# ---- design 1 ----
Design 1, where the registers sit:
Bar = 20 um. Other sequential cells in the stronger grey, the rest of the logic in the fainter grey.
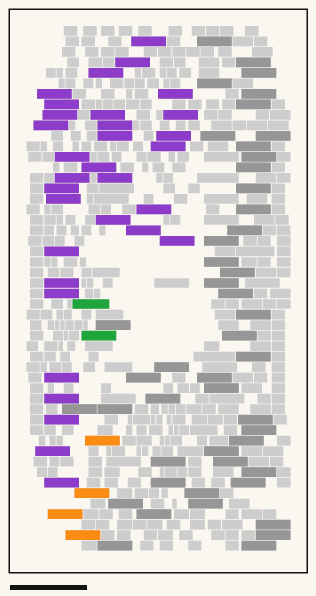
Design 1, placement density heat map:
Bar = 20 um. 8 x 15 tiles, from white (low) to dark blue (high), 0 to 100% covered.
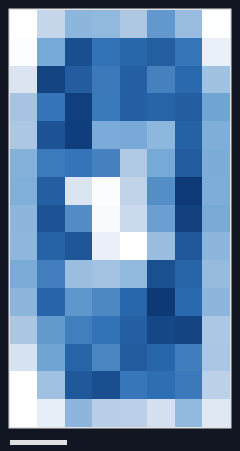
**src/rtl/axi4_lite_regif.sv**
```systemverilog
// AXI4-Lite slave that turns bus transactions into single-cycle-handshake register requests.
// Optional acknowledge timeout (SLVERR) is enabled by defining AXIL_REGIF_TIMEOUT_EN.
module axi4_lite_regif #(
  parameter int ADDR_BITS     = 8,
  parameter int REG_ADDR_BITS = 4,
  parameter int NUM_REGS      = 16,
  parameter int ACK_TIMEOUT   = 15
) (
  input  logic                     clk,
  input  logic                     rst_n,
  input  logic [ADDR_BITS-1:0]     s_axi_awaddr,
  input  logic                     s_axi_awvalid,
  output logic                     s_axi_awready,
  input  logic [31:0]              s_axi_wdata,
  input  logic [3:0]               s_axi_wstrb,
  input  logic                     s_axi_wvalid,
  output logic                     s_axi_wready,
  output logic [1:0]               s_axi_bresp,
  output logic                     s_axi_bvalid,
  input  logic                     s_axi_bready,
  input  logic [ADDR_BITS-1:0]     s_axi_araddr,
  input  logic                     s_axi_arvalid,
  output logic                     s_axi_arready,
  output logic [31:0]              s_axi_rdata,
  output logic [1:0]               s_axi_rresp,
  output logic                     s_axi_rvalid,
  input  logic                     s_axi_rready,
  output logic [REG_ADDR_BITS-1:0] wr_addr,
  output logic                     wr_en,
  output logic [31:0]              wr_data,
  output logic [3:0]               wr_strb,
  input  logic                     wr_ack,
  output logic [REG_ADDR_BITS-1:0] rd_addr,
  output logic                     rd_en,
  input  logic [31:0]              rd_data,
  input  logic                     rd_ack
);

  typedef enum logic [1:0] {WR_IDLE, WR_EXEC, WR_RESP} wr_state_e;
  typedef enum logic [1:0] {RD_IDLE, RD_EXEC, RD_RESP} rd_state_e;

  localparam logic [1:0] RESP_OKAY   = 2'b00;
  localparam logic [1:0] RESP_DECERR = 2'b11;
  localparam logic [REG_ADDR_BITS:0] NUM_REGS_L = (REG_ADDR_BITS+1)'(NUM_REGS);

`ifdef AXIL_REGIF_TIMEOUT_EN
  localparam logic [1:0] RESP_SLVERR = 2'b10;
  localparam int CNT_W = $clog2(ACK_TIMEOUT + 1);
  localparam logic [CNT_W-1:0] CNT_LAST = CNT_W'(ACK_TIMEOUT - 1);
`endif

  // Byte lanes addr[1:0] carry no register information.
  logic unused_addr_lsbs;
  assign unused_addr_lsbs = ^{s_axi_awaddr[1:0], s_axi_araddr[1:0]};

  function automatic logic decode_err(input logic [ADDR_BITS-1:0] addr);
    logic [REG_ADDR_BITS-1:0] idx;
    idx = addr[REG_ADDR_BITS+1:2];
    decode_err = ({1'b0, idx} >= NUM_REGS_L) || ((addr >> (REG_ADDR_BITS + 2)) != '0);
  endfunction

  // ---------------- write path ----------------
  wr_state_e                wr_state_q, wr_state_d;
  logic                     aw_held_q, aw_held_d;
  logic                     w_held_q, w_held_d;
  logic                     aw_err_q, aw_err_d;
  logic [REG_ADDR_BITS-1:0] wr_addr_q, wr_addr_d;
  logic [31:0]              wr_data_q, wr_data_d;
  logic [3:0]               wr_strb_q, wr_strb_d;
  logic [1:0]               bresp_q, bresp_d;
`ifdef AXIL_REGIF_TIMEOUT_EN
  logic [CNT_W-1:0]         wr_cnt_q, wr_cnt_d;
`endif

  // NOTE: every always_comb output gets a default first so no path leaves it unassigned (no latch).
  always_comb begin
    wr_state_d = wr_state_q;
    aw_held_d  = aw_held_q;
    w_held_d   = w_held_q;
    aw_err_d   = aw_err_q;
    wr_addr_d  = wr_addr_q;
    wr_data_d  = wr_data_q;
    wr_strb_d  = wr_strb_q;
    bresp_d    = bresp_q;
`ifdef AXIL_REGIF_TIMEOUT_EN
    wr_cnt_d   = wr_cnt_q;
`endif
    case (wr_state_q)
      WR_IDLE: begin
        if (s_axi_awvalid && !aw_held_q) begin
          aw_held_d = 1'b1;
          wr_addr_d = s_axi_awaddr[REG_ADDR_BITS+1:2];
          aw_err_d  = decode_err(s_axi_awaddr);
        end
        if (s_axi_wvalid && !w_held_q) begin
          w_held_d  = 1'b1;
          wr_data_d = s_axi_wdata;
          wr_strb_d = s_axi_wstrb;
        end
        // The last of the two handshakes launches the request in the same cycle.
        if (aw_held_d && w_held_d) begin
          aw_held_d = 1'b0;
          w_held_d  = 1'b0;
          if (aw_err_d) begin
            wr_state_d = WR_RESP;
            bresp_d    = RESP_DECERR;
          end else begin
            wr_state_d = WR_EXEC;
`ifdef AXIL_REGIF_TIMEOUT_EN
            wr_cnt_d   = '0;
`endif
          end
        end
      end
      WR_EXEC: begin
        if (wr_ack) begin
          wr_state_d = WR_RESP;
          bresp_d    = RESP_OKAY;
        end
`ifdef AXIL_REGIF_TIMEOUT_EN
        else if (wr_cnt_q == CNT_LAST) begin
          wr_state_d = WR_RESP;
          bresp_d    = RESP_SLVERR;
        end else begin
          wr_cnt_d = wr_cnt_q + CNT_W'(1);
        end
`endif
      end
      WR_RESP: begin
        if (s_axi_bready) wr_state_d = WR_IDLE;
      end
      default: wr_state_d = WR_IDLE;
    endcase
  end

  // NOTE: state registers use non-blocking assignments so all flops update from pre-edge values.
  always_ff @(posedge clk or negedge rst_n) begin
    if (!rst_n) begin
      wr_state_q <= WR_IDLE;
      aw_held_q  <= 1'b0;
      w_held_q   <= 1'b0;
      aw_err_q   <= 1'b0;
      wr_addr_q  <= '0;
      wr_data_q  <= '0;
      wr_strb_q  <= '0;
      bresp_q    <= '0;
`ifdef AXIL_REGIF_TIMEOUT_EN
      wr_cnt_q   <= '0;
`endif
    end else begin
      wr_state_q <= wr_state_d;
      aw_held_q  <= aw_held_d;
      w_held_q   <= w_held_d;
      aw_err_q   <= aw_err_d;
      wr_addr_q  <= wr_addr_d;
      wr_data_q  <= wr_data_d;
      wr_strb_q  <= wr_strb_d;
      bresp_q    <= bresp_d;
`ifdef AXIL_REGIF_TIMEOUT_EN
      wr_cnt_q   <= wr_cnt_d;
`endif
    end
  end

  assign s_axi_awready = (wr_state_q == WR_IDLE) && !aw_held_q;
  assign s_axi_wready  = (wr_state_q == WR_IDLE) && !w_held_q;
  assign s_axi_bvalid  = (wr_state_q == WR_RESP);
  assign s_axi_bresp   = bresp_q;
  assign wr_en         = (wr_state_q == WR_EXEC);
  assign wr_addr       = wr_addr_q;
  assign wr_data       = wr_data_q;
  assign wr_strb       = wr_strb_q;

  // ---------------- read path ----------------
  rd_state_e                rd_state_q, rd_state_d;
  logic [REG_ADDR_BITS-1:0] rd_addr_q, rd_addr_d;
  logic [31:0]              rdata_q, rdata_d;
  logic [1:0]               rresp_q, rresp_d;
`ifdef AXIL_REGIF_TIMEOUT_EN
  logic [CNT_W-1:0]         rd_cnt_q, rd_cnt_d;
`endif

  always_comb begin
    rd_state_d = rd_state_q;
    rd_addr_d  = rd_addr_q;
    rdata_d    = rdata_q;
    rresp_d    = rresp_q;
`ifdef AXIL_REGIF_TIMEOUT_EN
    rd_cnt_d   = rd_cnt_q;
`endif
    case (rd_state_q)
      RD_IDLE: begin
        if (s_axi_arvalid) begin
          rd_addr_d = s_axi_araddr[REG_ADDR_BITS+1:2];
          if (decode_err(s_axi_araddr)) begin
            rd_state_d = RD_RESP;
            rdata_d    = '0;
            rresp_d    = RESP_DECERR;
          end else begin
            rd_state_d = RD_EXEC;
`ifdef AXIL_REGIF_TIMEOUT_EN
            rd_cnt_d   = '0;
`endif
          end
        end
      end
      RD_EXEC: begin
        if (rd_ack) begin
          rd_state_d = RD_RESP;
          rdata_d    = rd_data;
          rresp_d    = RESP_OKAY;
        end
`ifdef AXIL_REGIF_TIMEOUT_EN
        else if (rd_cnt_q == CNT_LAST) begin
          rd_state_d = RD_RESP;
          rdata_d    = '0;
          rresp_d    = RESP_SLVERR;
        end else begin
          rd_cnt_d = rd_cnt_q + CNT_W'(1);
        end
`endif
      end
      RD_RESP: begin
        if (s_axi_rready) begin
          rd_state_d = RD_IDLE;
          rdata_d    = '0;
        end
      end
      default: rd_state_d = RD_IDLE;
    endcase
  end

  always_ff @(posedge clk or negedge rst_n) begin
    if (!rst_n) begin
      rd_state_q <= RD_IDLE;
      rd_addr_q  <= '0;
      rdata_q    <= '0;
      rresp_q    <= '0;
`ifdef AXIL_REGIF_TIMEOUT_EN
      rd_cnt_q   <= '0;
`endif
    end else begin
      rd_state_q <= rd_state_d;
      rd_addr_q  <= rd_addr_d;
      rdata_q    <= rdata_d;
      rresp_q    <= rresp_d;
`ifdef AXIL_REGIF_TIMEOUT_EN
      rd_cnt_q   <= rd_cnt_d;
`endif
    end
  end

  assign s_axi_arready = (rd_state_q == RD_IDLE);
  assign s_axi_rvalid  = (rd_state_q == RD_RESP);
  assign s_axi_rdata   = rdata_q;
  assign s_axi_rresp   = rresp_q;
  assign rd_en         = (rd_state_q == RD_EXEC);
  assign rd_addr       = rd_addr_q;

endmodule

```
**config.mk**
```make
export PLATFORM = sky130hd
export DESIGN_NAME = axi4_lite_regif
export DESIGN_NICKNAME = d
export VERILOG_FILES = /design/src/rtl/axi4_lite_regif.sv
export SDC_FILE = /design/constraint.sdc
export NUM_CORES = 1
export LEC_CHECK = 0
export CAP_MARGIN = 0
export CORE_ASPECT_RATIO = 2
export CORE_MARGIN = 4
export CORE_UTILIZATION = 41
export CTS_CLUSTER_DIAMETER = 60
export DETAILED_ROUTE_END_ITERATION = 8
export PLACE_DENSITY = 0.84
export SYNTH_ARGS = -nofsm -noshare
export SYNTH_HDL_FRONTEND = slang
export SYNTH_SLANG_ARGS = --single-unit
```
**constraint.sdc**
```tcl
create_clock -name clk -period 1.95 [get_ports clk]
set_clock_uncertainty 0.15 [all_clocks]
set_input_delay 0.39 -clock clk [delete_from_list [all_inputs] [get_ports clk]]
set_output_delay 0.39 -clock clk [all_outputs]
set_load 0.02 [all_outputs]
```
==> summary.txt <==
yosys + openroad results -> Chip Area=0.0112 mm2, inverters=3, grt met1 use=0.202, Setup WS pre-CTS=-80.5 ps, Sw Pwr=0.00305 W, Final Non-Filler Cells=just under 600, top post-synthesis cells by count=dfrtp_1 (85), o21ai_0 (38), nand3b_1 (33), endpoints failing hold=0, Synth top cell by count=dfrtp_1, simple share=0.106, Clock power frac=0.197, CP Capture Point=wr_data[21]$_DFFE_PN0P_, power per cell area=1460 mW/mm2, outcome=finished, final reports clean, Seq cells=85, unrepaired setup endpoints after global routing=yes, Synth mux share=0.157, met2 global-route usage=0.389, dpl cell area=0.00578 mm2
Notes on 'where the registers sit' of design 1 above:
| colour | netlist name | sequential cells |
|---|---|---|
| purple | `s_axi_rdata` | 32 |
| green | `rd_state_q` | 2 |
| orange | `wr_addr` | 4 |
Seq area share: 0.342
Sequential Area: 0.00213 mm2

Notes on 'placement density heat map' of design 1 above:
mean over tiles: 55%
nearly empty tiles: 5.0%
tiles over 75% full: 30%
Core Region: 0.00932 mm2
Util after Layout: 0.668
fp_density: 0.416


# ---- design 2 ----
`config.mk`:
```
export PLATFORM = sky130hd
export DESIGN_NAME = rv_multi_cyc_ctrl
export DESIGN_NICKNAME = d
export VERILOG_FILES = /design/src/rtl/rv_core_pkg.sv /design/src/rtl/rv_perf_cnt.sv /design/src/rtl/rv_multi_cyc_ctrl.sv
export SDC_FILE = /design/constraint.sdc
export NUM_CORES = 1
export LEC_CHECK = 0
export CAP_MARGIN = 0
export CORE_UTILIZATION = 42
export CTS_CLUSTER_DIAMETER = 30
export DETAILED_ROUTE_END_ITERATION = 8
export GPL_ROUTABILITY_DRIVEN = 0
export PLACE_DENSITY = 0.72
export REMOVE_ABC_BUFFERS = 1
export SLEW_MARGIN = 20
export SYNTH_ARGS = -nofsm -noshare
export SYNTH_HDL_FRONTEND = slang
export SYNTH_SLANG_ARGS = --single-unit
```
`constraint.sdc`:
```
create_clock -name clk -period 2.08 [get_ports clk]
set_input_delay 0.208 -clock clk [delete_from_list [all_inputs] [get_ports clk]]
set_output_delay 0.208 -clock clk [all_outputs]
set_load 0.1 [all_outputs]
```
`src/rtl/rv_core_pkg.sv`:
```
// rtl/rv_core_pkg.sv - shared types and constants for the multi-cycle RV64 core
package rv_core_pkg;

   typedef enum logic [2:0] {
      FETCH,
      IWAIT,
      EXEC,
      MEM,
      DWAIT,
      WB,
      HALT,
      TRAP
   } state_t;

   localparam logic [1:0]  CAUSE_NONE     = 2'd0;
   localparam logic [1:0]  CAUSE_ILLEGAL  = 2'd1;
   localparam logic [1:0]  CAUSE_MISALIGN = 2'd2;

   localparam logic [31:0] RESET_PC_DEF   = 32'h8000_0000;
   localparam int          INST_BYTES     = 4;

endpackage

```
`src/rtl/rv_perf_cnt.sv`:
```
// rtl/rv_perf_cnt.sv - mcycle/minstret counter pair with freeze and retire inputs
module rv_perf_cnt #(
   parameter int XLEN = 64
) (
   input  logic            clk,
   input  logic            rst,
   input  logic            freeze,
   input  logic            inc_instret,
   output logic [XLEN-1:0] mcycle,
   output logic [XLEN-1:0] minstret
);

   localparam logic [XLEN-1:0] ONE = XLEN'(1);

   always_ff @(posedge clk) begin
      if (rst) begin
         mcycle   <= '0;
         minstret <= '0;
      end else begin
         if (!freeze) begin
            mcycle <= mcycle + ONE;
         end
         if (inc_instret) begin
            minstret <= minstret + ONE;
         end
      end
   end

endmodule

```
`src/rtl/rv_multi_cyc_ctrl.sv`:
```
// rtl/rv_multi_cyc_ctrl.sv - multi-cycle sequencer owning pc, instruction register and handshakes
module rv_multi_cyc_ctrl
   import rv_core_pkg::*;
#(
   parameter int              XLEN     = 64,
   parameter int              PC_W     = 32,
   parameter logic [PC_W-1:0] RESET_PC = PC_W'(RESET_PC_DEF),
   parameter int              ILEN     = 32
) (
   input  logic            clk,
   input  logic            rst,
   output logic            imem_req,
   output logic [PC_W-1:0] imem_addr,
   input  logic            imem_gnt,
   input  logic            imem_rvalid,
   input  logic [ILEN-1:0] imem_rdata,
   output logic [ILEN-1:0] inst_o,
   output logic [PC_W-1:0] pc,
   input  logic            dec_ebreak,
   input  logic            dec_invalid,
   input  logic            dec_mem,
   input  logic            dec_rd_we,
   input  logic            jump_flag,
   input  logic [PC_W-1:0] jump_addr,
   output logic            dmem_req,
   input  logic            dmem_gnt,
   input  logic            dmem_rvalid,
   output logic            rd_w_en,
   output logic            halt,
   output logic            trap,
   output logic [1:0]      trap_cause,
   output logic [XLEN-1:0] mcycle,
   output logic [XLEN-1:0] minstret
);

   state_t          state;
   state_t          state_n;
   logic [1:0]      cause_n;
   logic            load_inst;
   logic [PC_W-1:0] pc_next;

   assign imem_addr = pc;
   assign pc_next   = jump_flag ? jump_addr : pc + PC_W'(INST_BYTES);

   // Grants only count while our registered request is actually up, so a
   // stray grant in the first cycle after reset cannot start a fetch.
   always_comb begin
      state_n   = state;
      cause_n   = trap_cause;
      load_inst = 1'b0;
      case (state)
         FETCH: begin
            if (imem_req && imem_gnt) begin
               if (imem_rvalid) begin
                  state_n   = EXEC;
                  load_inst = 1'b1;
               end else begin
                  state_n = IWAIT;
               end
            end
         end
         IWAIT: begin
            if (imem_rvalid) begin
               state_n   = EXEC;
               load_inst = 1'b1;
            end
         end
         EXEC: begin
            if (dec_invalid) begin
               state_n = TRAP;
               cause_n = CAUSE_ILLEGAL;
            end else if (dec_ebreak) begin
               state_n = HALT;
            end else if (jump_flag && (jump_addr[1:0] != 2'b00)) begin
               state_n = TRAP;
               cause_n = CAUSE_MISALIGN;
            end else if (dec_mem) begin
               state_n = MEM;
            end else begin
               state_n = WB;
            end
         end
         MEM: begin
            if (dmem_req && dmem_gnt) begin
               state_n = dmem_rvalid ? WB : DWAIT;
            end
         end
         DWAIT: begin
            if (dmem_rvalid) begin
               state_n = WB;
            end
         end
         WB:      state_n = FETCH;
         HALT:    state_n = HALT;
         TRAP:    state_n = TRAP;
         default: state_n = FETCH;
      endcase
   end

   // Outputs are registered off the next state so each is valid for the
   // whole cycle the FSM spends in the corresponding state.
   always_ff @(posedge clk) begin
      if (rst) begin
         state      <= FETCH;
         pc         <= RESET_PC;
         inst_o     <= '0;
         imem_req   <= 1'b0;
         dmem_req   <= 1'b0;
         rd_w_en    <= 1'b0;
         halt       <= 1'b0;
         trap       <= 1'b0;
         trap_cause <= CAUSE_NONE;
      end else begin
         state      <= state_n;
         imem_req   <= (state_n == FETCH);
         dmem_req   <= (state_n == MEM);
         rd_w_en    <= (state_n == WB) && dec_rd_we;
         halt       <= (state_n == HALT);
         trap       <= (state_n == TRAP);
         trap_cause <= cause_n;
         if (load_inst) begin
            inst_o <= imem_rdata;
         end
         if (state == WB) begin
            pc <= pc_next;
         end
      end
   end

   rv_perf_cnt #(
      .XLEN(XLEN)
   ) u_perf_cnt (
      .clk        (clk),
      .rst        (rst),
      .freeze     ((state == HALT) || (state == TRAP)),
      .inc_instret(state == WB),
      .mcycle     (mcycle),
      .minstret   (minstret)
   );

endmodule

```
Design 2, placement density heat map:
Bar = 50 um. 16 x 16 tiles, from white (low) to dark blue (high), 0 to 100% covered.
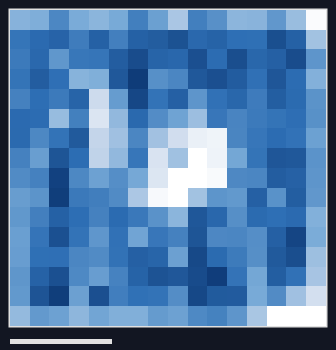
tiles over 75% full: 32%
mean over tiles: 63%
nearly empty tiles: 2.7%
fullest tile: 95%
emptiest ninth of the die: centre
fp_density: 0.432
Core Region: 0.0228 mm2
Util after Layout: 0.680

Design 2, I/O nets highlighted:
Bar = 50 um.
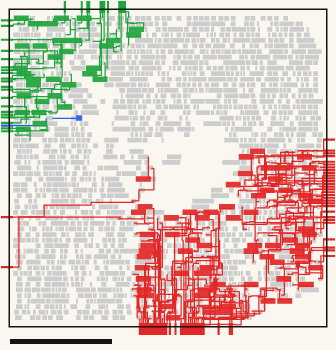
| colour | port | bits | direction | edge | end cells | buffers | wire |
|---|---|---|---|---|---|---|---|
| blue | `dec_rd_we` | 1 | input | left | 1 | 1 | 32.3 um |
| green | `inst_o` | 32 | output | 20 left, 12 top | 32 | 32 | 866 um |
| red | `minstret` | 64 | output | 33 bottom, 29 right, 2 left | 64 | 99 | 4060 um |
# IOs: 306
I/O Buffers: 305

Design 2, where the registers sit:
Bar = 50 um. Other sequential cells in the stronger grey, the rest of the logic in the fainter grey.
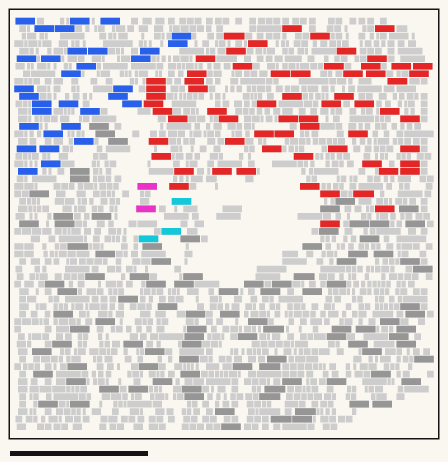
| colour | netlist name | sequential cells |
|---|---|---|
| blue | `inst_o` | 32 |
| magenta | `trap_cause` | 2 |
| cyan | `state` | 3 |
| red | `u_perf_cnt.mcycle` | 64 |
not coloured: 101
Seq area share: 0.262
Power Sequential: 0.00409 W
Sequential Area: 0.00406 mm2

==> summary.txt <==
yosys + openroad results -> outcome=complete, but fails checks, violated checks=setup timing, Yosys top cell by area=dfxtp_1, vias per inst=5.48, initial antenna violation count=0, share of cells above drive strength 1=0.322, Clock Sinks=202, top post-synthesis cells by count=dfxtp_1 (202), nand2_1 (138), a21oi_1 (125), number of global-route vias before repair=roughly 11000, Routed Antenna Nets=0, Post-Route WL=33300 um, CP Launch Type=flop, Setup WS post-layout=-10.4 ps, YS chip area=0.00983 mm2, # Cells Yosys=1232, met2 wire len=16200 um, Clk. pwr=0.00743 W, cts repair resizes=12, CP Cell Sequence=nand4_4 -> or3_4 -> or4b_4 -> buf_6 -> or3_1 -> a21oi_1, syn_area_per_cell=between 7 and 8 um2, Top area cell types=dfxtp_1 (41%), a21oi_1 (6.4%), nand2_1 (5.3%), nor2_1 (3.9%), nand4_1 (3.6%), row cnt=between 50 and 60, setup violators final=1, Setup crit end kind=flop, maximum vdd drop=roughly 0.84 mV, Fin Hold WS=~80 ps, Chip Area=~0.024 mm2

# ---- design 3 ----
Design 3, I/O nets highlighted:
Bar = 50 um.
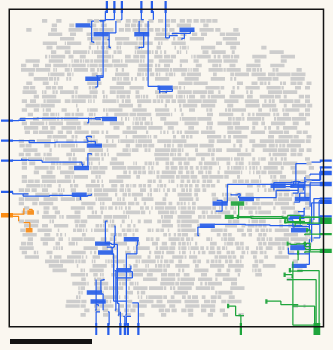
Design 3, placement density heat map:
Bar = 50 um. 19 x 19 tiles, from white (low) to dark blue (high), 0 to 100% covered.
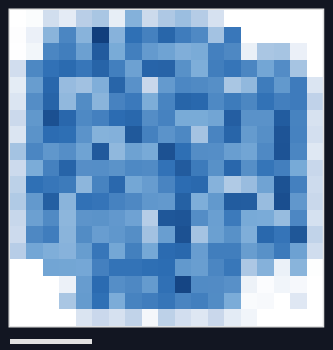
**config.mk**
```make
export PLATFORM = sky130hd
export DESIGN_NAME = obj_scheduler_flat
export DESIGN_NICKNAME = d
export VERILOG_FILES = /design/src/rtl/obj_scheduler_if.sv /design/src/rtl/obj_scheduler.sv /design/src/flat_wrapper.sv
export SDC_FILE = /design/constraint.sdc
export NUM_CORES = 1
export LEC_CHECK = 0
export CORE_AREA = 5 5 186 188
export DETAILED_ROUTE_END_ITERATION = 6
export DIE_AREA = 0 0 191 193
export PLACE_DENSITY_LB_ADDON = 0.15
export RECOVER_POWER = 50
export SLEW_MARGIN = 0
export SYNTH_ARGS = -nofsm -noshare
export SYNTH_HDL_FRONTEND = slang
export SYNTH_SLANG_ARGS = --single-unit
```
**constraint.sdc**
```tcl
create_clock -name clock -period 4 [get_ports clock]
set_clock_uncertainty 0.1 [all_clocks]
set_input_delay 0.6 -clock clock [delete_from_list [all_inputs] [get_ports clock]]
set_output_delay 0.6 -clock clock [all_outputs]
set_load 0.02 [all_outputs]
```
**src/rtl/obj_scheduler_if.sv**
```systemverilog
// Spawn request/response handshake between the game logic and obj_scheduler.
interface obj_scheduler_if;
    logic       spawn_req;
    logic [1:0] spawn_type;
    logic [9:0] spawn_vpos;
    logic       spawn_ack;
    logic       spawn_drop;

    modport master (
        output spawn_req,
        output spawn_type,
        output spawn_vpos,
        input  spawn_ack,
        input  spawn_drop
    );

    modport slave (
        input  spawn_req,
        input  spawn_type,
        input  spawn_vpos,
        output spawn_ack,
        output spawn_drop
    );
endinterface

```
**src/rtl/obj_scheduler.sv**
```systemverilog
// Per-frame sequencer for the five object records shown by display.
// Once per frame, on the falling edge of vsync, it scrolls, retires and
// animates each slot, places at most one pending spawn, and commits all
// five records together so display never sees a half-updated set.
module obj_scheduler #(
    parameter int unsigned SPAWN_HPOS     = 1023,
    parameter int unsigned SPAWN_COOLDOWN = 30,
    parameter int unsigned ANIM_DIV       = 8
) (
    input  logic                  clock,
    input  logic                  reset,
    input  logic                  vsync,
    input  logic [10:0]           d_offset,
    obj_scheduler_if.slave        spawn,
    output logic                  busy,
    output logic [2:0]            active_count,
    output logic [25:0]           obj1,
    output logic [25:0]           obj2,
    output logic [25:0]           obj3,
    output logic [25:0]           obj4,
    output logic [25:0]           obj5
);

    localparam int unsigned NSLOT = 5;
    localparam int unsigned FC_W  = (ANIM_DIV > 1) ? $clog2(ANIM_DIV) : 1;
    localparam int unsigned CD_W  = (SPAWN_COOLDOWN > 0) ? $clog2(SPAWN_COOLDOWN + 1) : 1;

    typedef enum logic [2:0] {
        IDLE   = 3'd0,
        SCAN0  = 3'd1,
        SCAN1  = 3'd2,
        SCAN2  = 3'd3,
        SCAN3  = 3'd4,
        SCAN4  = 3'd5,
        SPAWN  = 3'd6,
        COMMIT = 3'd7
    } state_t;

    state_t            state;
    state_t            state_n;

    logic              vsync_d;
    logic              frame_start;

    logic              load_w;
    logic              scan_en;
    logic [2:0]        scan_idx;
    logic              spawn_dec;
    logic              commit_en;

    logic [25:0]       w     [NSLOT];
    logic [25:0]       obj_q [NSLOT];

    logic [FC_W-1:0]   fc;
    logic              anim_step;
    logic [CD_W-1:0]   cooldown;
    logic              cd_loaded;

    logic              pending;
    logic [1:0]        p_type;
    logic [9:0]        p_vpos;

    logic [25:0]       scan_cur;
    logic [25:0]       scan_res;
    logic              has_free;
    logic [2:0]        free_idx;
    logic              spawn_go;
    logic              spawn_place;
    logic [25:0]       new_rec;
    logic [2:0]        cnt;

    assign frame_start = vsync_d & ~vsync;
    assign anim_step   = (ANIM_DIV == 1) || (fc == '0);
    assign new_rec     = {3'b000, p_type, 11'(SPAWN_HPOS), p_vpos};
    assign spawn_go    = spawn_dec && pending && (cooldown == '0);
    assign spawn_place = spawn_go && (p_type != 2'b00) && has_free;

    assign obj1 = obj_q[0];
    assign obj2 = obj_q[1];
    assign obj3 = obj_q[2];
    assign obj4 = obj_q[3];
    assign obj5 = obj_q[4];

    // Delay vsync by one cycle to detect its falling edge.
    always_ff @(posedge clock or negedge reset) begin
        if (!reset) begin
            vsync_d <= 1'b0;
        end else begin
            vsync_d <= vsync;
        end
    end

    // FSM state register.
    always_ff @(posedge clock or negedge reset) begin
        if (!reset) begin
            state <= IDLE;
        end else begin
            state <= state_n;
        end
    end

    // Next-state and per-state strobes; one cycle per state.
    always_comb begin
        state_n   = state;
        load_w    = 1'b0;
        scan_en   = 1'b0;
        scan_idx  = 3'd0;
        spawn_dec = 1'b0;
        commit_en = 1'b0;
        case (state)
            IDLE: begin
                if (frame_start) begin
                    load_w  = 1'b1;
                    state_n = SCAN0;
                end
            end
            SCAN0: begin
                scan_en  = 1'b1;
                scan_idx = 3'd0;
                state_n  = SCAN1;
            end
            SCAN1: begin
                scan_en  = 1'b1;
                scan_idx = 3'd1;
                state_n  = SCAN2;
            end
            SCAN2: begin
                scan_en  = 1'b1;
                scan_idx = 3'd2;
                state_n  = SCAN3;
            end
            SCAN3: begin
                scan_en  = 1'b1;
                scan_idx = 3'd3;
                state_n  = SCAN4;
            end
            SCAN4: begin
                scan_en  = 1'b1;
                scan_idx = 3'd4;
                state_n  = SPAWN;
            end
            SPAWN: begin
                spawn_dec = 1'b1;
                state_n   = COMMIT;
            end
            COMMIT: begin
                commit_en = 1'b1;
                state_n   = IDLE;
            end
            default: begin
                state_n = IDLE;
            end
        endcase
    end

    // Scroll one slot: retire if it would pass the left edge, else move and animate.
    always_comb begin
        scan_cur = w[scan_idx];
        scan_res = scan_cur;
        if (scan_cur[22:21] != 2'b00) begin
            if (d_offset > scan_cur[20:10]) begin
                scan_res = '0;
            end else begin
                scan_res[20:10] = 11'(scan_cur[20:10] - d_offset);
                if (anim_step) begin
                    scan_res[25:23] = 3'(scan_cur[25:23] + 3'd1);
                end
            end
        end
    end

    // Lowest-index empty slot and occupancy count of the working set.
    always_comb begin
        has_free = 1'b0;
        free_idx = 3'd0;
        cnt      = 3'd0;
        for (int unsigned k = 0; k < NSLOT; k++) begin
            if (!has_free && (w[k][22:21] == 2'b00)) begin
                has_free = 1'b1;
                free_idx = 3'(k);
            end
            cnt = 3'(cnt + 3'(w[k][22:21] != 2'b00));
        end
    end

    // Working copies: load on frame start, update during scan and spawn.
    always_ff @(posedge clock or negedge reset) begin
        if (!reset) begin
            for (int unsigned k = 0; k < NSLOT; k++) begin
                w[k] <= '0;
            end
        end else if (load_w) begin
            for (int unsigned k = 0; k < NSLOT; k++) begin
                w[k] <= obj_q[k];
            end
        end else if (scan_en) begin
            w[scan_idx] <= scan_res;
        end else if (spawn_place) begin
            w[free_idx] <= new_rec;
        end
    end

    // Visible records and count change only at commit.
    always_ff @(posedge clock or negedge reset) begin
        if (!reset) begin
            for (int unsigned k = 0; k < NSLOT; k++) begin
                obj_q[k] <= '0;
            end
            active_count <= 3'd0;
        end else if (commit_en) begin
            for (int unsigned k = 0; k < NSLOT; k++) begin
                obj_q[k] <= w[k];
            end
            active_count <= cnt;
        end
    end

    // Animation frame counter, free-running modulo ANIM_DIV per committed frame.
    always_ff @(posedge clock or negedge reset) begin
        if (!reset) begin
            fc <= '0;
        end else if (commit_en) begin
            fc <= FC_W'(fc + 1'b1);
        end
    end

    // Latch the newest request; a request in the decision cycle carries to the next frame.
    always_ff @(posedge clock or negedge reset) begin
        if (!reset) begin
            pending <= 1'b0;
            p_type  <= 2'b00;
            p_vpos  <= 10'd0;
        end else if (spawn.spawn_req) begin
            pending <= 1'b1;
            p_type  <= spawn.spawn_type;
            p_vpos  <= spawn.spawn_vpos;
        end else if (spawn_go) begin
            pending <= 1'b0;
        end
    end

    // Cooldown: loaded on placement, counted down at each later commit.
    always_ff @(posedge clock or negedge reset) begin
        if (!reset) begin
            cooldown  <= '0;
            cd_loaded <= 1'b0;
        end else if (spawn_place) begin
            cooldown  <= CD_W'(SPAWN_COOLDOWN);
            cd_loaded <= 1'b1;
        end else if (commit_en) begin
            if (cd_loaded) begin
                cd_loaded <= 1'b0;
            end else if (cooldown != '0) begin
                cooldown <= CD_W'(cooldown - 1'b1);
            end
        end
    end

    // Registered status: one-cycle ack/drop pulses and busy.
    always_ff @(posedge clock or negedge reset) begin
        if (!reset) begin
            spawn.spawn_ack  <= 1'b0;
            spawn.spawn_drop <= 1'b0;
            busy             <= 1'b0;
        end else begin
            spawn.spawn_ack  <= spawn_place;
            spawn.spawn_drop <= spawn_go && !spawn_place;
            busy             <= (state_n != IDLE);
        end
    end

endmodule

```
**src/flat_wrapper.sv**
```systemverilog
// flat-port wrapper written by rule: the top's interface ports become plain ports
module obj_scheduler_flat 
#(
    parameter int unsigned SPAWN_HPOS     = 1023,
    parameter int unsigned SPAWN_COOLDOWN = 30,
    parameter int unsigned ANIM_DIV       = 8
)
  (clock, reset, vsync, d_offset, busy, active_count, obj1, obj2, obj3, obj4, obj5, spawn_spawn_req, spawn_spawn_type, spawn_spawn_vpos, spawn_spawn_ack, spawn_spawn_drop);
  obj_scheduler_if spawn_i ();
  input  logic clock;
  input  logic reset;
  input  logic vsync;
  input  logic [10:0] d_offset;
  output logic busy;
  output logic [2:0] active_count;
  output logic [25:0] obj1;
  output logic [25:0] obj2;
  output logic [25:0] obj3;
  output logic [25:0] obj4;
  output logic [25:0] obj5;
  input wire logic [$bits(spawn_i.spawn_req)-1:0] spawn_spawn_req;
  input wire logic [$bits(spawn_i.spawn_type)-1:0] spawn_spawn_type;
  input wire logic [$bits(spawn_i.spawn_vpos)-1:0] spawn_spawn_vpos;
  output wire logic [$bits(spawn_i.spawn_ack)-1:0] spawn_spawn_ack;
  output wire logic [$bits(spawn_i.spawn_drop)-1:0] spawn_spawn_drop;
  assign spawn_i.spawn_req = spawn_spawn_req;
  assign spawn_i.spawn_type = spawn_spawn_type;
  assign spawn_i.spawn_vpos = spawn_spawn_vpos;
  assign spawn_spawn_ack = spawn_i.spawn_ack;
  assign spawn_spawn_drop = spawn_i.spawn_drop;
  obj_scheduler #(.SPAWN_HPOS(SPAWN_HPOS), .SPAWN_COOLDOWN(SPAWN_COOLDOWN), .ANIM_DIV(ANIM_DIV)) u_core (.clock(clock), .reset(reset), .vsync(vsync), .d_offset(d_offset), .spawn(spawn_i), .busy(busy), .active_count(active_count), .obj1(obj1), .obj2(obj2), .obj3(obj3), .obj4(obj4), .obj5(obj5));
endmodule
```
==> summary.txt <==
yosys + openroad results -> Post-Route WL=approximately 50000 um, # diodes=0, worst reg2reg path depth=16, Final Max Tran Viols=235, Tmin final=3850 ps, global routing's busiest layer=met2, outcome=complete, but fails checks, row cnt=67, number of max-cap violations=2, violated checks=capacitance limit, slew limit, Largest stage delay, worst path=around 460 ps, Adders+Majority by Area=0.0230, Seq cells=292, share of cells above drive strength 1=0.244, fmax=259 MHz, via count=around 12000, YS chip area=0.0146 mm2, syn_area_per_cell=10.9 um2, crit path buf inv count=3, Mapped Cells=roughly 1300, post-route cell area=roughly 0.019 mm2, pin count of the biggest net entering global routing=between 100 and 150, fin crit share=0.964, most instantiated logic cells after routing=dfrtp_1 (290), mux2_2 (141), a21oi_1 (131), largest combinational cell category by area=AND-OR/OR-AND gates, dpl cell area=0.0173 mm2, Chip Area=0.0369 mm2
Notes on 'I/O nets highlighted' of design 3 above:
| colour | port | bits | direction | edge | end cells | buffers | wire |
|---|---|---|---|---|---|---|---|
| green | `d_offset` | 11 | input | 6 right, 5 bottom | 12 | 11 | 468 um |
| blue | `obj4` | 26 | output | 10 right, 6 bottom, 6 top, 4 left | 26 | 26 | 1410 um |
| orange | `spawn_spawn_type` | 2 | input | left | 2 | 2 | 30.1 um |
# IOs: 163
I/O Buffers: 162

Notes on 'placement density heat map' of design 3 above:
densest ninth of the die: centre
tiles over 75% full: 13%
mean over tiles: 49%
nearly empty tiles: 10%
fullest tile: 94%
Core Region: 0.0329 mm2
fp_density: 0.442


# ---- design 4 ----
--- src/rtl/u712_cycle_seq.sv ---
`default_nettype none
// ----------------------------------------------------------------------------
// u712_cycle_seq : chip register / chip RAM CPU cycle sequencer gated by Agnus DMA
// Define U712_SEQ_TIMEOUT_EN to enable the DMA-wait timeout with BERR. Rev 1.0
// ----------------------------------------------------------------------------
module u712_cycle_seq #(
  parameter int REG_CLKS = 4,
  parameter int RAM_CLKS = 6,
  parameter int TMO_CLKS = 255
) (
  input  logic CLK40,
  input  logic RESETn,
  input  logic REG_REQ,
  input  logic RAM_REQ,
  input  logic RnW,
  input  logic CASUn,
  input  logic CASLn,
  output logic REG_CYCLE,
  output logic CPU_CYCLE,
  output logic CYCLE_RnW,
  output logic CYCLE_ACK,
  output logic BUSY,
  output logic BERR
);

  if (REG_CLKS < 2 || REG_CLKS > 15) begin : g_bad_reg_clks
    $error("REG_CLKS out of range 2..15");
  end
  if (RAM_CLKS < 2 || RAM_CLKS > 15) begin : g_bad_ram_clks
    $error("RAM_CLKS out of range 2..15");
  end
  if (TMO_CLKS < 1 || TMO_CLKS > 255) begin : g_bad_tmo_clks
    $error("TMO_CLKS out of range 1..255");
  end

  localparam logic [3:0] REG_LOAD = 4'(REG_CLKS - 1);
  localparam logic [3:0] RAM_LOAD = 4'(RAM_CLKS - 1);

`ifdef U712_SEQ_TIMEOUT_EN
  localparam logic [7:0] TMO_LAST = 8'(TMO_CLKS - 1);

  typedef enum logic [2:0] {
    IDLE     = 3'd0,
    WAIT_DMA = 3'd1,
    ACTIVE   = 3'd2,
    ACK      = 3'd3,
    ERR      = 3'd4
  } state_t;
`else
  typedef enum logic [2:0] {
    IDLE     = 3'd0,
    WAIT_DMA = 3'd1,
    ACTIVE   = 3'd2,
    ACK      = 3'd3
  } state_t;
`endif

  state_t     state, state_nxt;
  logic       is_reg, is_reg_nxt;
  logic       rnw_nxt;
  logic [3:0] cnt, cnt_nxt;
  logic       reg_cycle_nxt, cpu_cycle_nxt, ack_nxt, busy_nxt, berr_nxt;

  // CAS strobes are asynchronous to CLK40; idle level is high
  logic casu_meta, casu_sync, casl_meta, casl_sync;
  logic dma_busy;

  always_ff @(posedge CLK40) begin
    if (!RESETn) begin
      casu_meta <= 1'b1;
      casu_sync <= 1'b1;
      casl_meta <= 1'b1;
      casl_sync <= 1'b1;
    end else begin
      casu_meta <= CASUn;
      casu_sync <= casu_meta;
      casl_meta <= CASLn;
      casl_sync <= casl_meta;
    end
  end

  assign dma_busy = !casu_sync || !casl_sync;

`ifdef U712_SEQ_TIMEOUT_EN
  logic [7:0] wait_cnt, wait_cnt_nxt;
`endif

  always_comb begin
    state_nxt  = state;
    is_reg_nxt = is_reg;
    rnw_nxt    = CYCLE_RnW;
    cnt_nxt    = cnt;
`ifdef U712_SEQ_TIMEOUT_EN
    wait_cnt_nxt = wait_cnt;
`endif
    case (state)
      IDLE: begin
        if (REG_REQ || RAM_REQ) begin
          is_reg_nxt = REG_REQ;
          rnw_nxt    = RnW;
          state_nxt  = WAIT_DMA;
`ifdef U712_SEQ_TIMEOUT_EN
          wait_cnt_nxt = 8'd0;
`endif
        end
      end
      WAIT_DMA: begin
        if (!dma_busy) begin
          state_nxt = ACTIVE;
          cnt_nxt   = is_reg ? REG_LOAD : RAM_LOAD;
        end
`ifdef U712_SEQ_TIMEOUT_EN
        else if (wait_cnt == TMO_LAST) begin
          state_nxt = ERR;
        end else begin
          wait_cnt_nxt = wait_cnt + 8'd1;
        end
`endif
      end
      // DMA activity is deliberately not looked at once the cycle has started
      ACTIVE: begin
        if (cnt == 4'd0) begin
          state_nxt = ACK;
        end else begin
          cnt_nxt = cnt - 4'd1;
        end
      end
      ACK: state_nxt = IDLE;
`ifdef U712_SEQ_TIMEOUT_EN
      ERR: state_nxt = IDLE;
`endif
      default: state_nxt = IDLE;
    endcase

    reg_cycle_nxt = (state_nxt == ACTIVE) && is_reg_nxt;
    cpu_cycle_nxt = (state_nxt == ACTIVE) && !is_reg_nxt;
    ack_nxt       = (state_nxt == ACK);
    busy_nxt      = (state_nxt != IDLE);
`ifdef U712_SEQ_TIMEOUT_EN
    berr_nxt      = (state_nxt == ERR);
`else
    berr_nxt      = 1'b0;
`endif
  end

  always_ff @(posedge CLK40) begin
    if (!RESETn) begin
      state     <= IDLE;
      is_reg    <= 1'b0;
      cnt       <= 4'd0;
      REG_CYCLE <= 1'b0;
      CPU_CYCLE <= 1'b0;
      CYCLE_RnW <= 1'b1;
      CYCLE_ACK <= 1'b0;
      BUSY      <= 1'b0;
      BERR      <= 1'b0;
    end else begin
      state     <= state_nxt;
      is_reg    <= is_reg_nxt;
      cnt       <= cnt_nxt;
      REG_CYCLE <= reg_cycle_nxt;
      CPU_CYCLE <= cpu_cycle_nxt;
      CYCLE_RnW <= rnw_nxt;
      CYCLE_ACK <= ack_nxt;
      BUSY      <= busy_nxt;
      BERR      <= berr_nxt;
    end
  end

`ifdef U712_SEQ_TIMEOUT_EN
  always_ff @(posedge CLK40) begin
    if (!RESETn) begin
      wait_cnt <= 8'd0;
    end else begin
      wait_cnt <= wait_cnt_nxt;
    end
  end
`endif

endmodule
`default_nettype wire
--- config.mk ---
export PLATFORM = sky130hd
export DESIGN_NAME = u712_cycle_seq
export DESIGN_NICKNAME = d
export VERILOG_FILES = /design/src/rtl/u712_cycle_seq.sv
export SDC_FILE = /design/constraint.sdc
export NUM_CORES = 1
export LEC_CHECK = 0
export CELL_PAD_IN_SITES_DETAIL_PLACEMENT = 0
export CELL_PAD_IN_SITES_GLOBAL_PLACEMENT = 1
export CORE_MARGIN = 1
export CORE_UTILIZATION = 40
export DETAILED_ROUTE_END_ITERATION = 12
export GPL_ROUTABILITY_DRIVEN = 0
export GPL_TIMING_DRIVEN = 0
export PLACE_DENSITY_LB_ADDON = 0.1
export SYNTH_ARGS = -nofsm -noshare
export SYNTH_HDL_FRONTEND = slang
export SYNTH_SLANG_ARGS = --single-unit
--- constraint.sdc ---
create_clock -name CLK40 -period 3 [get_ports CLK40]
set_input_delay 0.75 -clock CLK40 [delete_from_list [all_inputs] [get_ports CLK40]]
set_output_delay 0.75 -clock CLK40 [all_outputs]
set_load 0.05 [all_outputs]
Design 4, I/O nets highlighted:
Bar = 10 um.
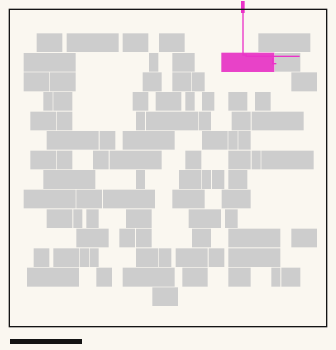
| colour | port | bits | direction | edge | end cells | buffers | wire |
|---|---|---|---|---|---|---|---|
| magenta | `CPU_CYCLE` | 1 | output | top | 1 | 1 | 15.1 um |
# IOs: 13
I/O Buffers: 11

Design 4, placement density heat map:
Bar = 10 um. 9 x 9 tiles, from white (low) to dark blue (high), 0 to 100% covered.
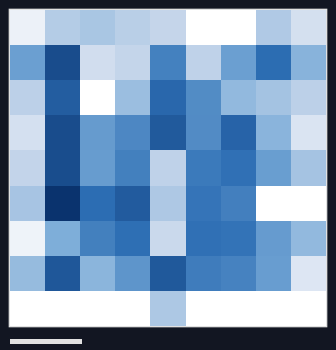
nearly empty tiles: 16%
fullest tile: 99%
mean over tiles: 44%
tiles over 75% full: 16%
Core Region: 0.00158 mm2
Util after Layout: 0.549
fp_density: 0.448

Design 4, where the registers sit:
Bar = 10 um. Other sequential cells in the stronger grey, the rest of the logic in the fainter grey.
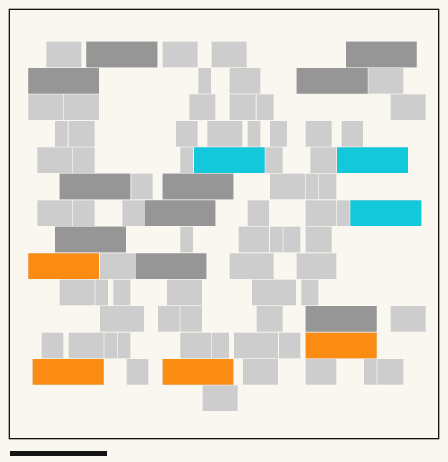
| colour | netlist name | sequential cells |
|---|---|---|
| orange | `cnt` | 4 |
| cyan | `state` | 3 |
not coloured: 10
Power Sequential: 0.000239 W
Seq area share: 0.393
Sequential Area: 340 um2

==> summary.txt <==
yosys + openroad results -> syn_area_per_cell=about 10 um2, simple share=0.268, DRC violations left=0, YS warnings=0, post-route cell area=866 um2, GRT Resource Usage Total=0.136, area fraction in compound gates=0.121, wire per inst=11.4 um, hpwl dp=864 um, global route total overflow=0, hold_sp=casl_meta$_SDFF_PN1_, Routed Antenna Nets=0, share of cells above drive strength 1=0.106, non-clk buf share=0.140, pin count of the biggest net entering global routing=11, CP Depth=1, hold-fix buffers at CTS=0, Well Taps=16, Fillers=around 160, Registers, synthesis=17, worst endpoint required time=between 2000 and 2500 ps, Setup CP Type=flop to output pin, CP Launch Type=flop, outcome=finished, final reports clean, Rel. slew slack=0.665, worst r2r src=cnt[0]$_SDFFE_PN0P_, clock latency on the worst-skew pair=approximately 290 ps, CP Capture Point=CYCLE_RnW, Fin Hold WS=between 400 and 500 ps

# ---- design 5 ----
Design 5, where the registers sit:
Bar = 50 um. Other sequential cells in the stronger grey, the rest of the logic in the fainter grey.
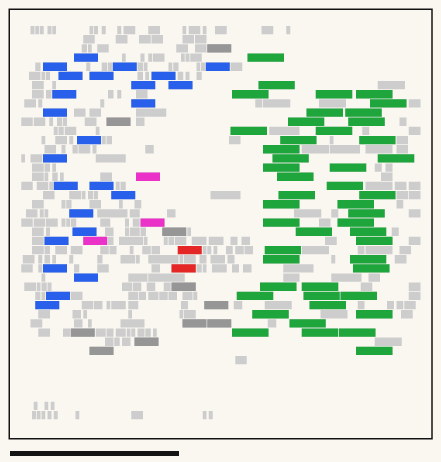
Design 5, I/O nets highlighted:
Bar = 50 um.
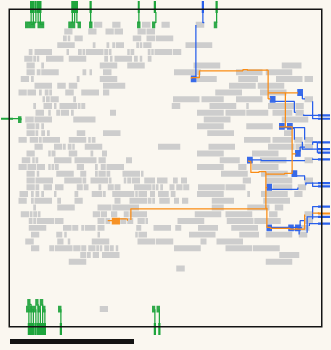
Design 5, supply network:
Bar = 50 um. Pins as bars on the die edge. Tap cells in grey.
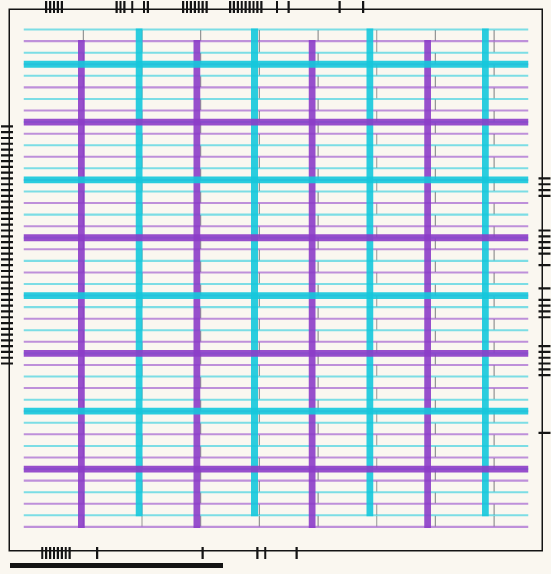
**config.mk**
```make
export PLATFORM = sky130hd
export DESIGN_NAME = cordic_flow_ctrl
export DESIGN_NICKNAME = d
export VERILOG_FILES = /design/src/rtl/cordic_flow_ctrl.sv
export SDC_FILE = /design/constraint.sdc
export NUM_CORES = 1
export LEC_CHECK = 0
export CAP_MARGIN = 10
export CORE_AREA = 3 3 122 124
export CTS_CLUSTER_DIAMETER = 60
export DETAILED_ROUTE_END_ITERATION = 7
export DIE_AREA = 0 0 125 127
export PLACE_DENSITY = 0.51
export REMOVE_ABC_BUFFERS = 1
export SLEW_MARGIN = 20
export SYNTH_ARGS = -nofsm -noshare
export SYNTH_HDL_FRONTEND = slang
export SYNTH_SLANG_ARGS = --single-unit
```
**constraint.sdc**
```tcl
create_clock -name clk -period 2.54 [get_ports clk]
set_input_delay 0.254 -clock clk [delete_from_list [all_inputs] [get_ports clk]]
set_output_delay 0.254 -clock clk [all_outputs]
set_load 0.02 [all_outputs]
```
**src/rtl/cordic_flow_ctrl.sv**
```systemverilog
// Valid/ready flow-control wrapper around a non-stalling CORDIC sin/cos pipeline.
// Optional request tagging is enabled by defining CORDIC_FLOW_TAG_EN.
module cordic_flow_ctrl #(
  parameter int W     = 12,
  parameter int DEPTH = 4
`ifdef CORDIC_FLOW_TAG_EN
  ,
  parameter int TAG_W = 4
`endif
) (
  input  logic             clk,
  input  logic             rst_n,
  input  logic             req_valid,
  output logic             req_ready,
  input  logic             req_func,
  input  logic [2*W-1:0]   req_angle,
`ifdef CORDIC_FLOW_TAG_EN
  input  logic [TAG_W-1:0] req_tag,
`endif
  output logic             cor_start,
  output logic             cor_func,
  output logic [2*W-1:0]   cor_a,
  output logic [2*W-1:0]   cor_b,
  input  logic             cor_valid,
  input  logic [W-1:0]     cor_f,
  output logic             rsp_valid,
  input  logic             rsp_ready,
  output logic [W-1:0]     rsp_data,
`ifdef CORDIC_FLOW_TAG_EN
  output logic [TAG_W-1:0] rsp_tag,
`endif
  output logic             busy,
  output logic             ovf_err
);

  localparam int CW = $clog2(DEPTH + 1);
  localparam int PW = $clog2(DEPTH);
  localparam logic [CW-1:0] DEPTH_C = CW'(DEPTH);
  localparam logic [CW-1:0] ONE_C   = CW'(1);
  localparam logic [PW-1:0] PONE_C  = PW'(1);

  logic [CW-1:0]  outst_q, outst_d, count_q, count_d;
  logic [PW-1:0]  wr_ptr_q, wr_ptr_d, rd_ptr_q, rd_ptr_d;
  logic [W-1:0]   mem_q [DEPTH];
  logic           cor_start_q, cor_start_d, cor_func_q, cor_func_d;
  logic [2*W-1:0] cor_a_q, cor_a_d;
  logic           ovf_q, ovf_d;
  logic           req_fire, rsp_fire, full, drop, push;

  // Ready and valid are gated by rst_n so they read 0 throughout a synchronous reset.
  assign req_ready = (outst_q != DEPTH_C) && rst_n;
  assign rsp_valid = (count_q != '0) && rst_n;
  assign req_fire  = req_valid && req_ready;
  assign rsp_fire  = rsp_valid && rsp_ready;
  assign full      = (count_q == DEPTH_C);
  assign drop      = cor_valid && ((full && !rsp_fire) || (outst_q == count_q));
  assign push      = cor_valid && !drop;

  // NOTE: next-state logic is combinational with every target defaulted first, so no latches form.
  always_comb begin
    outst_d     = outst_q;
    count_d     = count_q;
    wr_ptr_d    = wr_ptr_q;
    rd_ptr_d    = rd_ptr_q;
    cor_start_d = req_fire;
    cor_func_d  = cor_func_q;
    cor_a_d     = cor_a_q;
    ovf_d       = ovf_q | drop;
    if (req_fire && !rsp_fire) outst_d = outst_q + ONE_C;
    if (!req_fire && rsp_fire) outst_d = outst_q - ONE_C;
    if (push && !rsp_fire) count_d = count_q + ONE_C;
    if (!push && rsp_fire) count_d = count_q - ONE_C;
    if (push)     wr_ptr_d = wr_ptr_q + PONE_C;
    if (rsp_fire) rd_ptr_d = rd_ptr_q + PONE_C;
    if (req_fire) begin
      cor_func_d = req_func;
      cor_a_d    = req_angle;
    end
  end

  // NOTE: sequential state uses non-blocking assignments so every register samples pre-edge values.
  always_ff @(posedge clk) begin
    if (!rst_n) begin
      outst_q     <= '0;
      count_q     <= '0;
      wr_ptr_q    <= '0;
      rd_ptr_q    <= '0;
      cor_start_q <= 1'b0;
      cor_func_q  <= 1'b0;
      cor_a_q     <= '0;
      ovf_q       <= 1'b0;
    end else begin
      outst_q     <= outst_d;
      count_q     <= count_d;
      wr_ptr_q    <= wr_ptr_d;
      rd_ptr_q    <= rd_ptr_d;
      cor_start_q <= cor_start_d;
      cor_func_q  <= cor_func_d;
      cor_a_q     <= cor_a_d;
      ovf_q       <= ovf_d;
    end
  end

  // NOTE: storage is not reset; occupancy and pointers alone decide which entries are meaningful.
  always_ff @(posedge clk) begin
    if (push) mem_q[wr_ptr_q] <= cor_f;
  end

  assign rsp_data  = rsp_valid ? mem_q[rd_ptr_q] : '0;
  assign cor_start = cor_start_q;
  assign cor_func  = cor_func_q;
  assign cor_a     = cor_a_q;
  assign cor_b     = '0;
  assign busy      = (outst_q != '0) && rst_n;
  assign ovf_err   = ovf_q;

`ifdef CORDIC_FLOW_TAG_EN
  // Tag queue tracks outstanding requests, so its occupancy mirrors outst_q.
  logic [TAG_W-1:0] tag_mem_q [DEPTH];
  logic [PW-1:0]    tag_wr_q, tag_rd_q;

  always_ff @(posedge clk) begin
    if (!rst_n) begin
      tag_wr_q <= '0;
      tag_rd_q <= '0;
    end else begin
      if (req_fire) tag_wr_q <= tag_wr_q + PONE_C;
      if (rsp_fire) tag_rd_q <= tag_rd_q + PONE_C;
    end
  end

  always_ff @(posedge clk) begin
    if (req_fire) tag_mem_q[tag_wr_q] <= req_tag;
  end

  assign rsp_tag = rsp_valid ? tag_mem_q[tag_rd_q] : '0;
`endif

endmodule

```
==> summary.txt <==
yosys + openroad results -> grt met1 use=0.121, P_comb=0.000946 W, Top Consumer=registers, CTS Buf Count=9, Final GP Congestion=0.686, Setup WS pre-CTS=-187 ps, outcome=finished, final reports clean, met2 global-route usage=0.146, Setup WS post-layout=140 ps, Clock Sinks=87, pin count of the biggest net entering global routing=52, YS chip area=roughly 0.0036 mm2, Tmin final=2400 ps, share of cells above drive strength 1=0.112, Inst Count DP=around 560, Synth top cell by count=nand2_1, Multi-In Gates=180, Adders+Majority by Area=0.0319, GRT Resource Usage Total=0.0973, number of flip-flops in the largest register=approximately 48, tool warning count=28, reg2reg setup slack=~240 ps, power per cell area=807 mW/mm2, Registers, synthesis=87, Clk. pwr=0.00130 W, fp_density=0.260, Chip Area=0.0159 mm2, most instantiated logic cells after routing=clkdlybuf4s50_1 (83), nand2_1 (59), edfxtp_1 (48), Post-synth ARST share=0, WL met3=approximately 650 um, top post-synthesis cells by count=nand2_1 (59), edfxtp_1 (48), dfxtp_1 (39), Top Layer Used=met4, number of max-cap violations=0, Well Taps=around 180, simple share=0.110, skew final=5.30 ps
Notes on 'where the registers sit' of design 5 above:
| colour | netlist name | sequential cells |
|---|---|---|
| red | `wr_ptr_q` | 2 |
| green | `mem_q` | 48 |
| magenta | `count_q` | 3 |
| blue | `cor_a` | 24 |
not coloured: 10
Util after Layout: 0.355
Sequential Area: 0.00222 mm2
Seq area share: 0.451
Power Sequential: 0.00174 W

Notes on 'I/O nets highlighted' of design 5 above:
| colour | port | bits | direction | edge | end cells | buffers | wire |
|---|---|---|---|---|---|---|---|
| blue | `rsp_data` | 12 | output | 11 right, 1 top | 12 | 12 | 198 um |
| green | `cor_b` | 24 | output | 12 top, 11 bottom, 1 left | 24 | 0 | 150 um |
| orange | `rsp_valid` | 1 | output | right | 1 | 2 | 237 um |
# IOs: 108
I/O Buffers: 83

Notes on 'supply network' of design 5 above:
| colour | net |
|---|---|
| purple | VSS |
| cyan | VDD |
met4 straps: 8
rows: 43
met1 rails: 44
met5 straps: 8
die y size: 127 um
maximum vdd drop: 0.310 mV
Horiz. Die Dim: 125 um


# ---- design 6 ----
### config.mk
export PLATFORM = sky130hd
export DESIGN_NAME = sys_cmd_master
export DESIGN_NICKNAME = d
export VERILOG_FILES = /design/src/rtl/sys_cmd_pkg.sv /design/src/rtl/cmd_timeout_cnt.sv /design/src/rtl/sys_cmd_master.sv
export SDC_FILE = /design/constraint.sdc
export NUM_CORES = 1
export LEC_CHECK = 0
export ABC_AREA = 1
export CORE_ASPECT_RATIO = 0.8
export CORE_MARGIN = 2
export CORE_UTILIZATION = 50
export CTS_CLUSTER_SIZE = 20
export DETAILED_ROUTE_END_ITERATION = 12
export PLACE_DENSITY = 0.82
export SYNTH_ARGS = -nofsm -noshare
export SYNTH_HDL_FRONTEND = slang
export SYNTH_SLANG_ARGS = --single-unit
### constraint.sdc
create_clock -name CLK -period 2.35 [get_ports CLK]
set_input_delay 0.5875 -clock CLK [delete_from_list [all_inputs] [get_ports CLK]]
set_output_delay 0.5875 -clock CLK [all_outputs]
set_load 0.01 [all_outputs]
### src/rtl/sys_cmd_pkg.sv
// Shared constants and types for the system command master: opcode bytes,
// request encodings, FSM states and per-command frame/response sizes.
package sys_cmd_pkg;

  localparam logic [7:0] CMD_WR      = 8'hAA;
  localparam logic [7:0] CMD_RD      = 8'hBB;
  localparam logic [7:0] CMD_ALU_OP  = 8'hCC;
  localparam logic [7:0] CMD_ALU_NOP = 8'hDD;

  typedef enum logic [1:0] {
    REQ_WR      = 2'd0,
    REQ_RD      = 2'd1,
    REQ_ALU_OP  = 2'd2,
    REQ_ALU_NOP = 2'd3
  } req_cmd_e;

  typedef enum logic [1:0] {
    ST_IDLE      = 2'd0,
    ST_SEND      = 2'd1,
    ST_WAIT_RESP = 2'd2,
    ST_DONE      = 2'd3
  } state_e;

  localparam int FRAME_LEN_WR      = 3;
  localparam int FRAME_LEN_RD      = 2;
  localparam int FRAME_LEN_ALU_OP  = 4;
  localparam int FRAME_LEN_ALU_NOP = 2;

  localparam int RESP_BYTES_WR = 0;
  localparam int RESP_BYTES_RD = 1;

  // Index of the final frame byte, used as the SEND terminal count.
  function automatic logic [1:0] frameLastIdx(input req_cmd_e cmd);
    logic [1:0] idx;
    idx = 2'(FRAME_LEN_ALU_NOP - 1);
    case (cmd)
      REQ_WR:      idx = 2'(FRAME_LEN_WR - 1);
      REQ_RD:      idx = 2'(FRAME_LEN_RD - 1);
      REQ_ALU_OP:  idx = 2'(FRAME_LEN_ALU_OP - 1);
      REQ_ALU_NOP: idx = 2'(FRAME_LEN_ALU_NOP - 1);
      default:     idx = 2'(FRAME_LEN_ALU_NOP - 1);
    endcase
    return idx;
  endfunction

endpackage

### src/rtl/cmd_timeout_cnt.sv
// Response timeout counter for sys_cmd_master. Only instanced when the
// CMD_TIMEOUT_EN build option is defined. Counts enabled cycles since the
// last clear and flags expiry on the cycle the count reaches TIMEOUT_CYCLES-1.
module cmd_timeout_cnt #(
  parameter int TIMEOUT_CYCLES = 1024
) (
  input  logic CLK,
  input  logic RST,
  input  logic i_clear,
  input  logic i_enable,
  output logic o_expire
);

  localparam int CW = (TIMEOUT_CYCLES > 1) ? $clog2(TIMEOUT_CYCLES) : 1;
  localparam logic [CW-1:0] LAST = CW'(TIMEOUT_CYCLES - 1);

  logic [CW-1:0] r_count;

  // Count up while enabled, saturating at the terminal value; clear wins.
  always_ff @(posedge CLK or negedge RST) begin
    if (!RST)
      r_count <= '0;
    else if (i_clear)
      r_count <= '0;
    else if (i_enable && (r_count != LAST))
      r_count <= r_count + CW'(1);
  end

  assign o_expire = i_enable && (r_count == LAST);

endmodule

### src/rtl/sys_cmd_master.sv
// Host-side command issuer: accepts one request, serialises its frame to the
// UART TX byte interface, collects response bytes from UART RX and returns
// the assembled little-endian result.
// Build option: define CMD_TIMEOUT_EN to add a response timeout (resp_err=1).
import sys_cmd_pkg::*;

module sys_cmd_master #(
  parameter int DATA_WIDTH     = 8,
  parameter int ADDR_WIDTH     = 4,
  parameter int ALU_RESP_BYTES = 2,
  parameter int TIMEOUT_CYCLES = 1024
) (
  input  logic                    CLK,
  input  logic                    RST,
  input  logic                    req_valid,
  output logic                    req_ready,
  input  logic [1:0]              req_cmd,
  input  logic [ADDR_WIDTH-1:0]   req_addr,
  input  logic [DATA_WIDTH-1:0]   req_wdata,
  input  logic [DATA_WIDTH-1:0]   req_op_a,
  input  logic [DATA_WIDTH-1:0]   req_op_b,
  input  logic [3:0]              req_fun,
  output logic [DATA_WIDTH-1:0]   tx_data,
  output logic                    tx_valid,
  input  logic                    tx_ready,
  input  logic [DATA_WIDTH-1:0]   rx_data,
  input  logic                    rx_valid,
  output logic [2*DATA_WIDTH-1:0] resp_data,
  output logic                    resp_valid,
  output logic                    resp_err,
  output logic                    busy
);

  localparam logic [1:0] ALU_EXPECT = 2'(ALU_RESP_BYTES);

  state_e                        r_state;
  state_e                        w_nextState;
  logic [3:0][DATA_WIDTH-1:0]    r_frame;
  logic [1:0]                    r_txIdx;
  logic [1:0]                    r_lastIdx;
  logic [1:0]                    r_expect;
  logic [1:0]                    r_rxCnt;
  logic [2*DATA_WIDTH-1:0]       r_respData;
  logic                          w_accept;
  logic                          w_txLast;
  logic                          w_rxFinal;
  logic                          w_timeout;
  logic [DATA_WIDTH-1:0]         w_addrByte;
  logic [DATA_WIDTH-1:0]         w_funByte;

  assign w_accept   = (r_state == ST_IDLE) && req_valid;
  assign w_txLast   = tx_ready && (r_txIdx == r_lastIdx);
  assign w_rxFinal  = rx_valid && ((r_rxCnt + 2'd1) == r_expect);
  assign w_addrByte = {{(DATA_WIDTH-ADDR_WIDTH){1'b0}}, req_addr};
  assign w_funByte  = {{(DATA_WIDTH-4){1'b0}}, req_fun};

`ifdef CMD_TIMEOUT_EN
  logic w_expire;
  logic r_err;

  cmd_timeout_cnt #(
    .TIMEOUT_CYCLES(TIMEOUT_CYCLES)
  ) u_timeout (
    .CLK     (CLK),
    .RST     (RST),
    .i_clear (r_state != ST_WAIT_RESP || rx_valid),
    .i_enable(r_state == ST_WAIT_RESP),
    .o_expire(w_expire)
  );

  // A received byte in the expiry cycle takes priority over the timeout.
  assign w_timeout = (r_state == ST_WAIT_RESP) && w_expire && !rx_valid;

  // Error flag: cleared by a new request, set when the wait expires.
  always_ff @(posedge CLK or negedge RST) begin
    if (!RST)
      r_err <= 1'b0;
    else if (w_accept)
      r_err <= 1'b0;
    else if (w_timeout)
      r_err <= 1'b1;
  end

  assign resp_err = r_err;
`else
  assign w_timeout = 1'b0;
  assign resp_err  = 1'b0;
`endif

  // State register.
  always_ff @(posedge CLK or negedge RST) begin
    if (!RST)
      r_state <= ST_IDLE;
    else
      r_state <= w_nextState;
  end

  // Next-state logic; writes expect no response and skip the wait.
  always_comb begin
    w_nextState = r_state;
    case (r_state)
      ST_IDLE:      if (req_valid) w_nextState = ST_SEND;
      ST_SEND:      if (w_txLast)  w_nextState = (r_expect == 2'd0) ? ST_DONE : ST_WAIT_RESP;
      ST_WAIT_RESP: if (w_rxFinal || w_timeout) w_nextState = ST_DONE;
      ST_DONE:      w_nextState = ST_IDLE;
      default:      w_nextState = ST_IDLE;
    endcase
  end

  // Outputs decoded from state; tx_data reads the current frame byte.
  always_comb begin
    req_ready  = (r_state == ST_IDLE);
    busy       = (r_state != ST_IDLE);
    tx_valid   = (r_state == ST_SEND);
    tx_data    = (r_state == ST_SEND) ? r_frame[r_txIdx] : '0;
    resp_valid = (r_state == ST_DONE);
    resp_data  = r_respData;
  end

  // Frame latch on acceptance, TX byte stepping and RX byte assembly.
  always_ff @(posedge CLK or negedge RST) begin
    if (!RST) begin
      r_frame    <= '0;
      r_txIdx    <= 2'd0;
      r_lastIdx  <= 2'd0;
      r_expect   <= 2'd0;
      r_rxCnt    <= 2'd0;
      r_respData <= '0;
    end else begin
      if (w_accept) begin
        r_txIdx    <= 2'd0;
        r_rxCnt    <= 2'd0;
        r_respData <= '0;
        r_lastIdx  <= frameLastIdx(req_cmd_e'(req_cmd));
        case (req_cmd_e'(req_cmd))
          REQ_WR: begin
            r_frame  <= {{DATA_WIDTH{1'b0}}, req_wdata, w_addrByte, CMD_WR};
            r_expect <= 2'(RESP_BYTES_WR);
          end
          REQ_RD: begin
            r_frame  <= {{DATA_WIDTH{1'b0}}, {DATA_WIDTH{1'b0}}, w_addrByte, CMD_RD};
            r_expect <= 2'(RESP_BYTES_RD);
          end
          REQ_ALU_OP: begin
            r_frame  <= {w_funByte, req_op_b, req_op_a, CMD_ALU_OP};
            r_expect <= ALU_EXPECT;
          end
          default: begin
            r_frame  <= {{DATA_WIDTH{1'b0}}, {DATA_WIDTH{1'b0}}, w_funByte, CMD_ALU_NOP};
            r_expect <= ALU_EXPECT;
          end
        endcase
      end
      if ((r_state == ST_SEND) && tx_ready && !w_txLast)
        r_txIdx <= r_txIdx + 2'd1;
      if ((r_state == ST_WAIT_RESP) && rx_valid) begin
        if (r_rxCnt[0])
          r_respData[2*DATA_WIDTH-1:DATA_WIDTH] <= rx_data;
        else
          r_respData[DATA_WIDTH-1:0] <= rx_data;
        r_rxCnt <= r_rxCnt + 2'd1;
      end
    end
  end

endmodule
Design 6, where the registers sit:
Bar = 20 um. Other sequential cells in the stronger grey, the rest of the logic in the fainter grey.
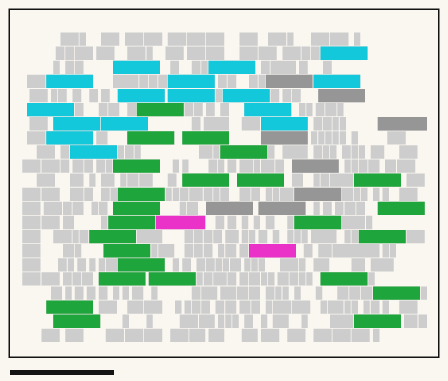
| colour | netlist name | sequential cells |
|---|---|---|
| magenta | `r_txIdx` | 2 |
| green | `r_frame` | 24 |
| cyan | `resp_data` | 16 |
Power Sequential: 0.00141 W
Seq area share: 0.365
Sequential Area: 0.00125 mm2
Util after Layout: 0.733

==> summary.txt <==
yosys + openroad results -> Int Pwr=approximately 0.0022 W, YS chip area=0.00247 mm2, Clock Root Buffer=clkbuf_8, outcome=finished, final reports clean, Top Layer Used=met4, Chip Area=between 0.005 and 0.006 mm2, post-route cell area=about 0.0034 mm2, HP Class=input port to asynchronous set/reset pin, worst reg2reg path depth=8, Final clock-cell share=0.0277, crit path buf inv count=3, area share, top type=0.507, first-pass GRT wire length=10800 um, endpoints failing hold=0, Well Taps=60, share of cells above drive strength 1=0.103, fmax=434 MHz, Horiz. Die Dim=approximately 83 um, inverters=60, number of non-clock buffers=just under 90, clk_buf instances=6, Routed Antenna Nets=0, row cnt=22, Mapped Cells=306, number of max-cap violations=0, Multi-In Gates=183, Post-CTS Setup Inserts=4, area fraction in compound gates=0.156, logic share of the area=0.277, sequential fraction of design power=0.383, NumNets Final=440, non-clk buf share=0.242, setup TNS=0 ps, number of global-route vias before repair=approximately 2300, CP Capture Point=tx_valid, Rel. slew slack=0.596, setup violators final=0, Clk. pwr=0.000519 W, largest combinational cell category by area=simple AND/OR/NAND/NOR gates, Worst-Margin Slew=around 610 ps, grt met1 use=0.369
Design 6, placement density heat map:
Bar = 20 um. 8 x 7 tiles, from white (low) to dark blue (high), 0 to 100% covered.
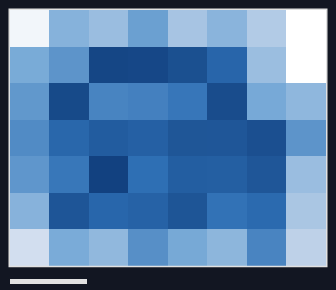
emptiest ninth of the die: upper right
mean over tiles: 61%
tiles over 75% full: 38%
fullest tile: 93%
fp_density: 0.527
Core Region: 0.00468 mm2


# ---- design 7 ----
===== config.mk =====
export PLATFORM = sky130hd
export DESIGN_NAME = irq_cfg_loader
export DESIGN_NICKNAME = d
export VERILOG_FILES = /design/src/rtl/irq_cfg_pkg.sv /design/src/rtl/irq_cfg_shadow.sv /design/src/rtl/irq_cfg_loader.sv
export SDC_FILE = /design/constraint.sdc
export NUM_CORES = 1
export LEC_CHECK = 0
export ABC_AREA = 1
export CORE_UTILIZATION = 37
export DETAILED_ROUTE_END_ITERATION = 16
export HOLD_SLACK_MARGIN = 0.1
export PLACE_DENSITY_LB_ADDON = 0.2
export SYNTH_ARGS = -nofsm -noshare
export SYNTH_HDL_FRONTEND = slang
export SYNTH_SLANG_ARGS = --single-unit

===== constraint.sdc =====
create_clock -name clk -period 2 [get_ports clk]
set_input_delay 0.4 -clock clk [delete_from_list [all_inputs] [get_ports clk]]
set_output_delay 0.4 -clock clk [all_outputs]
set_load 0.05 [all_outputs]

===== src/rtl/irq_cfg_pkg.sv =====
// Shared definitions for the irq_router configuration path: loader FSM states,
// routing-entry field layout and the entry-count helper used by the router side.
package irq_cfg_pkg;

    typedef enum logic [1:0] {
        INIT   = 2'd0,
        IDLE   = 2'd1,
        WRITE  = 2'd2,
        RELOAD = 2'd3
    } cfg_state_e;

    // Routing entry layout: bit7 enables the route, [3:0] selects the target cpu.
    localparam int ENTRY_W       = 8;
    localparam int ENTRY_EN_BIT  = 7;
    localparam int ENTRY_CPU_LSB = 0;
    localparam int ENTRY_CPU_W   = 4;

    // Maskable entries (one per slot and channel) followed by one NMI entry per slot.
    function automatic int calc_num_entries(input int num_slots, input int num_ch);
        return num_slots * num_ch + num_slots;
    endfunction

endpackage


===== src/rtl/irq_cfg_shadow.sv =====
// Shadow copy of the irq_router routing table. The router cannot be read back
// from this side, so every entry written to it is mirrored here.
// One write port, one registered read port; out-of-range reads return zero.
module irq_cfg_shadow
    import irq_cfg_pkg::*;
#(
    parameter int                 DEPTH      = 9,
    parameter int                 ADDR_W     = 8,
    parameter logic [ENTRY_W-1:0] INIT_VALUE = '0
)(
    input  logic               clk,
    input  logic               rst_n,
    input  logic               wr_en,
    input  logic [ADDR_W-1:0]  wr_addr,
    input  logic [ENTRY_W-1:0] wr_data,
    input  logic               rd_en,
    input  logic [ADDR_W-1:0]  rd_addr,
    output logic [ENTRY_W-1:0] rd_data
);

    localparam int               IDX_W   = (DEPTH > 1) ? $clog2(DEPTH) : 1;
    localparam logic [ADDR_W-1:0] DEPTH_A = ADDR_W'(DEPTH);

    logic [ENTRY_W-1:0] mem [DEPTH];
    logic               wr_hit;
    logic               rd_hit;

    assign wr_hit = wr_en && (wr_addr < DEPTH_A);
    assign rd_hit = rd_addr < DEPTH_A;

    // Entry storage: comes out of reset holding the default routing value.
    always_ff @(posedge clk or negedge rst_n) begin
        if (!rst_n) begin
            for (int i = 0; i < DEPTH; i++) begin
                mem[i] <= INIT_VALUE;
            end
        end else if (wr_hit) begin
            mem[wr_addr[IDX_W-1:0]] <= wr_data;
        end
    end

    // Registered read: a read on the same edge as a write sees the old value.
    always_ff @(posedge clk or negedge rst_n) begin
        if (!rst_n) begin
            rd_data <= '0;
        end else if (rd_en) begin
            rd_data <= rd_hit ? mem[rd_addr[IDX_W-1:0]] : '0;
        end
    end

endmodule


===== src/rtl/irq_cfg_loader.sv =====
// Owner of the irq_router configuration port. After reset it writes
// DEFAULT_ENTRY into every routing entry, then forwards host writes one at a
// time and keeps a readable shadow of the table. The router's cfg_rd_en is
// tied low at the dock level; nothing here reads the router.
// Optional build macro IRQ_CFG_LOCK_EN adds a sticky lock that drops host
// writes and reload requests until the next reset.
module irq_cfg_loader
    import irq_cfg_pkg::*;
#(
    parameter int                 NUM_SLOTS       = 3,
    parameter int                 NUM_TILE_INT_CH = 2,
    parameter int                 CFG_ADDR_WIDTH  = 8,
    parameter logic [ENTRY_W-1:0] DEFAULT_ENTRY   = 8'h00
)(
    input  logic                      clk,
    input  logic                      rst_n,
    input  logic                      host_wr_valid,
    output logic                      host_wr_ready,
    input  logic [CFG_ADDR_WIDTH-1:0] host_wr_addr,
    input  logic [ENTRY_W-1:0]        host_wr_data,
    input  logic                      host_rd_en,
    input  logic [CFG_ADDR_WIDTH-1:0] host_rd_addr,
    output logic [ENTRY_W-1:0]        host_rd_data,
    input  logic                      reload_req,
    input  logic                      lock_set,
    output logic                      busy,
    output logic                      addr_err,
    output logic                      cfg_wr_en,
    output logic [CFG_ADDR_WIDTH-1:0] cfg_addr,
    output logic [ENTRY_W-1:0]        cfg_wdata
);

    localparam int                        N        = calc_num_entries(NUM_SLOTS, NUM_TILE_INT_CH);
    localparam logic [CFG_ADDR_WIDTH-1:0] N_A      = CFG_ADDR_WIDTH'(N);
    localparam logic [CFG_ADDR_WIDTH-1:0] LAST_IDX = CFG_ADDR_WIDTH'(N - 1);

    cfg_state_e                state;
    logic [CFG_ADDR_WIDTH-1:0] idx;
    logic                      reload_pend;
    logic                      locked;

    logic                      fill_active;
    logic                      accept;
    logic                      addr_ok;
    logic                      wr_commit;
    logic                      reload_go;

    logic                      sh_we;
    logic [CFG_ADDR_WIDTH-1:0] sh_waddr;
    logic [ENTRY_W-1:0]        sh_wdata;

`ifdef IRQ_CFG_LOCK_EN
    logic lock_q;

    // Sticky lock: armed from IDLE, only reset releases it.
    always_ff @(posedge clk or negedge rst_n) begin
        if (!rst_n) begin
            lock_q <= 1'b0;
        end else if ((state == IDLE) && lock_set) begin
            lock_q <= 1'b1;
        end
    end

    assign locked = lock_q;
`else
    logic unused_lock_set;

    assign unused_lock_set = lock_set;
    assign locked          = 1'b0;
`endif

    // Handshake decode and shadow write-port steering for fill passes vs host writes.
    always_comb begin
        fill_active = (state == INIT) || (state == RELOAD);
        accept      = (state == IDLE) && host_wr_valid && host_wr_ready;
        addr_ok     = host_wr_addr < N_A;
        wr_commit   = accept && addr_ok && !locked;
        reload_go   = (reload_pend || reload_req) && !locked;
        sh_we       = fill_active || wr_commit;
        sh_waddr    = fill_active ? idx : host_wr_addr;
        sh_wdata    = fill_active ? DEFAULT_ENTRY : host_wr_data;
    end

    // Main sequencer: default fill, host write forwarding, reload scheduling.
    always_ff @(posedge clk or negedge rst_n) begin
        if (!rst_n) begin
            state         <= INIT;
            idx           <= '0;
            reload_pend   <= 1'b0;
            cfg_wr_en     <= 1'b0;
            cfg_addr      <= '0;
            cfg_wdata     <= '0;
            host_wr_ready <= 1'b0;
            busy          <= 1'b1;
            addr_err      <= 1'b0;
        end else begin
            cfg_wr_en <= 1'b0;
            case (state)
                INIT, RELOAD: begin
                    cfg_wr_en     <= 1'b1;
                    cfg_addr      <= idx;
                    cfg_wdata     <= DEFAULT_ENTRY;
                    busy          <= 1'b1;
                    host_wr_ready <= 1'b0;
                    reload_pend   <= 1'b0;
                    if (idx == LAST_IDX) begin
                        idx   <= '0;
                        state <= IDLE;
                    end else begin
                        idx <= idx + CFG_ADDR_WIDTH'(1);
                    end
                end
                IDLE: begin
                    if (wr_commit) begin
                        cfg_wr_en     <= 1'b1;
                        cfg_addr      <= host_wr_addr;
                        cfg_wdata     <= host_wr_data;
                        host_wr_ready <= 1'b0;
                        busy          <= 1'b0;
                        reload_pend   <= reload_req;
                        state         <= WRITE;
                    end else begin
                        if (accept) begin
                            addr_err <= 1'b1;
                        end
                        if (reload_go) begin
                            idx           <= '0;
                            host_wr_ready <= 1'b0;
                            busy          <= 1'b1;
                            reload_pend   <= 1'b0;
                            state         <= RELOAD;
                        end else begin
                            host_wr_ready <= 1'b1;
                            busy          <= 1'b0;
                        end
                    end
                end
                WRITE: begin
                    if (reload_go) begin
                        idx           <= '0;
                        host_wr_ready <= 1'b0;
                        busy          <= 1'b1;
                        reload_pend   <= 1'b0;
                        state         <= RELOAD;
                    end else begin
                        host_wr_ready <= 1'b1;
                        busy          <= 1'b0;
                        state         <= IDLE;
                    end
                end
                default: begin
                    state <= INIT;
                    idx   <= '0;
                end
            endcase
        end
    end

    irq_cfg_shadow #(
        .DEPTH      (N),
        .ADDR_W     (CFG_ADDR_WIDTH),
        .INIT_VALUE (DEFAULT_ENTRY)
    ) u_shadow (
        .clk     (clk),
        .rst_n   (rst_n),
        .wr_en   (sh_we),
        .wr_addr (sh_waddr),
        .wr_data (sh_wdata),
        .rd_en   (host_rd_en),
        .rd_addr (host_rd_addr),
        .rd_data (host_rd_data)
    );

endmodule

Design 7, placement view:
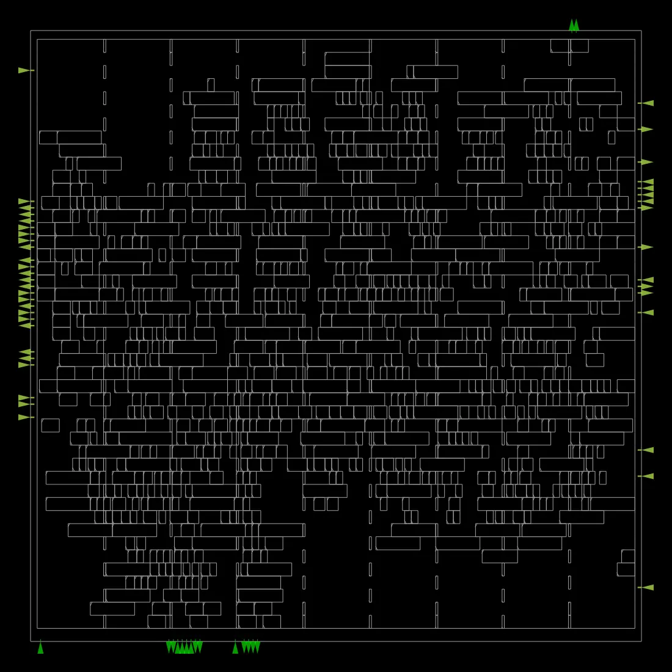
Fillers: 1448
row cnt: 45
Well Taps: 188

Design 7, I/O nets highlighted:
Bar = 50 um.
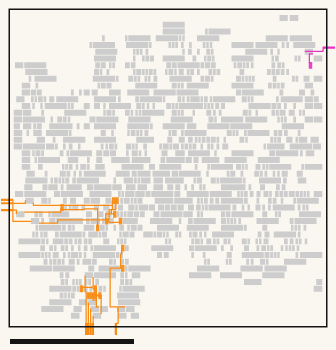
| colour | port | bits | direction | edge | end cells | buffers | wire |
|---|---|---|---|---|---|---|---|
| magenta | `host_rd_en` | 1 | input | right | 1 | 1 | 14.7 um |
| orange | `host_wr_addr` | 8 | input | 5 bottom, 3 left | 15 | 8 | 280 um |
I/O Buffers: 56
# IOs: 58

==> summary.txt <==
yosys + openroad results -> outcome=finished, final reports clean, hold_sp=addr_err$_DFFE_PN0P_, Net Count, Synth=791, syn_area_per_cell=7.64 um2, setup TNS=0 ps, dominant logic cell type in the layout=nand2_1, Data arrival, critical path=~2200 ps, met2 global-route usage=0.348, largest combinational cell category by area=simple AND/OR/NAND/NOR gates, global routing's busiest layer=met2, Top area cell types=dfrtp_1 (48%), nand2_1 (19%), nand4_1 (8.2%), nand3_1 (5.9%), inv_1 (2.8%), DRC violations left=0, M1 WL=just under 8000 um, Int Pwr=around 0.0077 W, Hold EP=addr_err$_DFFE_PN0P_, cts repair resizes=9, Sequential Area=0.00278 mm2, worst reg2reg path depth=11, largest class=combinational gates, logic share of the area=0.362, worst r2r src=state[1]$_DFFE_PN0P_, CP Depth=11, WL met3=1050 um, Setup WS post-layout=56.8 ps, most instantiated logic cells after routing=nand2_1 (285), dfrtp_1 (110), nand4_1 (76)

# ---- design 8 ----
Design 8, placement view:
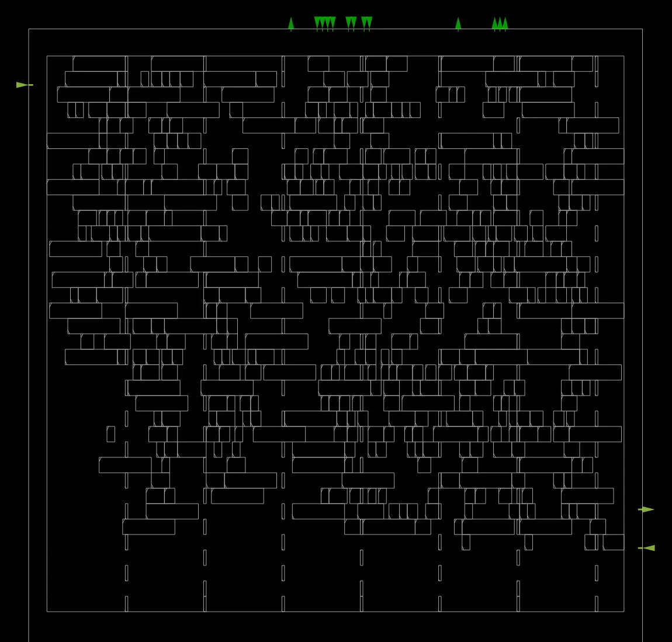
Design 8, where the registers sit:
Bar = 20 um. Other sequential cells in the stronger grey, the rest of the logic in the fainter grey.
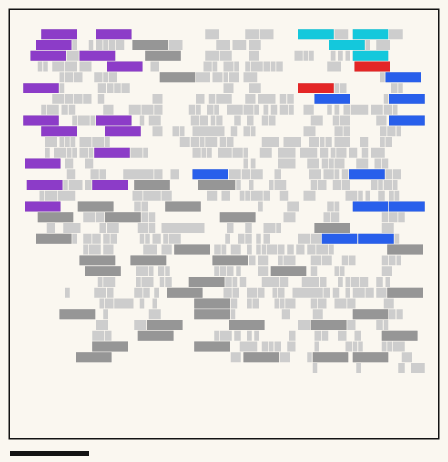
<file path="src/rtl/piezo_pkg.sv">
// Shared types and per-source tone/cadence tables for the piezo sound arbiter.
// Half-periods are derived from the clock frequency so one RTL serves any CLK_HZ.
package piezo_pkg;

  typedef enum logic [1:0] {
    ST_IDLE = 2'd0,
    ST_PLAY = 2'd1,
    ST_GAP  = 2'd2
  } state_t;

  localparam int NSRC = 4;

  localparam logic [1:0] SRC_HORN = 2'd0;
  localparam logic [1:0] SRC_ESS  = 2'd1;
  localparam logic [1:0] SRC_REV  = 2'd2;
  localparam logic [1:0] SRC_TURN = 2'd3;

  function automatic longint tone_hz(input logic [1:0] src);
    case (src)
      SRC_HORN: return 64'd440;
      SRC_ESS:  return 64'd1000;
      SRC_REV:  return 64'd800;
      default:  return 64'd2000;
    endcase
  endfunction

  // Clamped to 1..65535 so the 16-bit half-period counter always has a valid terminal value.
  function automatic logic [15:0] half_of(input longint clk_hz, input logic [1:0] src);
    longint h;
    h = clk_hz / (64'd2 * tone_hz(src));
    if (h > 64'd65535) h = 64'd65535;
    else if (h < 64'd1) h = 64'd1;
    return h[15:0];
  endfunction

  function automatic logic [9:0] on_ms_of(input logic [1:0] src);
    case (src)
      SRC_HORN: return 10'd1;
      SRC_ESS:  return 10'd100;
      SRC_REV:  return 10'd500;
      default:  return 10'd30;
    endcase
  endfunction

  // An OFF time of zero means the source plays continuously.
  function automatic logic [9:0] off_ms_of(input logic [1:0] src);
    case (src)
      SRC_HORN: return 10'd0;
      SRC_ESS:  return 10'd100;
      SRC_REV:  return 10'd500;
      default:  return 10'd470;
    endcase
  endfunction

endpackage

</file>
<file path="src/rtl/piezo_tone_gen.sv">
// Square-wave generator with ms-based on/off cadence; wave is registered.
// restart forces wave=0 and starts a fresh ON phase on the next cycle.
module piezo_tone_gen (
  input  logic        clk,
  input  logic        rst_n,
  input  logic        restart,
  input  logic [15:0] half_period,
  input  logic [9:0]  on_ms,
  input  logic [9:0]  off_ms,
  input  logic        ms_tick,
  output logic        wave
);

  logic [15:0] tone_cnt;
  logic [9:0]  ms_cnt;
  logic        on_phase;
  logic        cadenced;
  logic        phase_end;

  assign cadenced  = (off_ms != 10'd0);
  assign phase_end = cadenced && ms_tick &&
                     (ms_cnt == ((on_phase ? on_ms : off_ms) - 10'd1));

  always_ff @(posedge clk or negedge rst_n) begin
    if (!rst_n) begin
      tone_cnt <= 16'd0;
      ms_cnt   <= 10'd0;
      on_phase <= 1'b1;
      wave     <= 1'b0;
    end else if (restart) begin
      tone_cnt <= 16'd0;
      ms_cnt   <= 10'd0;
      on_phase <= 1'b1;
      wave     <= 1'b0;
    end else begin
      if (cadenced && ms_tick)
        ms_cnt <= phase_end ? 10'd0 : ms_cnt + 10'd1;
      if (phase_end) begin
        // Both phase boundaries leave the tone silent and phase-aligned to zero.
        on_phase <= !on_phase;
        tone_cnt <= 16'd0;
        wave     <= 1'b0;
      end else if (on_phase) begin
        if (tone_cnt == half_period - 16'd1) begin
          wave     <= !wave;
          tone_cnt <= 16'd0;
        end else begin
          tone_cnt <= tone_cnt + 16'd1;
        end
      end
    end
  end

endmodule

</file>
<file path="src/rtl/piezo_sound_arbiter.sv">
// Fixed-priority preemptive arbiter sharing one piezo between four sound sources.
// All outputs registered: grant follows a request by one cycle; releases pass through a silent gap.
module piezo_sound_arbiter
  import piezo_pkg::*;
#(
  parameter int CLK_HZ = 50_000_000,
  parameter int GAP_MS = 20
) (
  input  logic       clk,
  input  logic       rst_n,
  input  logic [3:0] req,
  input  logic [3:0] en_mask,
  output logic [3:0] grant,
  output logic       busy,
  output logic       piezo_out
);

  localparam int              TICK_DIV  = CLK_HZ / 1000;
  localparam int              TW        = $clog2(TICK_DIV);
  localparam logic [TW-1:0]   TICK_LAST = TW'(TICK_DIV - 1);
  localparam logic [15:0]     GAP_LAST  = 16'(GAP_MS - 1);
  localparam logic [15:0]     HALF_HORN = half_of(longint'(CLK_HZ), SRC_HORN);
  localparam logic [15:0]     HALF_ESS  = half_of(longint'(CLK_HZ), SRC_ESS);
  localparam logic [15:0]     HALF_REV  = half_of(longint'(CLK_HZ), SRC_REV);
  localparam logic [15:0]     HALF_TURN = half_of(longint'(CLK_HZ), SRC_TURN);

  state_t        state, state_n;
  logic [1:0]    owner, owner_n;
  logic [1:0]    hi_idx;
  logic [3:0]    ereq;
  logic          any_req;
  logic [TW-1:0] tick_cnt;
  logic          ms_tick;
  logic [15:0]   gap_cnt;
  logic          restart;
  logic [15:0]   half_sel;
  logic          wave;

  assign ereq    = req & en_mask;
  assign any_req = |ereq;
  assign ms_tick = (tick_cnt == TICK_LAST);

  always_comb begin
    hi_idx = 2'd0;
    for (int i = NSRC - 1; i >= 0; i--)
      if (ereq[i]) hi_idx = 2'(i);
  end

  always_comb begin
    state_n = state;
    owner_n = owner;
    case (state)
      ST_IDLE: begin
        if (any_req) begin
          state_n = ST_PLAY;
          owner_n = hi_idx;
        end
      end
      ST_PLAY: begin
        // Preemption wins over release, so a simultaneous release+higher request skips the gap.
        if (any_req && (hi_idx < owner))
          owner_n = hi_idx;
        else if (!ereq[owner])
          state_n = any_req ? ST_GAP : ST_IDLE;
      end
      ST_GAP: begin
        if (ms_tick && (gap_cnt == GAP_LAST)) begin
          state_n = any_req ? ST_PLAY : ST_IDLE;
          owner_n = hi_idx;
        end
      end
      default: state_n = ST_IDLE;
    endcase
  end

  // Tone is held cleared whenever no grant continues unchanged into the next cycle.
  assign restart = (state != ST_PLAY) || (state_n != ST_PLAY) || (owner_n != owner);

  always_ff @(posedge clk or negedge rst_n) begin
    if (!rst_n) begin
      state    <= ST_IDLE;
      owner    <= 2'd0;
      grant    <= 4'd0;
      busy     <= 1'b0;
      tick_cnt <= '0;
      gap_cnt  <= 16'd0;
    end else begin
      state    <= state_n;
      owner    <= owner_n;
      grant    <= (state_n == ST_PLAY) ? (4'b0001 << owner_n) : 4'b0000;
      busy     <= (state_n != ST_IDLE);
      tick_cnt <= ms_tick ? '0 : tick_cnt + TW'(1);
      if (state != ST_GAP)
        gap_cnt <= 16'd0;
      else if (ms_tick)
        gap_cnt <= gap_cnt + 16'd1;
    end
  end

  always_comb begin
    case (owner)
      SRC_HORN: half_sel = HALF_HORN;
      SRC_ESS:  half_sel = HALF_ESS;
      SRC_REV:  half_sel = HALF_REV;
      default:  half_sel = HALF_TURN;
    endcase
  end

  piezo_tone_gen u_tone (
    .clk         (clk),
    .rst_n       (rst_n),
    .restart     (restart),
    .half_period (half_sel),
    .on_ms       (on_ms_of(owner)),
    .off_ms      (off_ms_of(owner)),
    .ms_tick     (ms_tick),
    .wave        (wave)
  );

  assign piezo_out = wave;

endmodule

</file>
<file path="config.mk">
export PLATFORM = sky130hd
export DESIGN_NAME = piezo_sound_arbiter
export DESIGN_NICKNAME = d
export VERILOG_FILES = /design/src/rtl/piezo_pkg.sv /design/src/rtl/piezo_tone_gen.sv /design/src/rtl/piezo_sound_arbiter.sv
export SDC_FILE = /design/constraint.sdc
export NUM_CORES = 1
export LEC_CHECK = 0
export CAP_MARGIN = 5
export CORE_MARGIN = 3
export CORE_UTILIZATION = 40
export CTS_BUF_LIST = sky130_fd_sc_hd__clkbuf_4
export CTS_CLUSTER_DIAMETER = 120
export DETAILED_ROUTE_END_ITERATION = 8
export HOLD_SLACK_MARGIN = 0.03
export MAX_ROUTING_LAYER = met4
export SETUP_SLACK_MARGIN = 0.5
export SLEW_MARGIN = 20
export SYNTH_ARGS = -nofsm -noshare
export SYNTH_HDL_FRONTEND = slang
export SYNTH_SLANG_ARGS = --single-unit
</file>
<file path="constraint.sdc">
create_clock -name clk -period 5.5 [get_ports clk]
set_input_delay 0.55 -clock clk [delete_from_list [all_inputs] [get_ports clk]]
set_output_delay 0.55 -clock clk [all_outputs]
set_load 0.01 [all_outputs]
</file>
==> summary.txt <==
yosys + openroad results -> NumNets Final=~520, met3 GRT Util=0.0364, Synth cell types=53, dpl cell area=0.00445 mm2, pin count of the biggest net entering global routing=70, sequential fraction of design power=0.554, total power=around 0.00092 W, Mapped Area=0.00417 mm2, outcome=finished, final reports clean, reg2reg setup slack=about 1600 ps, Sw Pwr=0.000245 W, Top Consumer=registers, Final clock-cell share=0.0306, WL met3=298 um, Initial DRC Count=approximately 240, Clock power frac=0.369, Int Pwr=0.000675 W, # Cells Yosys=487, maximum vdd drop=between 0.1 and 0.15 mV, setup TNS=0 ps, wire per inst=approximately 15 um, most instantiated logic cells after routing=dfrtp_1 (68), nor2_1 (60), nand2_1 (59), met2 global-route usage=0.258, DRC violations left=0, Crit path max-delay family=simple AND/OR/NAND/NOR gates, Setup WS pre-CTS=1450 ps, CP Launch Type=flop, Setup WS post-layout=1590 ps, switching part of the total=0.266, skew final=18.4 ps, logic area=about 0.0024 mm2, Clock Sinks=69
Notes on 'placement view' of design 8 above:
Well Taps: 133
row cnt: 36
Final Non-Filler Cells: 634
Seq area share: 0.377
Fillers: 944

Notes on 'where the registers sit' of design 8 above:
| colour | netlist name | sequential cells |
|---|---|---|
| purple | `gap_cnt` | 16 |
| red | `owner` | 2 |
| blue | `u_tone.ms_cnt` | 10 |
| cyan | `grant` | 4 |
Power Sequential: 0.000510 W
Sequential Area: 0.00173 mm2
Util after Layout: 0.461


# ---- design 9 ----
Design 9, I/O nets highlighted:
Bar = 50 um.
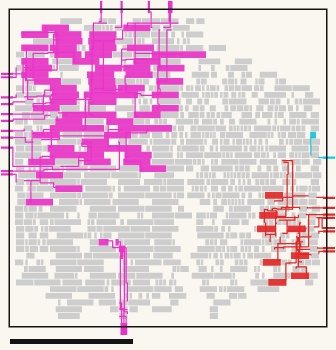
Design 9, where the registers sit:
Bar = 50 um. Other sequential cells in the stronger grey, the rest of the logic in the fainter grey.
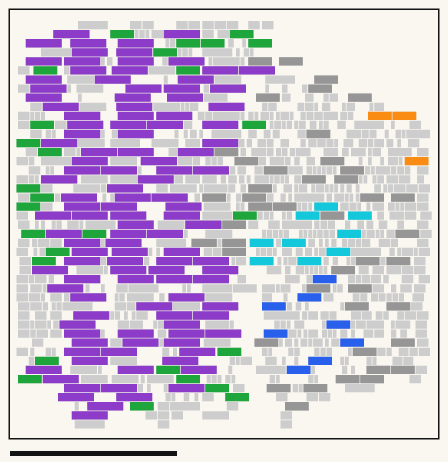
Design 9, placement density heat map:
Bar = 50 um. 13 x 13 tiles, from white (low) to dark blue (high), 0 to 100% covered.
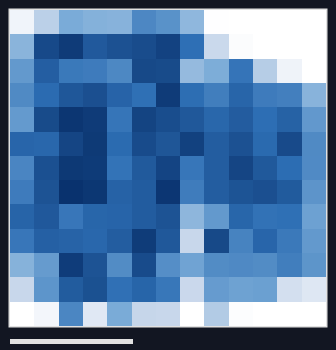
File: src/rtl/imm_pack_loader.sv
// Boot-time instruction loader: packs immediate + upper fields into 28-bit words
// and streams them through a small FIFO into instruction memory.
module imm_pack_loader #(
  parameter int ADDR_W = 8,
  parameter int DEPTH  = 4
) (
  input  logic              clk,
  input  logic              reset,
  input  logic              start,
  input  logic [ADDR_W-1:0] base_addr,
  input  logic [ADDR_W:0]   word_count,
  input  logic              in_valid,
  output logic              in_ready,
  input  logic [1:0]        in_fmt,
  input  logic [11:0]       in_head,
  input  logic [18:0]       in_imm,
  input  logic              mem_wait,
  output logic              mem_we,
  output logic [ADDR_W-1:0] mem_addr,
  output logic [27:0]       mem_wdata,
  output logic              busy,
  output logic              done,
  output logic              ovf_err,
  output logic [7:0]        ovf_count,
  output logic [1:0]        dbg_state
);

  localparam int PTR_W = (DEPTH > 1) ? $clog2(DEPTH) : 1;
  localparam logic [PTR_W-1:0] PTR_ONE   = PTR_W'(1);
  localparam logic [PTR_W:0]   CNT_ONE   = (PTR_W+1)'(1);
  localparam logic [PTR_W:0]   CNT_FULL  = (PTR_W+1)'(DEPTH);
  localparam logic [ADDR_W:0]  WC_ONE    = (ADDR_W+1)'(1);
  localparam logic [ADDR_W-1:0] ADDR_ONE = ADDR_W'(1);

  // Handshake: a word transfers on any rising edge where in_valid && in_ready;
  // in_ready never depends on in_valid, and in_valid/fields must hold until taken.

  typedef enum logic [1:0] {
    S_IDLE = 2'd0,
    S_LOAD = 2'd1,
    S_DONE = 2'd2
  } state_t;

  state_t              state_q, state_d;
  logic [ADDR_W-1:0]   cur_addr_q, cur_addr_d;
  logic [ADDR_W:0]     remaining_q, remaining_d;
  logic [ADDR_W:0]     wc_q, wc_d;
  logic [ADDR_W:0]     accepted_q, accepted_d;
  logic [PTR_W-1:0]    wr_ptr_q, wr_ptr_d;
  logic [PTR_W-1:0]    rd_ptr_q, rd_ptr_d;
  logic [PTR_W:0]      cnt_q, cnt_d;
  logic                mem_we_q, mem_we_d;
  logic [ADDR_W-1:0]   mem_addr_q, mem_addr_d;
  logic [27:0]         mem_wdata_q, mem_wdata_d;
  logic                ovf_err_q, ovf_err_d;
  logic [7:0]          ovf_count_q, ovf_count_d;
  logic [28:0]         fifo_q [DEPTH];

  logic [27:0] pack_word;
  logic        pack_ovf;
  logic        fifo_full, fifo_empty, held, push, pop;
  logic [28:0] head_entry;

  always_comb begin
    pack_word = {in_head[8:0], in_imm};
    pack_ovf  = 1'b0;
    case (in_fmt)
      2'b10: begin
        pack_word = {in_head[10:0], in_imm[16:0]};
        pack_ovf  = |in_imm[18:17];
      end
      2'b11: begin
        pack_word = {in_head[11:0], in_imm[15:0]};
        pack_ovf  = |in_imm[18:16];
      end
      default: ;
    endcase
  end

  assign fifo_full  = (cnt_q == CNT_FULL);
  assign fifo_empty = (cnt_q == '0);
  assign held       = mem_we_q & mem_wait;
  assign in_ready   = (state_q == S_LOAD) && !fifo_full && (accepted_q < wc_q);
  assign push       = in_valid & in_ready;
  assign pop        = (state_q == S_LOAD) && !fifo_empty && !held;
  assign head_entry = fifo_q[rd_ptr_q];

  always_comb begin
    state_d     = state_q;
    cur_addr_d  = cur_addr_q;
    remaining_d = remaining_q;
    wc_d        = wc_q;
    accepted_d  = accepted_q;
    wr_ptr_d    = wr_ptr_q;
    rd_ptr_d    = rd_ptr_q;
    cnt_d       = cnt_q;
    mem_we_d    = mem_we_q;
    mem_addr_d  = mem_addr_q;
    mem_wdata_d = mem_wdata_q;
    ovf_err_d   = ovf_err_q;
    ovf_count_d = ovf_count_q;

    case (state_q)
      S_IDLE: begin
        if (start) begin
          cur_addr_d  = base_addr;
          remaining_d = word_count;
          wc_d        = word_count;
          accepted_d  = '0;
          ovf_err_d   = 1'b0;
          ovf_count_d = '0;
          state_d     = (word_count == '0) ? S_DONE : S_LOAD;
        end
      end
      S_LOAD: begin
        if (remaining_q == '0 && !held) state_d = S_DONE;
      end
      S_DONE:  state_d = S_IDLE;
      default: state_d = S_IDLE;
    endcase

    if (push) begin
      wr_ptr_d   = wr_ptr_q + PTR_ONE;
      accepted_d = accepted_q + WC_ONE;
    end

    // A popped overflow word still consumes its address slot so layout is kept.
    if (pop) begin
      rd_ptr_d    = rd_ptr_q + PTR_ONE;
      cur_addr_d  = cur_addr_q + ADDR_ONE;
      remaining_d = remaining_q - WC_ONE;
      if (head_entry[0]) begin
        mem_we_d  = 1'b0;
        ovf_err_d = 1'b1;
        if (ovf_count_q != 8'hFF) ovf_count_d = ovf_count_q + 8'd1;
      end else begin
        mem_we_d    = 1'b1;
        mem_addr_d  = cur_addr_q;
        mem_wdata_d = head_entry[28:1];
      end
    end else if (!held) begin
      mem_we_d = 1'b0;
    end

    case ({push, pop})
      2'b10:   cnt_d = cnt_q + CNT_ONE;
      2'b01:   cnt_d = cnt_q - CNT_ONE;
      default: cnt_d = cnt_q;
    endcase
  end

  always_ff @(posedge clk) begin
    if (reset) begin
      state_q     <= S_IDLE;
      cur_addr_q  <= '0;
      remaining_q <= '0;
      wc_q        <= '0;
      accepted_q  <= '0;
      wr_ptr_q    <= '0;
      rd_ptr_q    <= '0;
      cnt_q       <= '0;
      mem_we_q    <= 1'b0;
      mem_addr_q  <= '0;
      mem_wdata_q <= '0;
      ovf_err_q   <= 1'b0;
      ovf_count_q <= '0;
    end else begin
      state_q     <= state_d;
      cur_addr_q  <= cur_addr_d;
      remaining_q <= remaining_d;
      wc_q        <= wc_d;
      accepted_q  <= accepted_d;
      wr_ptr_q    <= wr_ptr_d;
      rd_ptr_q    <= rd_ptr_d;
      cnt_q       <= cnt_d;
      mem_we_q    <= mem_we_d;
      mem_addr_q  <= mem_addr_d;
      mem_wdata_q <= mem_wdata_d;
      ovf_err_q   <= ovf_err_d;
      ovf_count_q <= ovf_count_d;
    end
  end

  // Storage needs no reset: occupancy is tracked by the pointers and count.
  always_ff @(posedge clk) begin
    if (push) fifo_q[wr_ptr_q] <= {pack_word, pack_ovf};
  end

  assign mem_we    = mem_we_q;
  assign mem_addr  = mem_addr_q;
  assign mem_wdata = mem_wdata_q;
  assign busy      = (state_q == S_LOAD);
  assign done      = (state_q == S_DONE);
  assign ovf_err   = ovf_err_q;
  assign ovf_count = ovf_count_q;
  assign dbg_state = state_q;

endmodule

File: config.mk
export PLATFORM = sky130hd
export DESIGN_NAME = imm_pack_loader
export DESIGN_NICKNAME = d
export VERILOG_FILES = /design/src/rtl/imm_pack_loader.sv
export SDC_FILE = /design/constraint.sdc
export NUM_CORES = 1
export LEC_CHECK = 0
export CORE_MARGIN = 1.5
export CORE_UTILIZATION = 55
export DETAILED_ROUTE_END_ITERATION = 6
export GPL_ROUTABILITY_DRIVEN = 0
export PLACE_DENSITY = 0.89
export REMOVE_ABC_BUFFERS = 1
export SLEW_MARGIN = 40
export SYNTH_ARGS = -nofsm -noshare
export SYNTH_HDL_FRONTEND = slang
export SYNTH_SLANG_ARGS = --single-unit
File: constraint.sdc
create_clock -name clk -period 3.13 [get_ports clk]
set_input_delay 0.626 -clock clk [delete_from_list [all_inputs] [get_ports clk]]
set_output_delay 0.626 -clock clk [all_outputs]
set_load 0.05 [all_outputs]
==> summary.txt <==
yosys + openroad results -> Inst Count DP=1024, Multi-In Gates=456, setup violators final=0, Post-synth seq share=0.617, switching part of the total=0.235, drt pass-1 iters=5, endpoints failing hold=0, Well Taps=between 200 and 250, area share, top type=0.403, outcome=finished, final reports clean, total power=0.00592 W, initial antenna violation count=0, Registers, synthesis=208, CP Depth=8, Mapped Cells=725, Final Max Tran Viols=0, maximum vdd drop=0.445 mV, Clock power frac=0.393, global route total overflow=0, Clk. pwr=0.00233 W, dpl cell area=between 0.01 and 0.015 mm2, Fin Hold WS=453 ps, via count=6133, WL met3=1360 um, Chip Area=0.0165 mm2, CP max FO=15, Setup WS pre-CTS=455 ps, cts repair resizes=0, Worst-Margin Slew=~750 ps, die y size=128 um, grt met1 use=0.318, logic share of the area=0.289, hold-fix buffers at CTS=0, Synth top cell by count=edfxtp_1, dominant logic cell type in the layout=edfxtp_1, fin crit share=0.896, post-route cell area=between 0.01 and 0.015 mm2
## Picture notes: 'I/O nets highlighted' of design 9
| colour | port | bits | direction | edge | end cells | buffers | wire |
|---|---|---|---|---|---|---|---|
| cyan | `done` | 1 | output | right | 1 | 1 | 12.0 um |
| red | `ovf_count` | 8 | output | right | 8 | 8 | 332 um |
| magenta | `in_imm` | 19 | input | 11 left, 5 top, 3 bottom | 68 | 19 | 1050 um |
I/O Buffers: 105
# IOs: 106

## Picture notes: 'where the registers sit' of design 9
| colour | netlist name | sequential cells |
|---|---|---|
| cyan | `remaining_q` | 9 |
| purple | `fifo_q` | 116 |
| orange | `cnt_q` | 3 |
| blue | `cur_addr_q` | 8 |
| green | `mem_wdata` | 28 |
Sequential Area: 0.00533 mm2
Util after Layout: 0.698

## Picture notes: 'placement density heat map' of design 9
emptiest ninth of the die: upper right
nearly empty tiles: 9.5%
fullest tile: 99%
fp_density: 0.566
Core Region: 0.0153 mm2


# ---- design 10 ----
Design 10, supply network:
Bar = 20 um. Pins as bars on the die edge. Tap cells in grey.
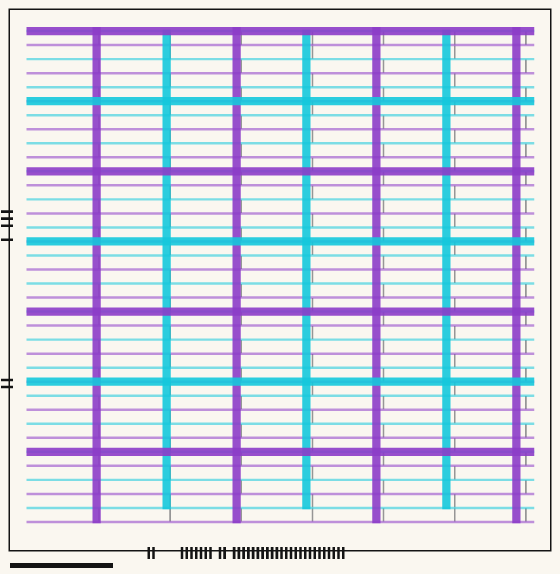
<file path="src/rtl/mux16_rr_arbiter.sv">
// Round-robin arbiter for a shared 16:1 mux. One requester owns the mux at a
// time; a grant is bounded by HOLD_MAX cycles while others wait, and every
// grant is followed by one dead (GAP) cycle so the mux never switches owners
// under a live grant.
module mux16_rr_arbiter #(
  parameter int HOLD_MAX = 8
) (
  input  logic        clk,
  input  logic        rst_n,
  input  logic        en,
  input  logic [15:0] req,
  output logic [3:0]  sel,
  output logic [15:0] gnt,
  output logic        gnt_valid,
  output logic        gnt_done
);

  localparam int         NUM_REQ = 16;
  localparam logic [7:0] HOLD    = 8'(HOLD_MAX);

  typedef enum logic [1:0] {IDLE, GRANT, GAP} state_t;

  state_t      state, state_nxt;
  logic [3:0]  ptr, ptr_nxt, sel_nxt, winner;
  logic [7:0]  hcnt, hcnt_nxt;
  logic [31:0] req_dbl;
  logic [15:0] req_rot;
  logic        any_req, others, rel;

  // Rotate req so ptr sits at bit 0, take the lowest set bit, map back.
  always_comb begin
    req_dbl = {req, req} >> ptr;
    req_rot = req_dbl[15:0];
    winner  = ptr;
    for (int k = NUM_REQ-1; k >= 0; k--)
      if (req_rot[k]) winner = ptr + 4'(k);
  end

  assign any_req = |req;
  assign others  = |(req & ~(16'h1 << sel));
  // Hold limit only bites when someone else is actually waiting.
  assign rel     = !req[sel] || !en || ((hcnt >= HOLD) && others);

  // Next-state, pointer, select and hold-counter decisions.
  always_comb begin
    state_nxt = state;
    ptr_nxt   = ptr;
    sel_nxt   = sel;
    hcnt_nxt  = hcnt;
    case (state)
      IDLE, GAP: begin
        if (en && any_req) begin
          state_nxt = GRANT;
          sel_nxt   = winner;
          hcnt_nxt  = 8'd1;
        end else begin
          state_nxt = IDLE;
        end
      end
      GRANT: begin
        if (rel) begin
          state_nxt = GAP;
          ptr_nxt   = sel + 4'd1;
        end else if (hcnt < HOLD) begin
          hcnt_nxt  = hcnt + 8'd1;
        end
      end
      default: state_nxt = IDLE;
    endcase
  end

  // State registers; reset clears outputs immediately since they decode state.
  always_ff @(posedge clk or negedge rst_n) begin
    if (!rst_n) begin
      state <= IDLE;
      ptr   <= 4'd0;
      sel   <= 4'd0;
      hcnt  <= 8'd0;
    end else begin
      state <= state_nxt;
      ptr   <= ptr_nxt;
      sel   <= sel_nxt;
      hcnt  <= hcnt_nxt;
    end
  end

  // One-hot grant decode, one bit per requester.
  for (genvar i = 0; i < NUM_REQ; i++) begin : g_gnt
    assign gnt[i] = (state == GRANT) && (sel == 4'(i));
  end

  assign gnt_valid = (state == GRANT);
  assign gnt_done  = (state == GAP);

endmodule
</file>
<file path="config.mk">
export PLATFORM = sky130hd
export DESIGN_NAME = mux16_rr_arbiter
export DESIGN_NICKNAME = d
export VERILOG_FILES = /design/src/rtl/mux16_rr_arbiter.sv
export SDC_FILE = /design/constraint.sdc
export NUM_CORES = 1
export LEC_CHECK = 0
export ABC_AREA = 1
export CAP_MARGIN = 20
export CORE_MARGIN = 3
export CORE_UTILIZATION = 30
export CTS_BUF_LIST = sky130_fd_sc_hd__clkbuf_8
export DETAILED_ROUTE_END_ITERATION = 10
export PLACE_DENSITY = 0.58
export SYNTH_ARGS = -nofsm -noshare
export SYNTH_HDL_FRONTEND = slang
export SYNTH_SLANG_ARGS = --single-unit
</file>
<file path="constraint.sdc">
create_clock -name clk -period 2.23 [get_ports clk]
set_clock_uncertainty 0.1 [all_clocks]
set_input_delay 0.446 -clock clk [delete_from_list [all_inputs] [get_ports clk]]
set_output_delay 0.446 -clock clk [all_outputs]
set_load 0.02 [all_outputs]
</file>
==> summary.txt <==
yosys + openroad results -> setup violators final=14, Worst Setup SP=ptr[0]$_DFFE_PN0P_, endpoints failing hold=0, Sequential Area=roughly 460 um2, Clock Sinks=18, WL met3=about 520 um, setup TNS=-1040 ps, outcome=complete, but fails checks, Final GP Congestion=0.965, fp_density=0.312, crit path buf inv count=3, number of flip-flops in the largest register=8, drt pass-1 iters=5, via count=slightly below 4000, Hold EP=hcnt[2]$_DFFE_PN0P_, Top Layer Used=met4, violated checks=setup timing, Net Count, Synth=560, Top area cell types=nand2_1 (18%), nand3_1 (18%), dfrtp_1 (15%), o21ai_0 (9.8%), inv_1 (8.0%), HP Class=flop to flop, clk_buf instances=4, Data arrival, critical path=2460 ps, # diodes=0, Post-synth EDFFs=0, largest combinational cell category by area=simple AND/OR/NAND/NOR gates, Adders+Majority by Area=0.0642, Setup WS post-layout=-182 ps
## Picture notes: 'supply network' of design 10
| colour | net |
|---|---|
| cyan | VDD |
| purple | VSS |
met1 rails: 36
tap cells: 129
met4 straps: 7
rows: 35
signal pins: 41
Core Region: 0.00937 mm2
Horiz. Die Dim: 105 um
die y size: 105 um


# ---- design 11 ----
Design 11, placement density heat map:
Bar = 50 um. 21 x 21 tiles, from white (low) to dark blue (high), 0 to 100% covered.
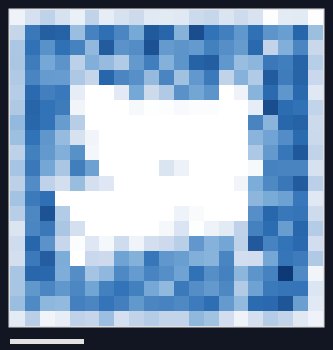
Design 11, I/O nets highlighted:
Bar = 50 um.
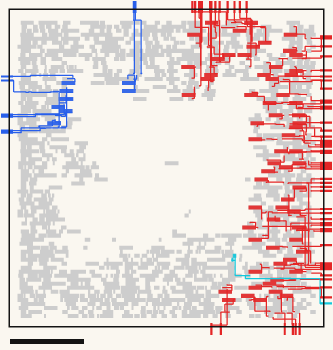
Design 11, where the registers sit:
Bar = 50 um. Other sequential cells in the stronger grey, the rest of the logic in the fainter grey.
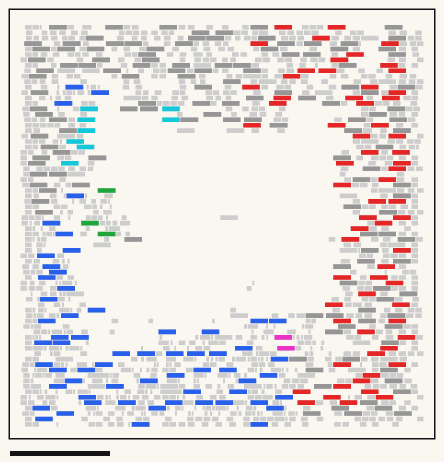
File: src/rtl/mem_port_arbiter_if.sv
// Bundle of the IFU, LSU and physical-memory handshake signals around the arbiter.
// The slave modport is the arbiter's view; master is the surrounding pipeline/memory view.
interface mem_port_arbiter_if;
    logic        if_req_valid;
    logic        if_req_ready;
    logic [63:0] if_addr;
    logic        if_flush;
    logic        if_resp_valid;
    logic [63:0] if_rdata;
    logic        ls_req_valid;
    logic        ls_req_ready;
    logic [63:0] ls_addr;
    logic        ls_wen;
    logic [63:0] ls_wdata;
    logic [7:0]  ls_wmask;
    logic        ls_resp_valid;
    logic [63:0] ls_rdata;
    logic        mem_req_valid;
    logic        mem_req_ready;
    logic [63:0] mem_addr;
    logic        mem_wen;
    logic [63:0] mem_wdata;
    logic [7:0]  mem_wmask;
    logic        mem_resp_valid;
    logic [63:0] mem_rdata;
    logic        owner;

    modport slave (
        input  if_req_valid, if_addr, if_flush,
        input  ls_req_valid, ls_addr, ls_wen, ls_wdata, ls_wmask,
        input  mem_req_ready, mem_resp_valid, mem_rdata,
        output if_req_ready, if_resp_valid, if_rdata,
        output ls_req_ready, ls_resp_valid, ls_rdata,
        output mem_req_valid, mem_addr, mem_wen, mem_wdata, mem_wmask,
        output owner
    );

    modport master (
        output if_req_valid, if_addr, if_flush,
        output ls_req_valid, ls_addr, ls_wen, ls_wdata, ls_wmask,
        output mem_req_ready, mem_resp_valid, mem_rdata,
        input  if_req_ready, if_resp_valid, if_rdata,
        input  ls_req_ready, ls_resp_valid, ls_rdata,
        input  mem_req_valid, mem_addr, mem_wen, mem_wdata, mem_wmask,
        input  owner
    );
endinterface

File: src/rtl/mem_port_arbiter.sv
// Shares one doubly-aligned 64-bit memory port between instruction fetch and load/store,
// one transaction at a time; LSU has priority, a streak counter bounds fetch starvation.
module mem_port_arbiter #(
    parameter int MAX_LSU_STREAK = 4
) (
    input  logic              clk,
    input  logic              rst,
    mem_port_arbiter_if.slave bus
);
    localparam int              SW         = (MAX_LSU_STREAK < 1) ? 1 : $clog2(MAX_LSU_STREAK + 1);
    localparam logic [SW-1:0]   STREAK_MAX = SW'(MAX_LSU_STREAK);
    localparam logic [1:0]      ST_IDLE    = 2'd0;
    localparam logic [1:0]      ST_ISSUE   = 2'd1;
    localparam logic [1:0]      ST_WAIT    = 2'd2;

    logic [1:0]    state_q,    state_d;
    logic          owner_q,    owner_d;
    logic [60:0]   addr_q,     addr_d;
    logic          wen_q,      wen_d;
    logic [63:0]   wdata_q,    wdata_d;
    logic [7:0]    wmask_q,    wmask_d;
    logic          mreq_q,     mreq_d;
    logic [SW-1:0] streak_q,   streak_d;
    logic          drop_q,     drop_d;
    logic          if_resp_q,  if_resp_d;
    logic          ls_resp_q,  ls_resp_d;
    logic [63:0]   if_rdata_q, if_rdata_d;
    logic [63:0]   ls_rdata_q, ls_rdata_d;
    logic          ls_win_s;
    logic          if_win_s;
    logic          flush_hit_s;

    assign flush_hit_s = bus.if_flush && !owner_q;

    // Arbitration: LSU first unless the fetch side has waited out a full streak.
    always_comb begin
        ls_win_s = 1'b0;
        if_win_s = 1'b0;
        if (state_q == ST_IDLE) begin
            if (bus.ls_req_valid && !(bus.if_req_valid && (streak_q == STREAK_MAX))) begin
                ls_win_s = 1'b1;
            end else if (bus.if_req_valid && !bus.if_flush) begin
                if_win_s = 1'b1;
            end else begin
                ls_win_s = 1'b0;
            end
        end else begin
            if_win_s = 1'b0;
        end
    end

    // Transaction sequencing, capture of the granted request and response routing.
    always_comb begin
        state_d    = state_q;
        owner_d    = owner_q;
        addr_d     = addr_q;
        wen_d      = wen_q;
        wdata_d    = wdata_q;
        wmask_d    = wmask_q;
        mreq_d     = mreq_q;
        streak_d   = streak_q;
        drop_d     = drop_q;
        if_resp_d  = 1'b0;
        ls_resp_d  = 1'b0;
        if_rdata_d = if_rdata_q;
        ls_rdata_d = ls_rdata_q;
        case (state_q)
            ST_IDLE: begin
                drop_d = 1'b0;
                if (ls_win_s) begin
                    state_d = ST_ISSUE;
                    mreq_d  = 1'b1;
                    owner_d = 1'b1;
                    addr_d  = bus.ls_addr[63:3];
                    wen_d   = bus.ls_wen;
                    wdata_d = bus.ls_wdata;
                    wmask_d = bus.ls_wen ? bus.ls_wmask : 8'h00;
                    if (!bus.if_req_valid) begin
                        streak_d = {SW{1'b0}};
                    end else if (streak_q == STREAK_MAX) begin
                        streak_d = streak_q;
                    end else begin
                        streak_d = streak_q + SW'(1);
                    end
                end else if (if_win_s) begin
                    state_d  = ST_ISSUE;
                    mreq_d   = 1'b1;
                    owner_d  = 1'b0;
                    addr_d   = bus.if_addr[63:3];
                    wen_d    = 1'b0;
                    wdata_d  = 64'd0;
                    wmask_d  = 8'h00;
                    streak_d = {SW{1'b0}};
                end else begin
                    state_d = ST_IDLE;
                end
            end
            ST_ISSUE: begin
                if (flush_hit_s) begin
                    drop_d = 1'b1;
                end else begin
                    drop_d = drop_q;
                end
                if (bus.mem_req_ready) begin
                    state_d = ST_WAIT;
                    mreq_d  = 1'b0;
                end else begin
                    state_d = ST_ISSUE;
                end
            end
            ST_WAIT: begin
                if (bus.mem_resp_valid) begin
                    state_d = ST_IDLE;
                    drop_d  = 1'b0;
                    if (owner_q) begin
                        ls_resp_d  = 1'b1;
                        ls_rdata_d = bus.mem_rdata;
                    end else if (!(drop_q || flush_hit_s)) begin
                        if_resp_d  = 1'b1;
                        if_rdata_d = bus.mem_rdata;
                    end else begin
                        if_resp_d = 1'b0;
                    end
                end else if (flush_hit_s) begin
                    drop_d = 1'b1;
                end else begin
                    state_d = ST_WAIT;
                end
            end
            default: begin
                state_d = ST_IDLE;
                mreq_d  = 1'b0;
                drop_d  = 1'b0;
            end
        endcase
    end

    // State and output registers; reset abandons any transaction in flight.
    always_ff @(posedge clk or posedge rst) begin
        if (rst) begin
            state_q    <= ST_IDLE;
            owner_q    <= 1'b0;
            addr_q     <= 61'd0;
            wen_q      <= 1'b0;
            wdata_q    <= 64'd0;
            wmask_q    <= 8'h00;
            mreq_q     <= 1'b0;
            streak_q   <= {SW{1'b0}};
            drop_q     <= 1'b0;
            if_resp_q  <= 1'b0;
            ls_resp_q  <= 1'b0;
            if_rdata_q <= 64'd0;
            ls_rdata_q <= 64'd0;
        end else begin
            state_q    <= state_d;
            owner_q    <= owner_d;
            addr_q     <= addr_d;
            wen_q      <= wen_d;
            wdata_q    <= wdata_d;
            wmask_q    <= wmask_d;
            mreq_q     <= mreq_d;
            streak_q   <= streak_d;
            drop_q     <= drop_d;
            if_resp_q  <= if_resp_d;
            ls_resp_q  <= ls_resp_d;
            if_rdata_q <= if_rdata_d;
            ls_rdata_q <= ls_rdata_d;
        end
    end

    assign bus.if_req_ready  = if_win_s;
    assign bus.ls_req_ready  = ls_win_s;
    assign bus.if_resp_valid = if_resp_q;
    assign bus.if_rdata      = if_rdata_q;
    assign bus.ls_resp_valid = ls_resp_q;
    assign bus.ls_rdata      = ls_rdata_q;
    assign bus.mem_req_valid = mreq_q;
    assign bus.mem_addr      = {addr_q, 3'b000};
    assign bus.mem_wen       = wen_q;
    assign bus.mem_wdata     = wdata_q;
    assign bus.mem_wmask     = wmask_q;
    assign bus.owner         = owner_q;
endmodule
File: src/flat_wrapper.sv
// flat-port wrapper written by rule: the top's interface ports become plain ports
module mem_port_arbiter_flat 
#(
    parameter int MAX_LSU_STREAK = 4
)
  (clk, rst, bus_if_req_valid, bus_if_addr, bus_if_flush, bus_ls_req_valid, bus_ls_addr, bus_ls_wen, bus_ls_wdata, bus_ls_wmask, bus_mem_req_ready, bus_mem_resp_valid, bus_mem_rdata, bus_if_req_ready, bus_if_resp_valid, bus_if_rdata, bus_ls_req_ready, bus_ls_resp_valid, bus_ls_rdata, bus_mem_req_valid, bus_mem_addr, bus_mem_wen, bus_mem_wdata, bus_mem_wmask, bus_owner);
  mem_port_arbiter_if bus_i ();
  input  logic clk;
  input  logic rst;
  input wire logic [$bits(bus_i.if_req_valid)-1:0] bus_if_req_valid;
  input wire logic [$bits(bus_i.if_addr)-1:0] bus_if_addr;
  input wire logic [$bits(bus_i.if_flush)-1:0] bus_if_flush;
  input wire logic [$bits(bus_i.ls_req_valid)-1:0] bus_ls_req_valid;
  input wire logic [$bits(bus_i.ls_addr)-1:0] bus_ls_addr;
  input wire logic [$bits(bus_i.ls_wen)-1:0] bus_ls_wen;
  input wire logic [$bits(bus_i.ls_wdata)-1:0] bus_ls_wdata;
  input wire logic [$bits(bus_i.ls_wmask)-1:0] bus_ls_wmask;
  input wire logic [$bits(bus_i.mem_req_ready)-1:0] bus_mem_req_ready;
  input wire logic [$bits(bus_i.mem_resp_valid)-1:0] bus_mem_resp_valid;
  input wire logic [$bits(bus_i.mem_rdata)-1:0] bus_mem_rdata;
  output wire logic [$bits(bus_i.if_req_ready)-1:0] bus_if_req_ready;
  output wire logic [$bits(bus_i.if_resp_valid)-1:0] bus_if_resp_valid;
  output wire logic [$bits(bus_i.if_rdata)-1:0] bus_if_rdata;
  output wire logic [$bits(bus_i.ls_req_ready)-1:0] bus_ls_req_ready;
  output wire logic [$bits(bus_i.ls_resp_valid)-1:0] bus_ls_resp_valid;
  output wire logic [$bits(bus_i.ls_rdata)-1:0] bus_ls_rdata;
  output wire logic [$bits(bus_i.mem_req_valid)-1:0] bus_mem_req_valid;
  output wire logic [$bits(bus_i.mem_addr)-1:0] bus_mem_addr;
  output wire logic [$bits(bus_i.mem_wen)-1:0] bus_mem_wen;
  output wire logic [$bits(bus_i.mem_wdata)-1:0] bus_mem_wdata;
  output wire logic [$bits(bus_i.mem_wmask)-1:0] bus_mem_wmask;
  output wire logic [$bits(bus_i.owner)-1:0] bus_owner;
  assign bus_i.if_req_valid = bus_if_req_valid;
  assign bus_i.if_addr = bus_if_addr;
  assign bus_i.if_flush = bus_if_flush;
  assign bus_i.ls_req_valid = bus_ls_req_valid;
  assign bus_i.ls_addr = bus_ls_addr;
  assign bus_i.ls_wen = bus_ls_wen;
  assign bus_i.ls_wdata = bus_ls_wdata;
  assign bus_i.ls_wmask = bus_ls_wmask;
  assign bus_i.mem_req_ready = bus_mem_req_ready;
  assign bus_i.mem_resp_valid = bus_mem_resp_valid;
  assign bus_i.mem_rdata = bus_mem_rdata;
  assign bus_if_req_ready = bus_i.if_req_ready;
  assign bus_if_resp_valid = bus_i.if_resp_valid;
  assign bus_if_rdata = bus_i.if_rdata;
  assign bus_ls_req_ready = bus_i.ls_req_ready;
  assign bus_ls_resp_valid = bus_i.ls_resp_valid;
  assign bus_ls_rdata = bus_i.ls_rdata;
  assign bus_mem_req_valid = bus_i.mem_req_valid;
  assign bus_mem_addr = bus_i.mem_addr;
  assign bus_mem_wen = bus_i.mem_wen;
  assign bus_mem_wdata = bus_i.mem_wdata;
  assign bus_mem_wmask = bus_i.mem_wmask;
  assign bus_owner = bus_i.owner;
  mem_port_arbiter #(.MAX_LSU_STREAK(MAX_LSU_STREAK)) u_core (.clk(clk), .rst(rst), .bus(bus_i));
endmodule
File: config.mk
export PLATFORM = sky130hd
export DESIGN_NAME = mem_port_arbiter_flat
export DESIGN_NICKNAME = d
export VERILOG_FILES = /design/src/rtl/mem_port_arbiter_if.sv /design/src/rtl/mem_port_arbiter.sv /design/src/flat_wrapper.sv
export SDC_FILE = /design/constraint.sdc
export NUM_CORES = 1
export LEC_CHECK = 0
export CORE_AREA = 5 5 207 209
export CTS_CLUSTER_SIZE = 30
export DETAILED_ROUTE_END_ITERATION = 7
export DIE_AREA = 0 0 212 214
export PLACE_DENSITY = 0.63
export RECOVER_POWER = 25
export SLEW_MARGIN = 20
export SYNTH_ARGS = -nofsm -noshare
export SYNTH_HDL_FRONTEND = slang
export SYNTH_SLANG_ARGS = --single-unit
File: constraint.sdc
create_clock -name clk -period 23 [get_ports clk]
set_clock_uncertainty 0.05 [all_clocks]
set_input_delay 4.6 -clock clk [delete_from_list [all_inputs] [get_ports clk]]
set_output_delay 4.6 -clock clk [all_outputs]
set_load 0.05 [all_outputs]
==> summary.txt <==
yosys + openroad results -> outcome=complete, but fails checks, violated checks=capacitance limit, slew limit, post-route cell area=0.0179 mm2, CP Launch Type=input port, Tmin final=12100 ps, GRT Resource Usage Total=0.155, reg2reg setup slack=18540 ps, Worst-Margin Slew=approximately 5800 ps, NumNets Final=1602, Final Max Tran Viols=approximately 350, M1 WL=14600 um, drt pass-1 iters=4, clk_buf instances=approximately 45, fin crit share=0.526, Final GP Congestion=0.777, Final clock-cell share=0.0570, Final Non-Filler Cells=1880, Fin Hold WS=442 ps, Combinational Power Share=0.569, YS chip area=approximately 0.011 mm2, Pleak=7.89 nW, Crit path max-delay family=buffers and inverters, P_comb=0.00175 W, Well Taps=532, HP Class=flop to flop, Setup WS pre-CTS=11340 ps, Post-Route WL=37000 um, global route total overflow=0, clk slew on worst S/H paths=approximately 50 ps, unrepaired setup endpoints after global routing=no, number of max-cap violations=4, Int Pwr=0.00162 W, met3 GRT Util=0.0502, CTS Buf Count=31, CP Capture Point=u_core.bus.mem_wdata[15]$_DFFE_PP0P_, Top Layer Used=met5, CP max stage cell=clkinvlp_2
About 'placement density heat map' of design 11:
nearly empty tiles: 20%
tiles over 75% full: 9.3%
emptiest ninth of the die: centre
densest ninth of the die: lower right
mean over tiles: 38%
fp_density: 0.272
Core Region: 0.0406 mm2
Util after Layout: 0.440

About 'I/O nets highlighted' of design 11:
| colour | port | bits | direction | edge | end cells | buffers | wire |
|---|---|---|---|---|---|---|---|
| blue | `bus_mem_wmask` | 8 | output | 6 left, 2 top | 8 | 8 | 470 um |
| cyan | `bus_mem_req_ready` | 1 | input | right | 2 | 1 | 97.9 um |
| red | `bus_ls_rdata` | 64 | output | 45 right, 13 top, 6 bottom | 64 | 64 | 2350 um |
# IOs: 543
I/O Buffers: 533

About 'where the registers sit' of design 11:
| colour | netlist name | sequential cells |
|---|---|---|
| magenta | `u_core.state_q` | 2 |
| blue | `u_core.addr_q` | 61 |
| cyan | `u_core.bus.mem_wmask` | 8 |
| green | `u_core.streak_q` | 3 |
| red | `u_core.bus.ls_rdata` | 64 |
Sequential Area: 0.00681 mm2
Power Sequential: 0.000831 W
Seq area share: 0.381



==> notes/layouts.md <==
Pictures saved along the way, in no particular order.

Supply network.
panel A
Bar = 20 um. Pins as bars on the die edge. Tap cells in grey.
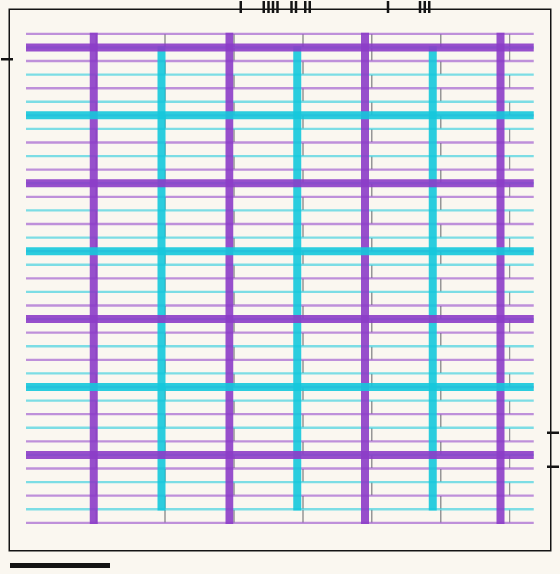
panel B
Bar = 50 um. Pins as bars on the die edge. Tap cells in grey.
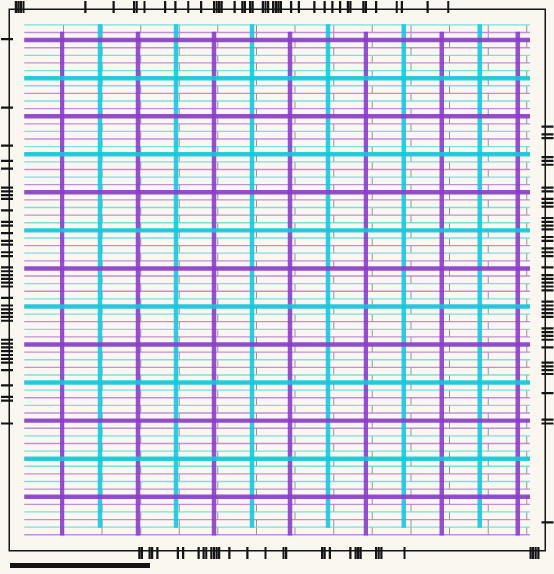
panel C
Bar = 50 um. Pins as bars on the die edge. Tap cells in grey.
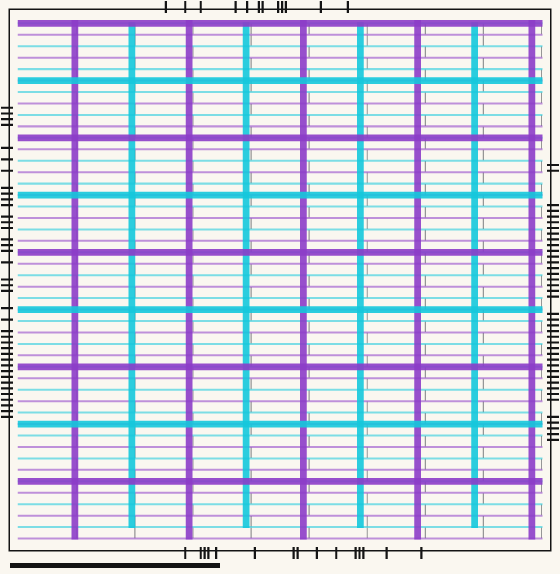
panel D
Bar = 20 um. Pins as bars on the die edge. Tap cells in grey.
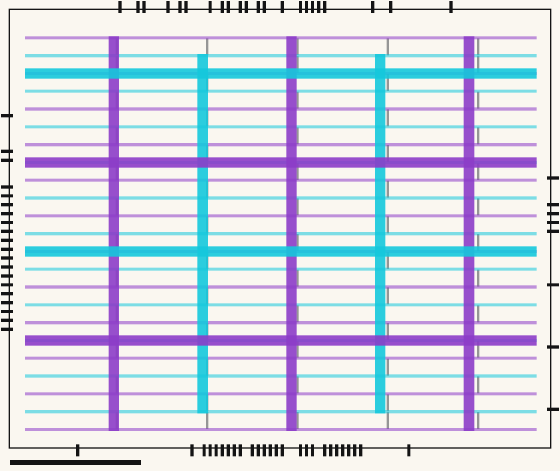
panel E
Bar = 20 um. Pins as bars on the die edge. Tap cells in grey.
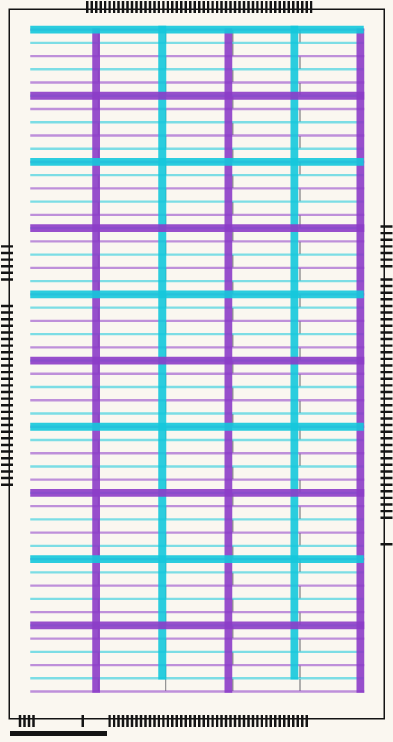
panel F
Bar = 50 um. Pins as bars on the die edge. Tap cells in grey.
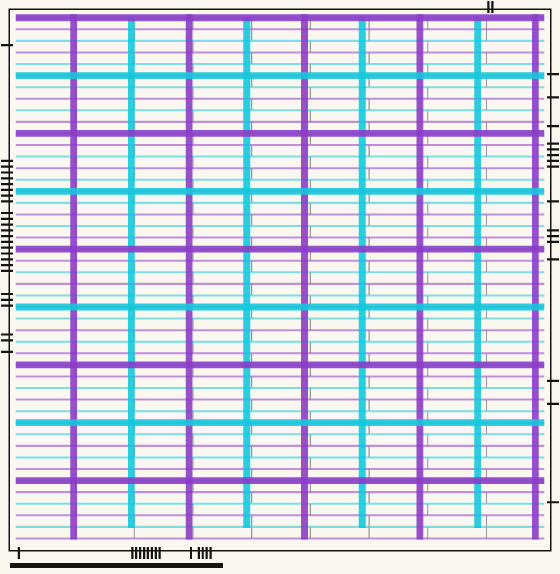
design 7: panel F
design 8: panel A
design 6: panel D
design 1: panel E
design 9: panel C
design 3: panel B
Of these, smallest die: panel D
Of these, largest die: panel B

Key to panel D:
| colour | net |
|---|---|
| cyan | VDD |
| purple | VSS |
met4 straps: 5
tap cells: 60
met5 straps: 4
met1 rails: 23


==> gallery <==
Supply network.
(a)
Bar = 50 um. Pins as bars on the die edge. Tap cells in grey.
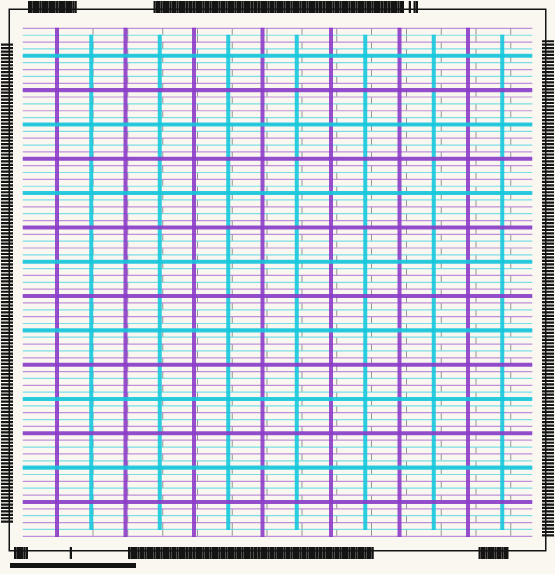
(b)
Bar = 50 um. Pins as bars on the die edge. Tap cells in grey.
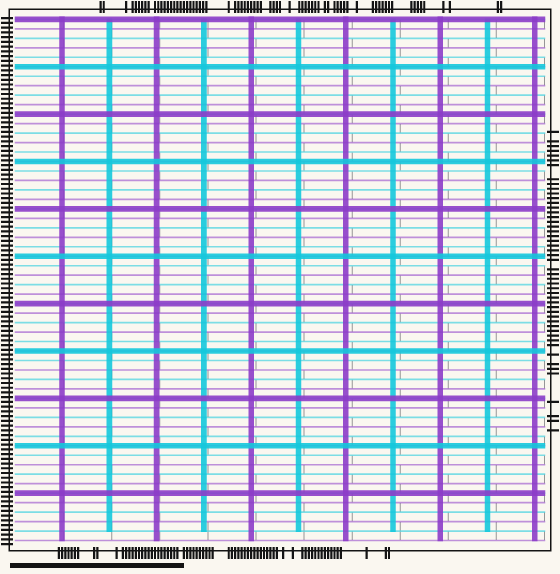
(c)
Bar = 10 um. Pins as bars on the die edge. Tap cells in grey.
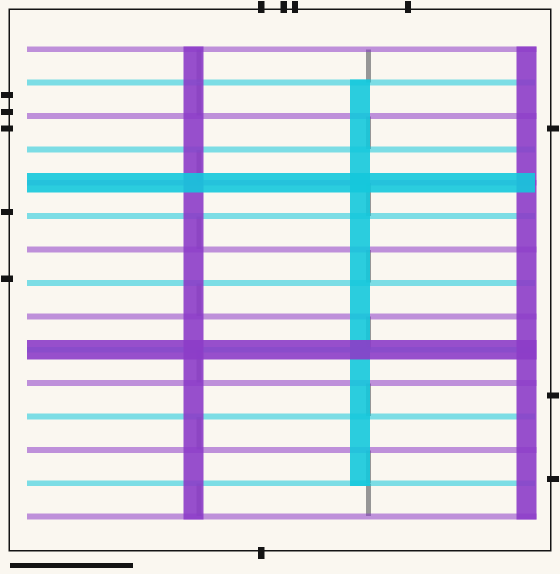
(a) is design 11.
(b) is design 2.
(c) is design 4.

Power and IR drop assume default switching activity.
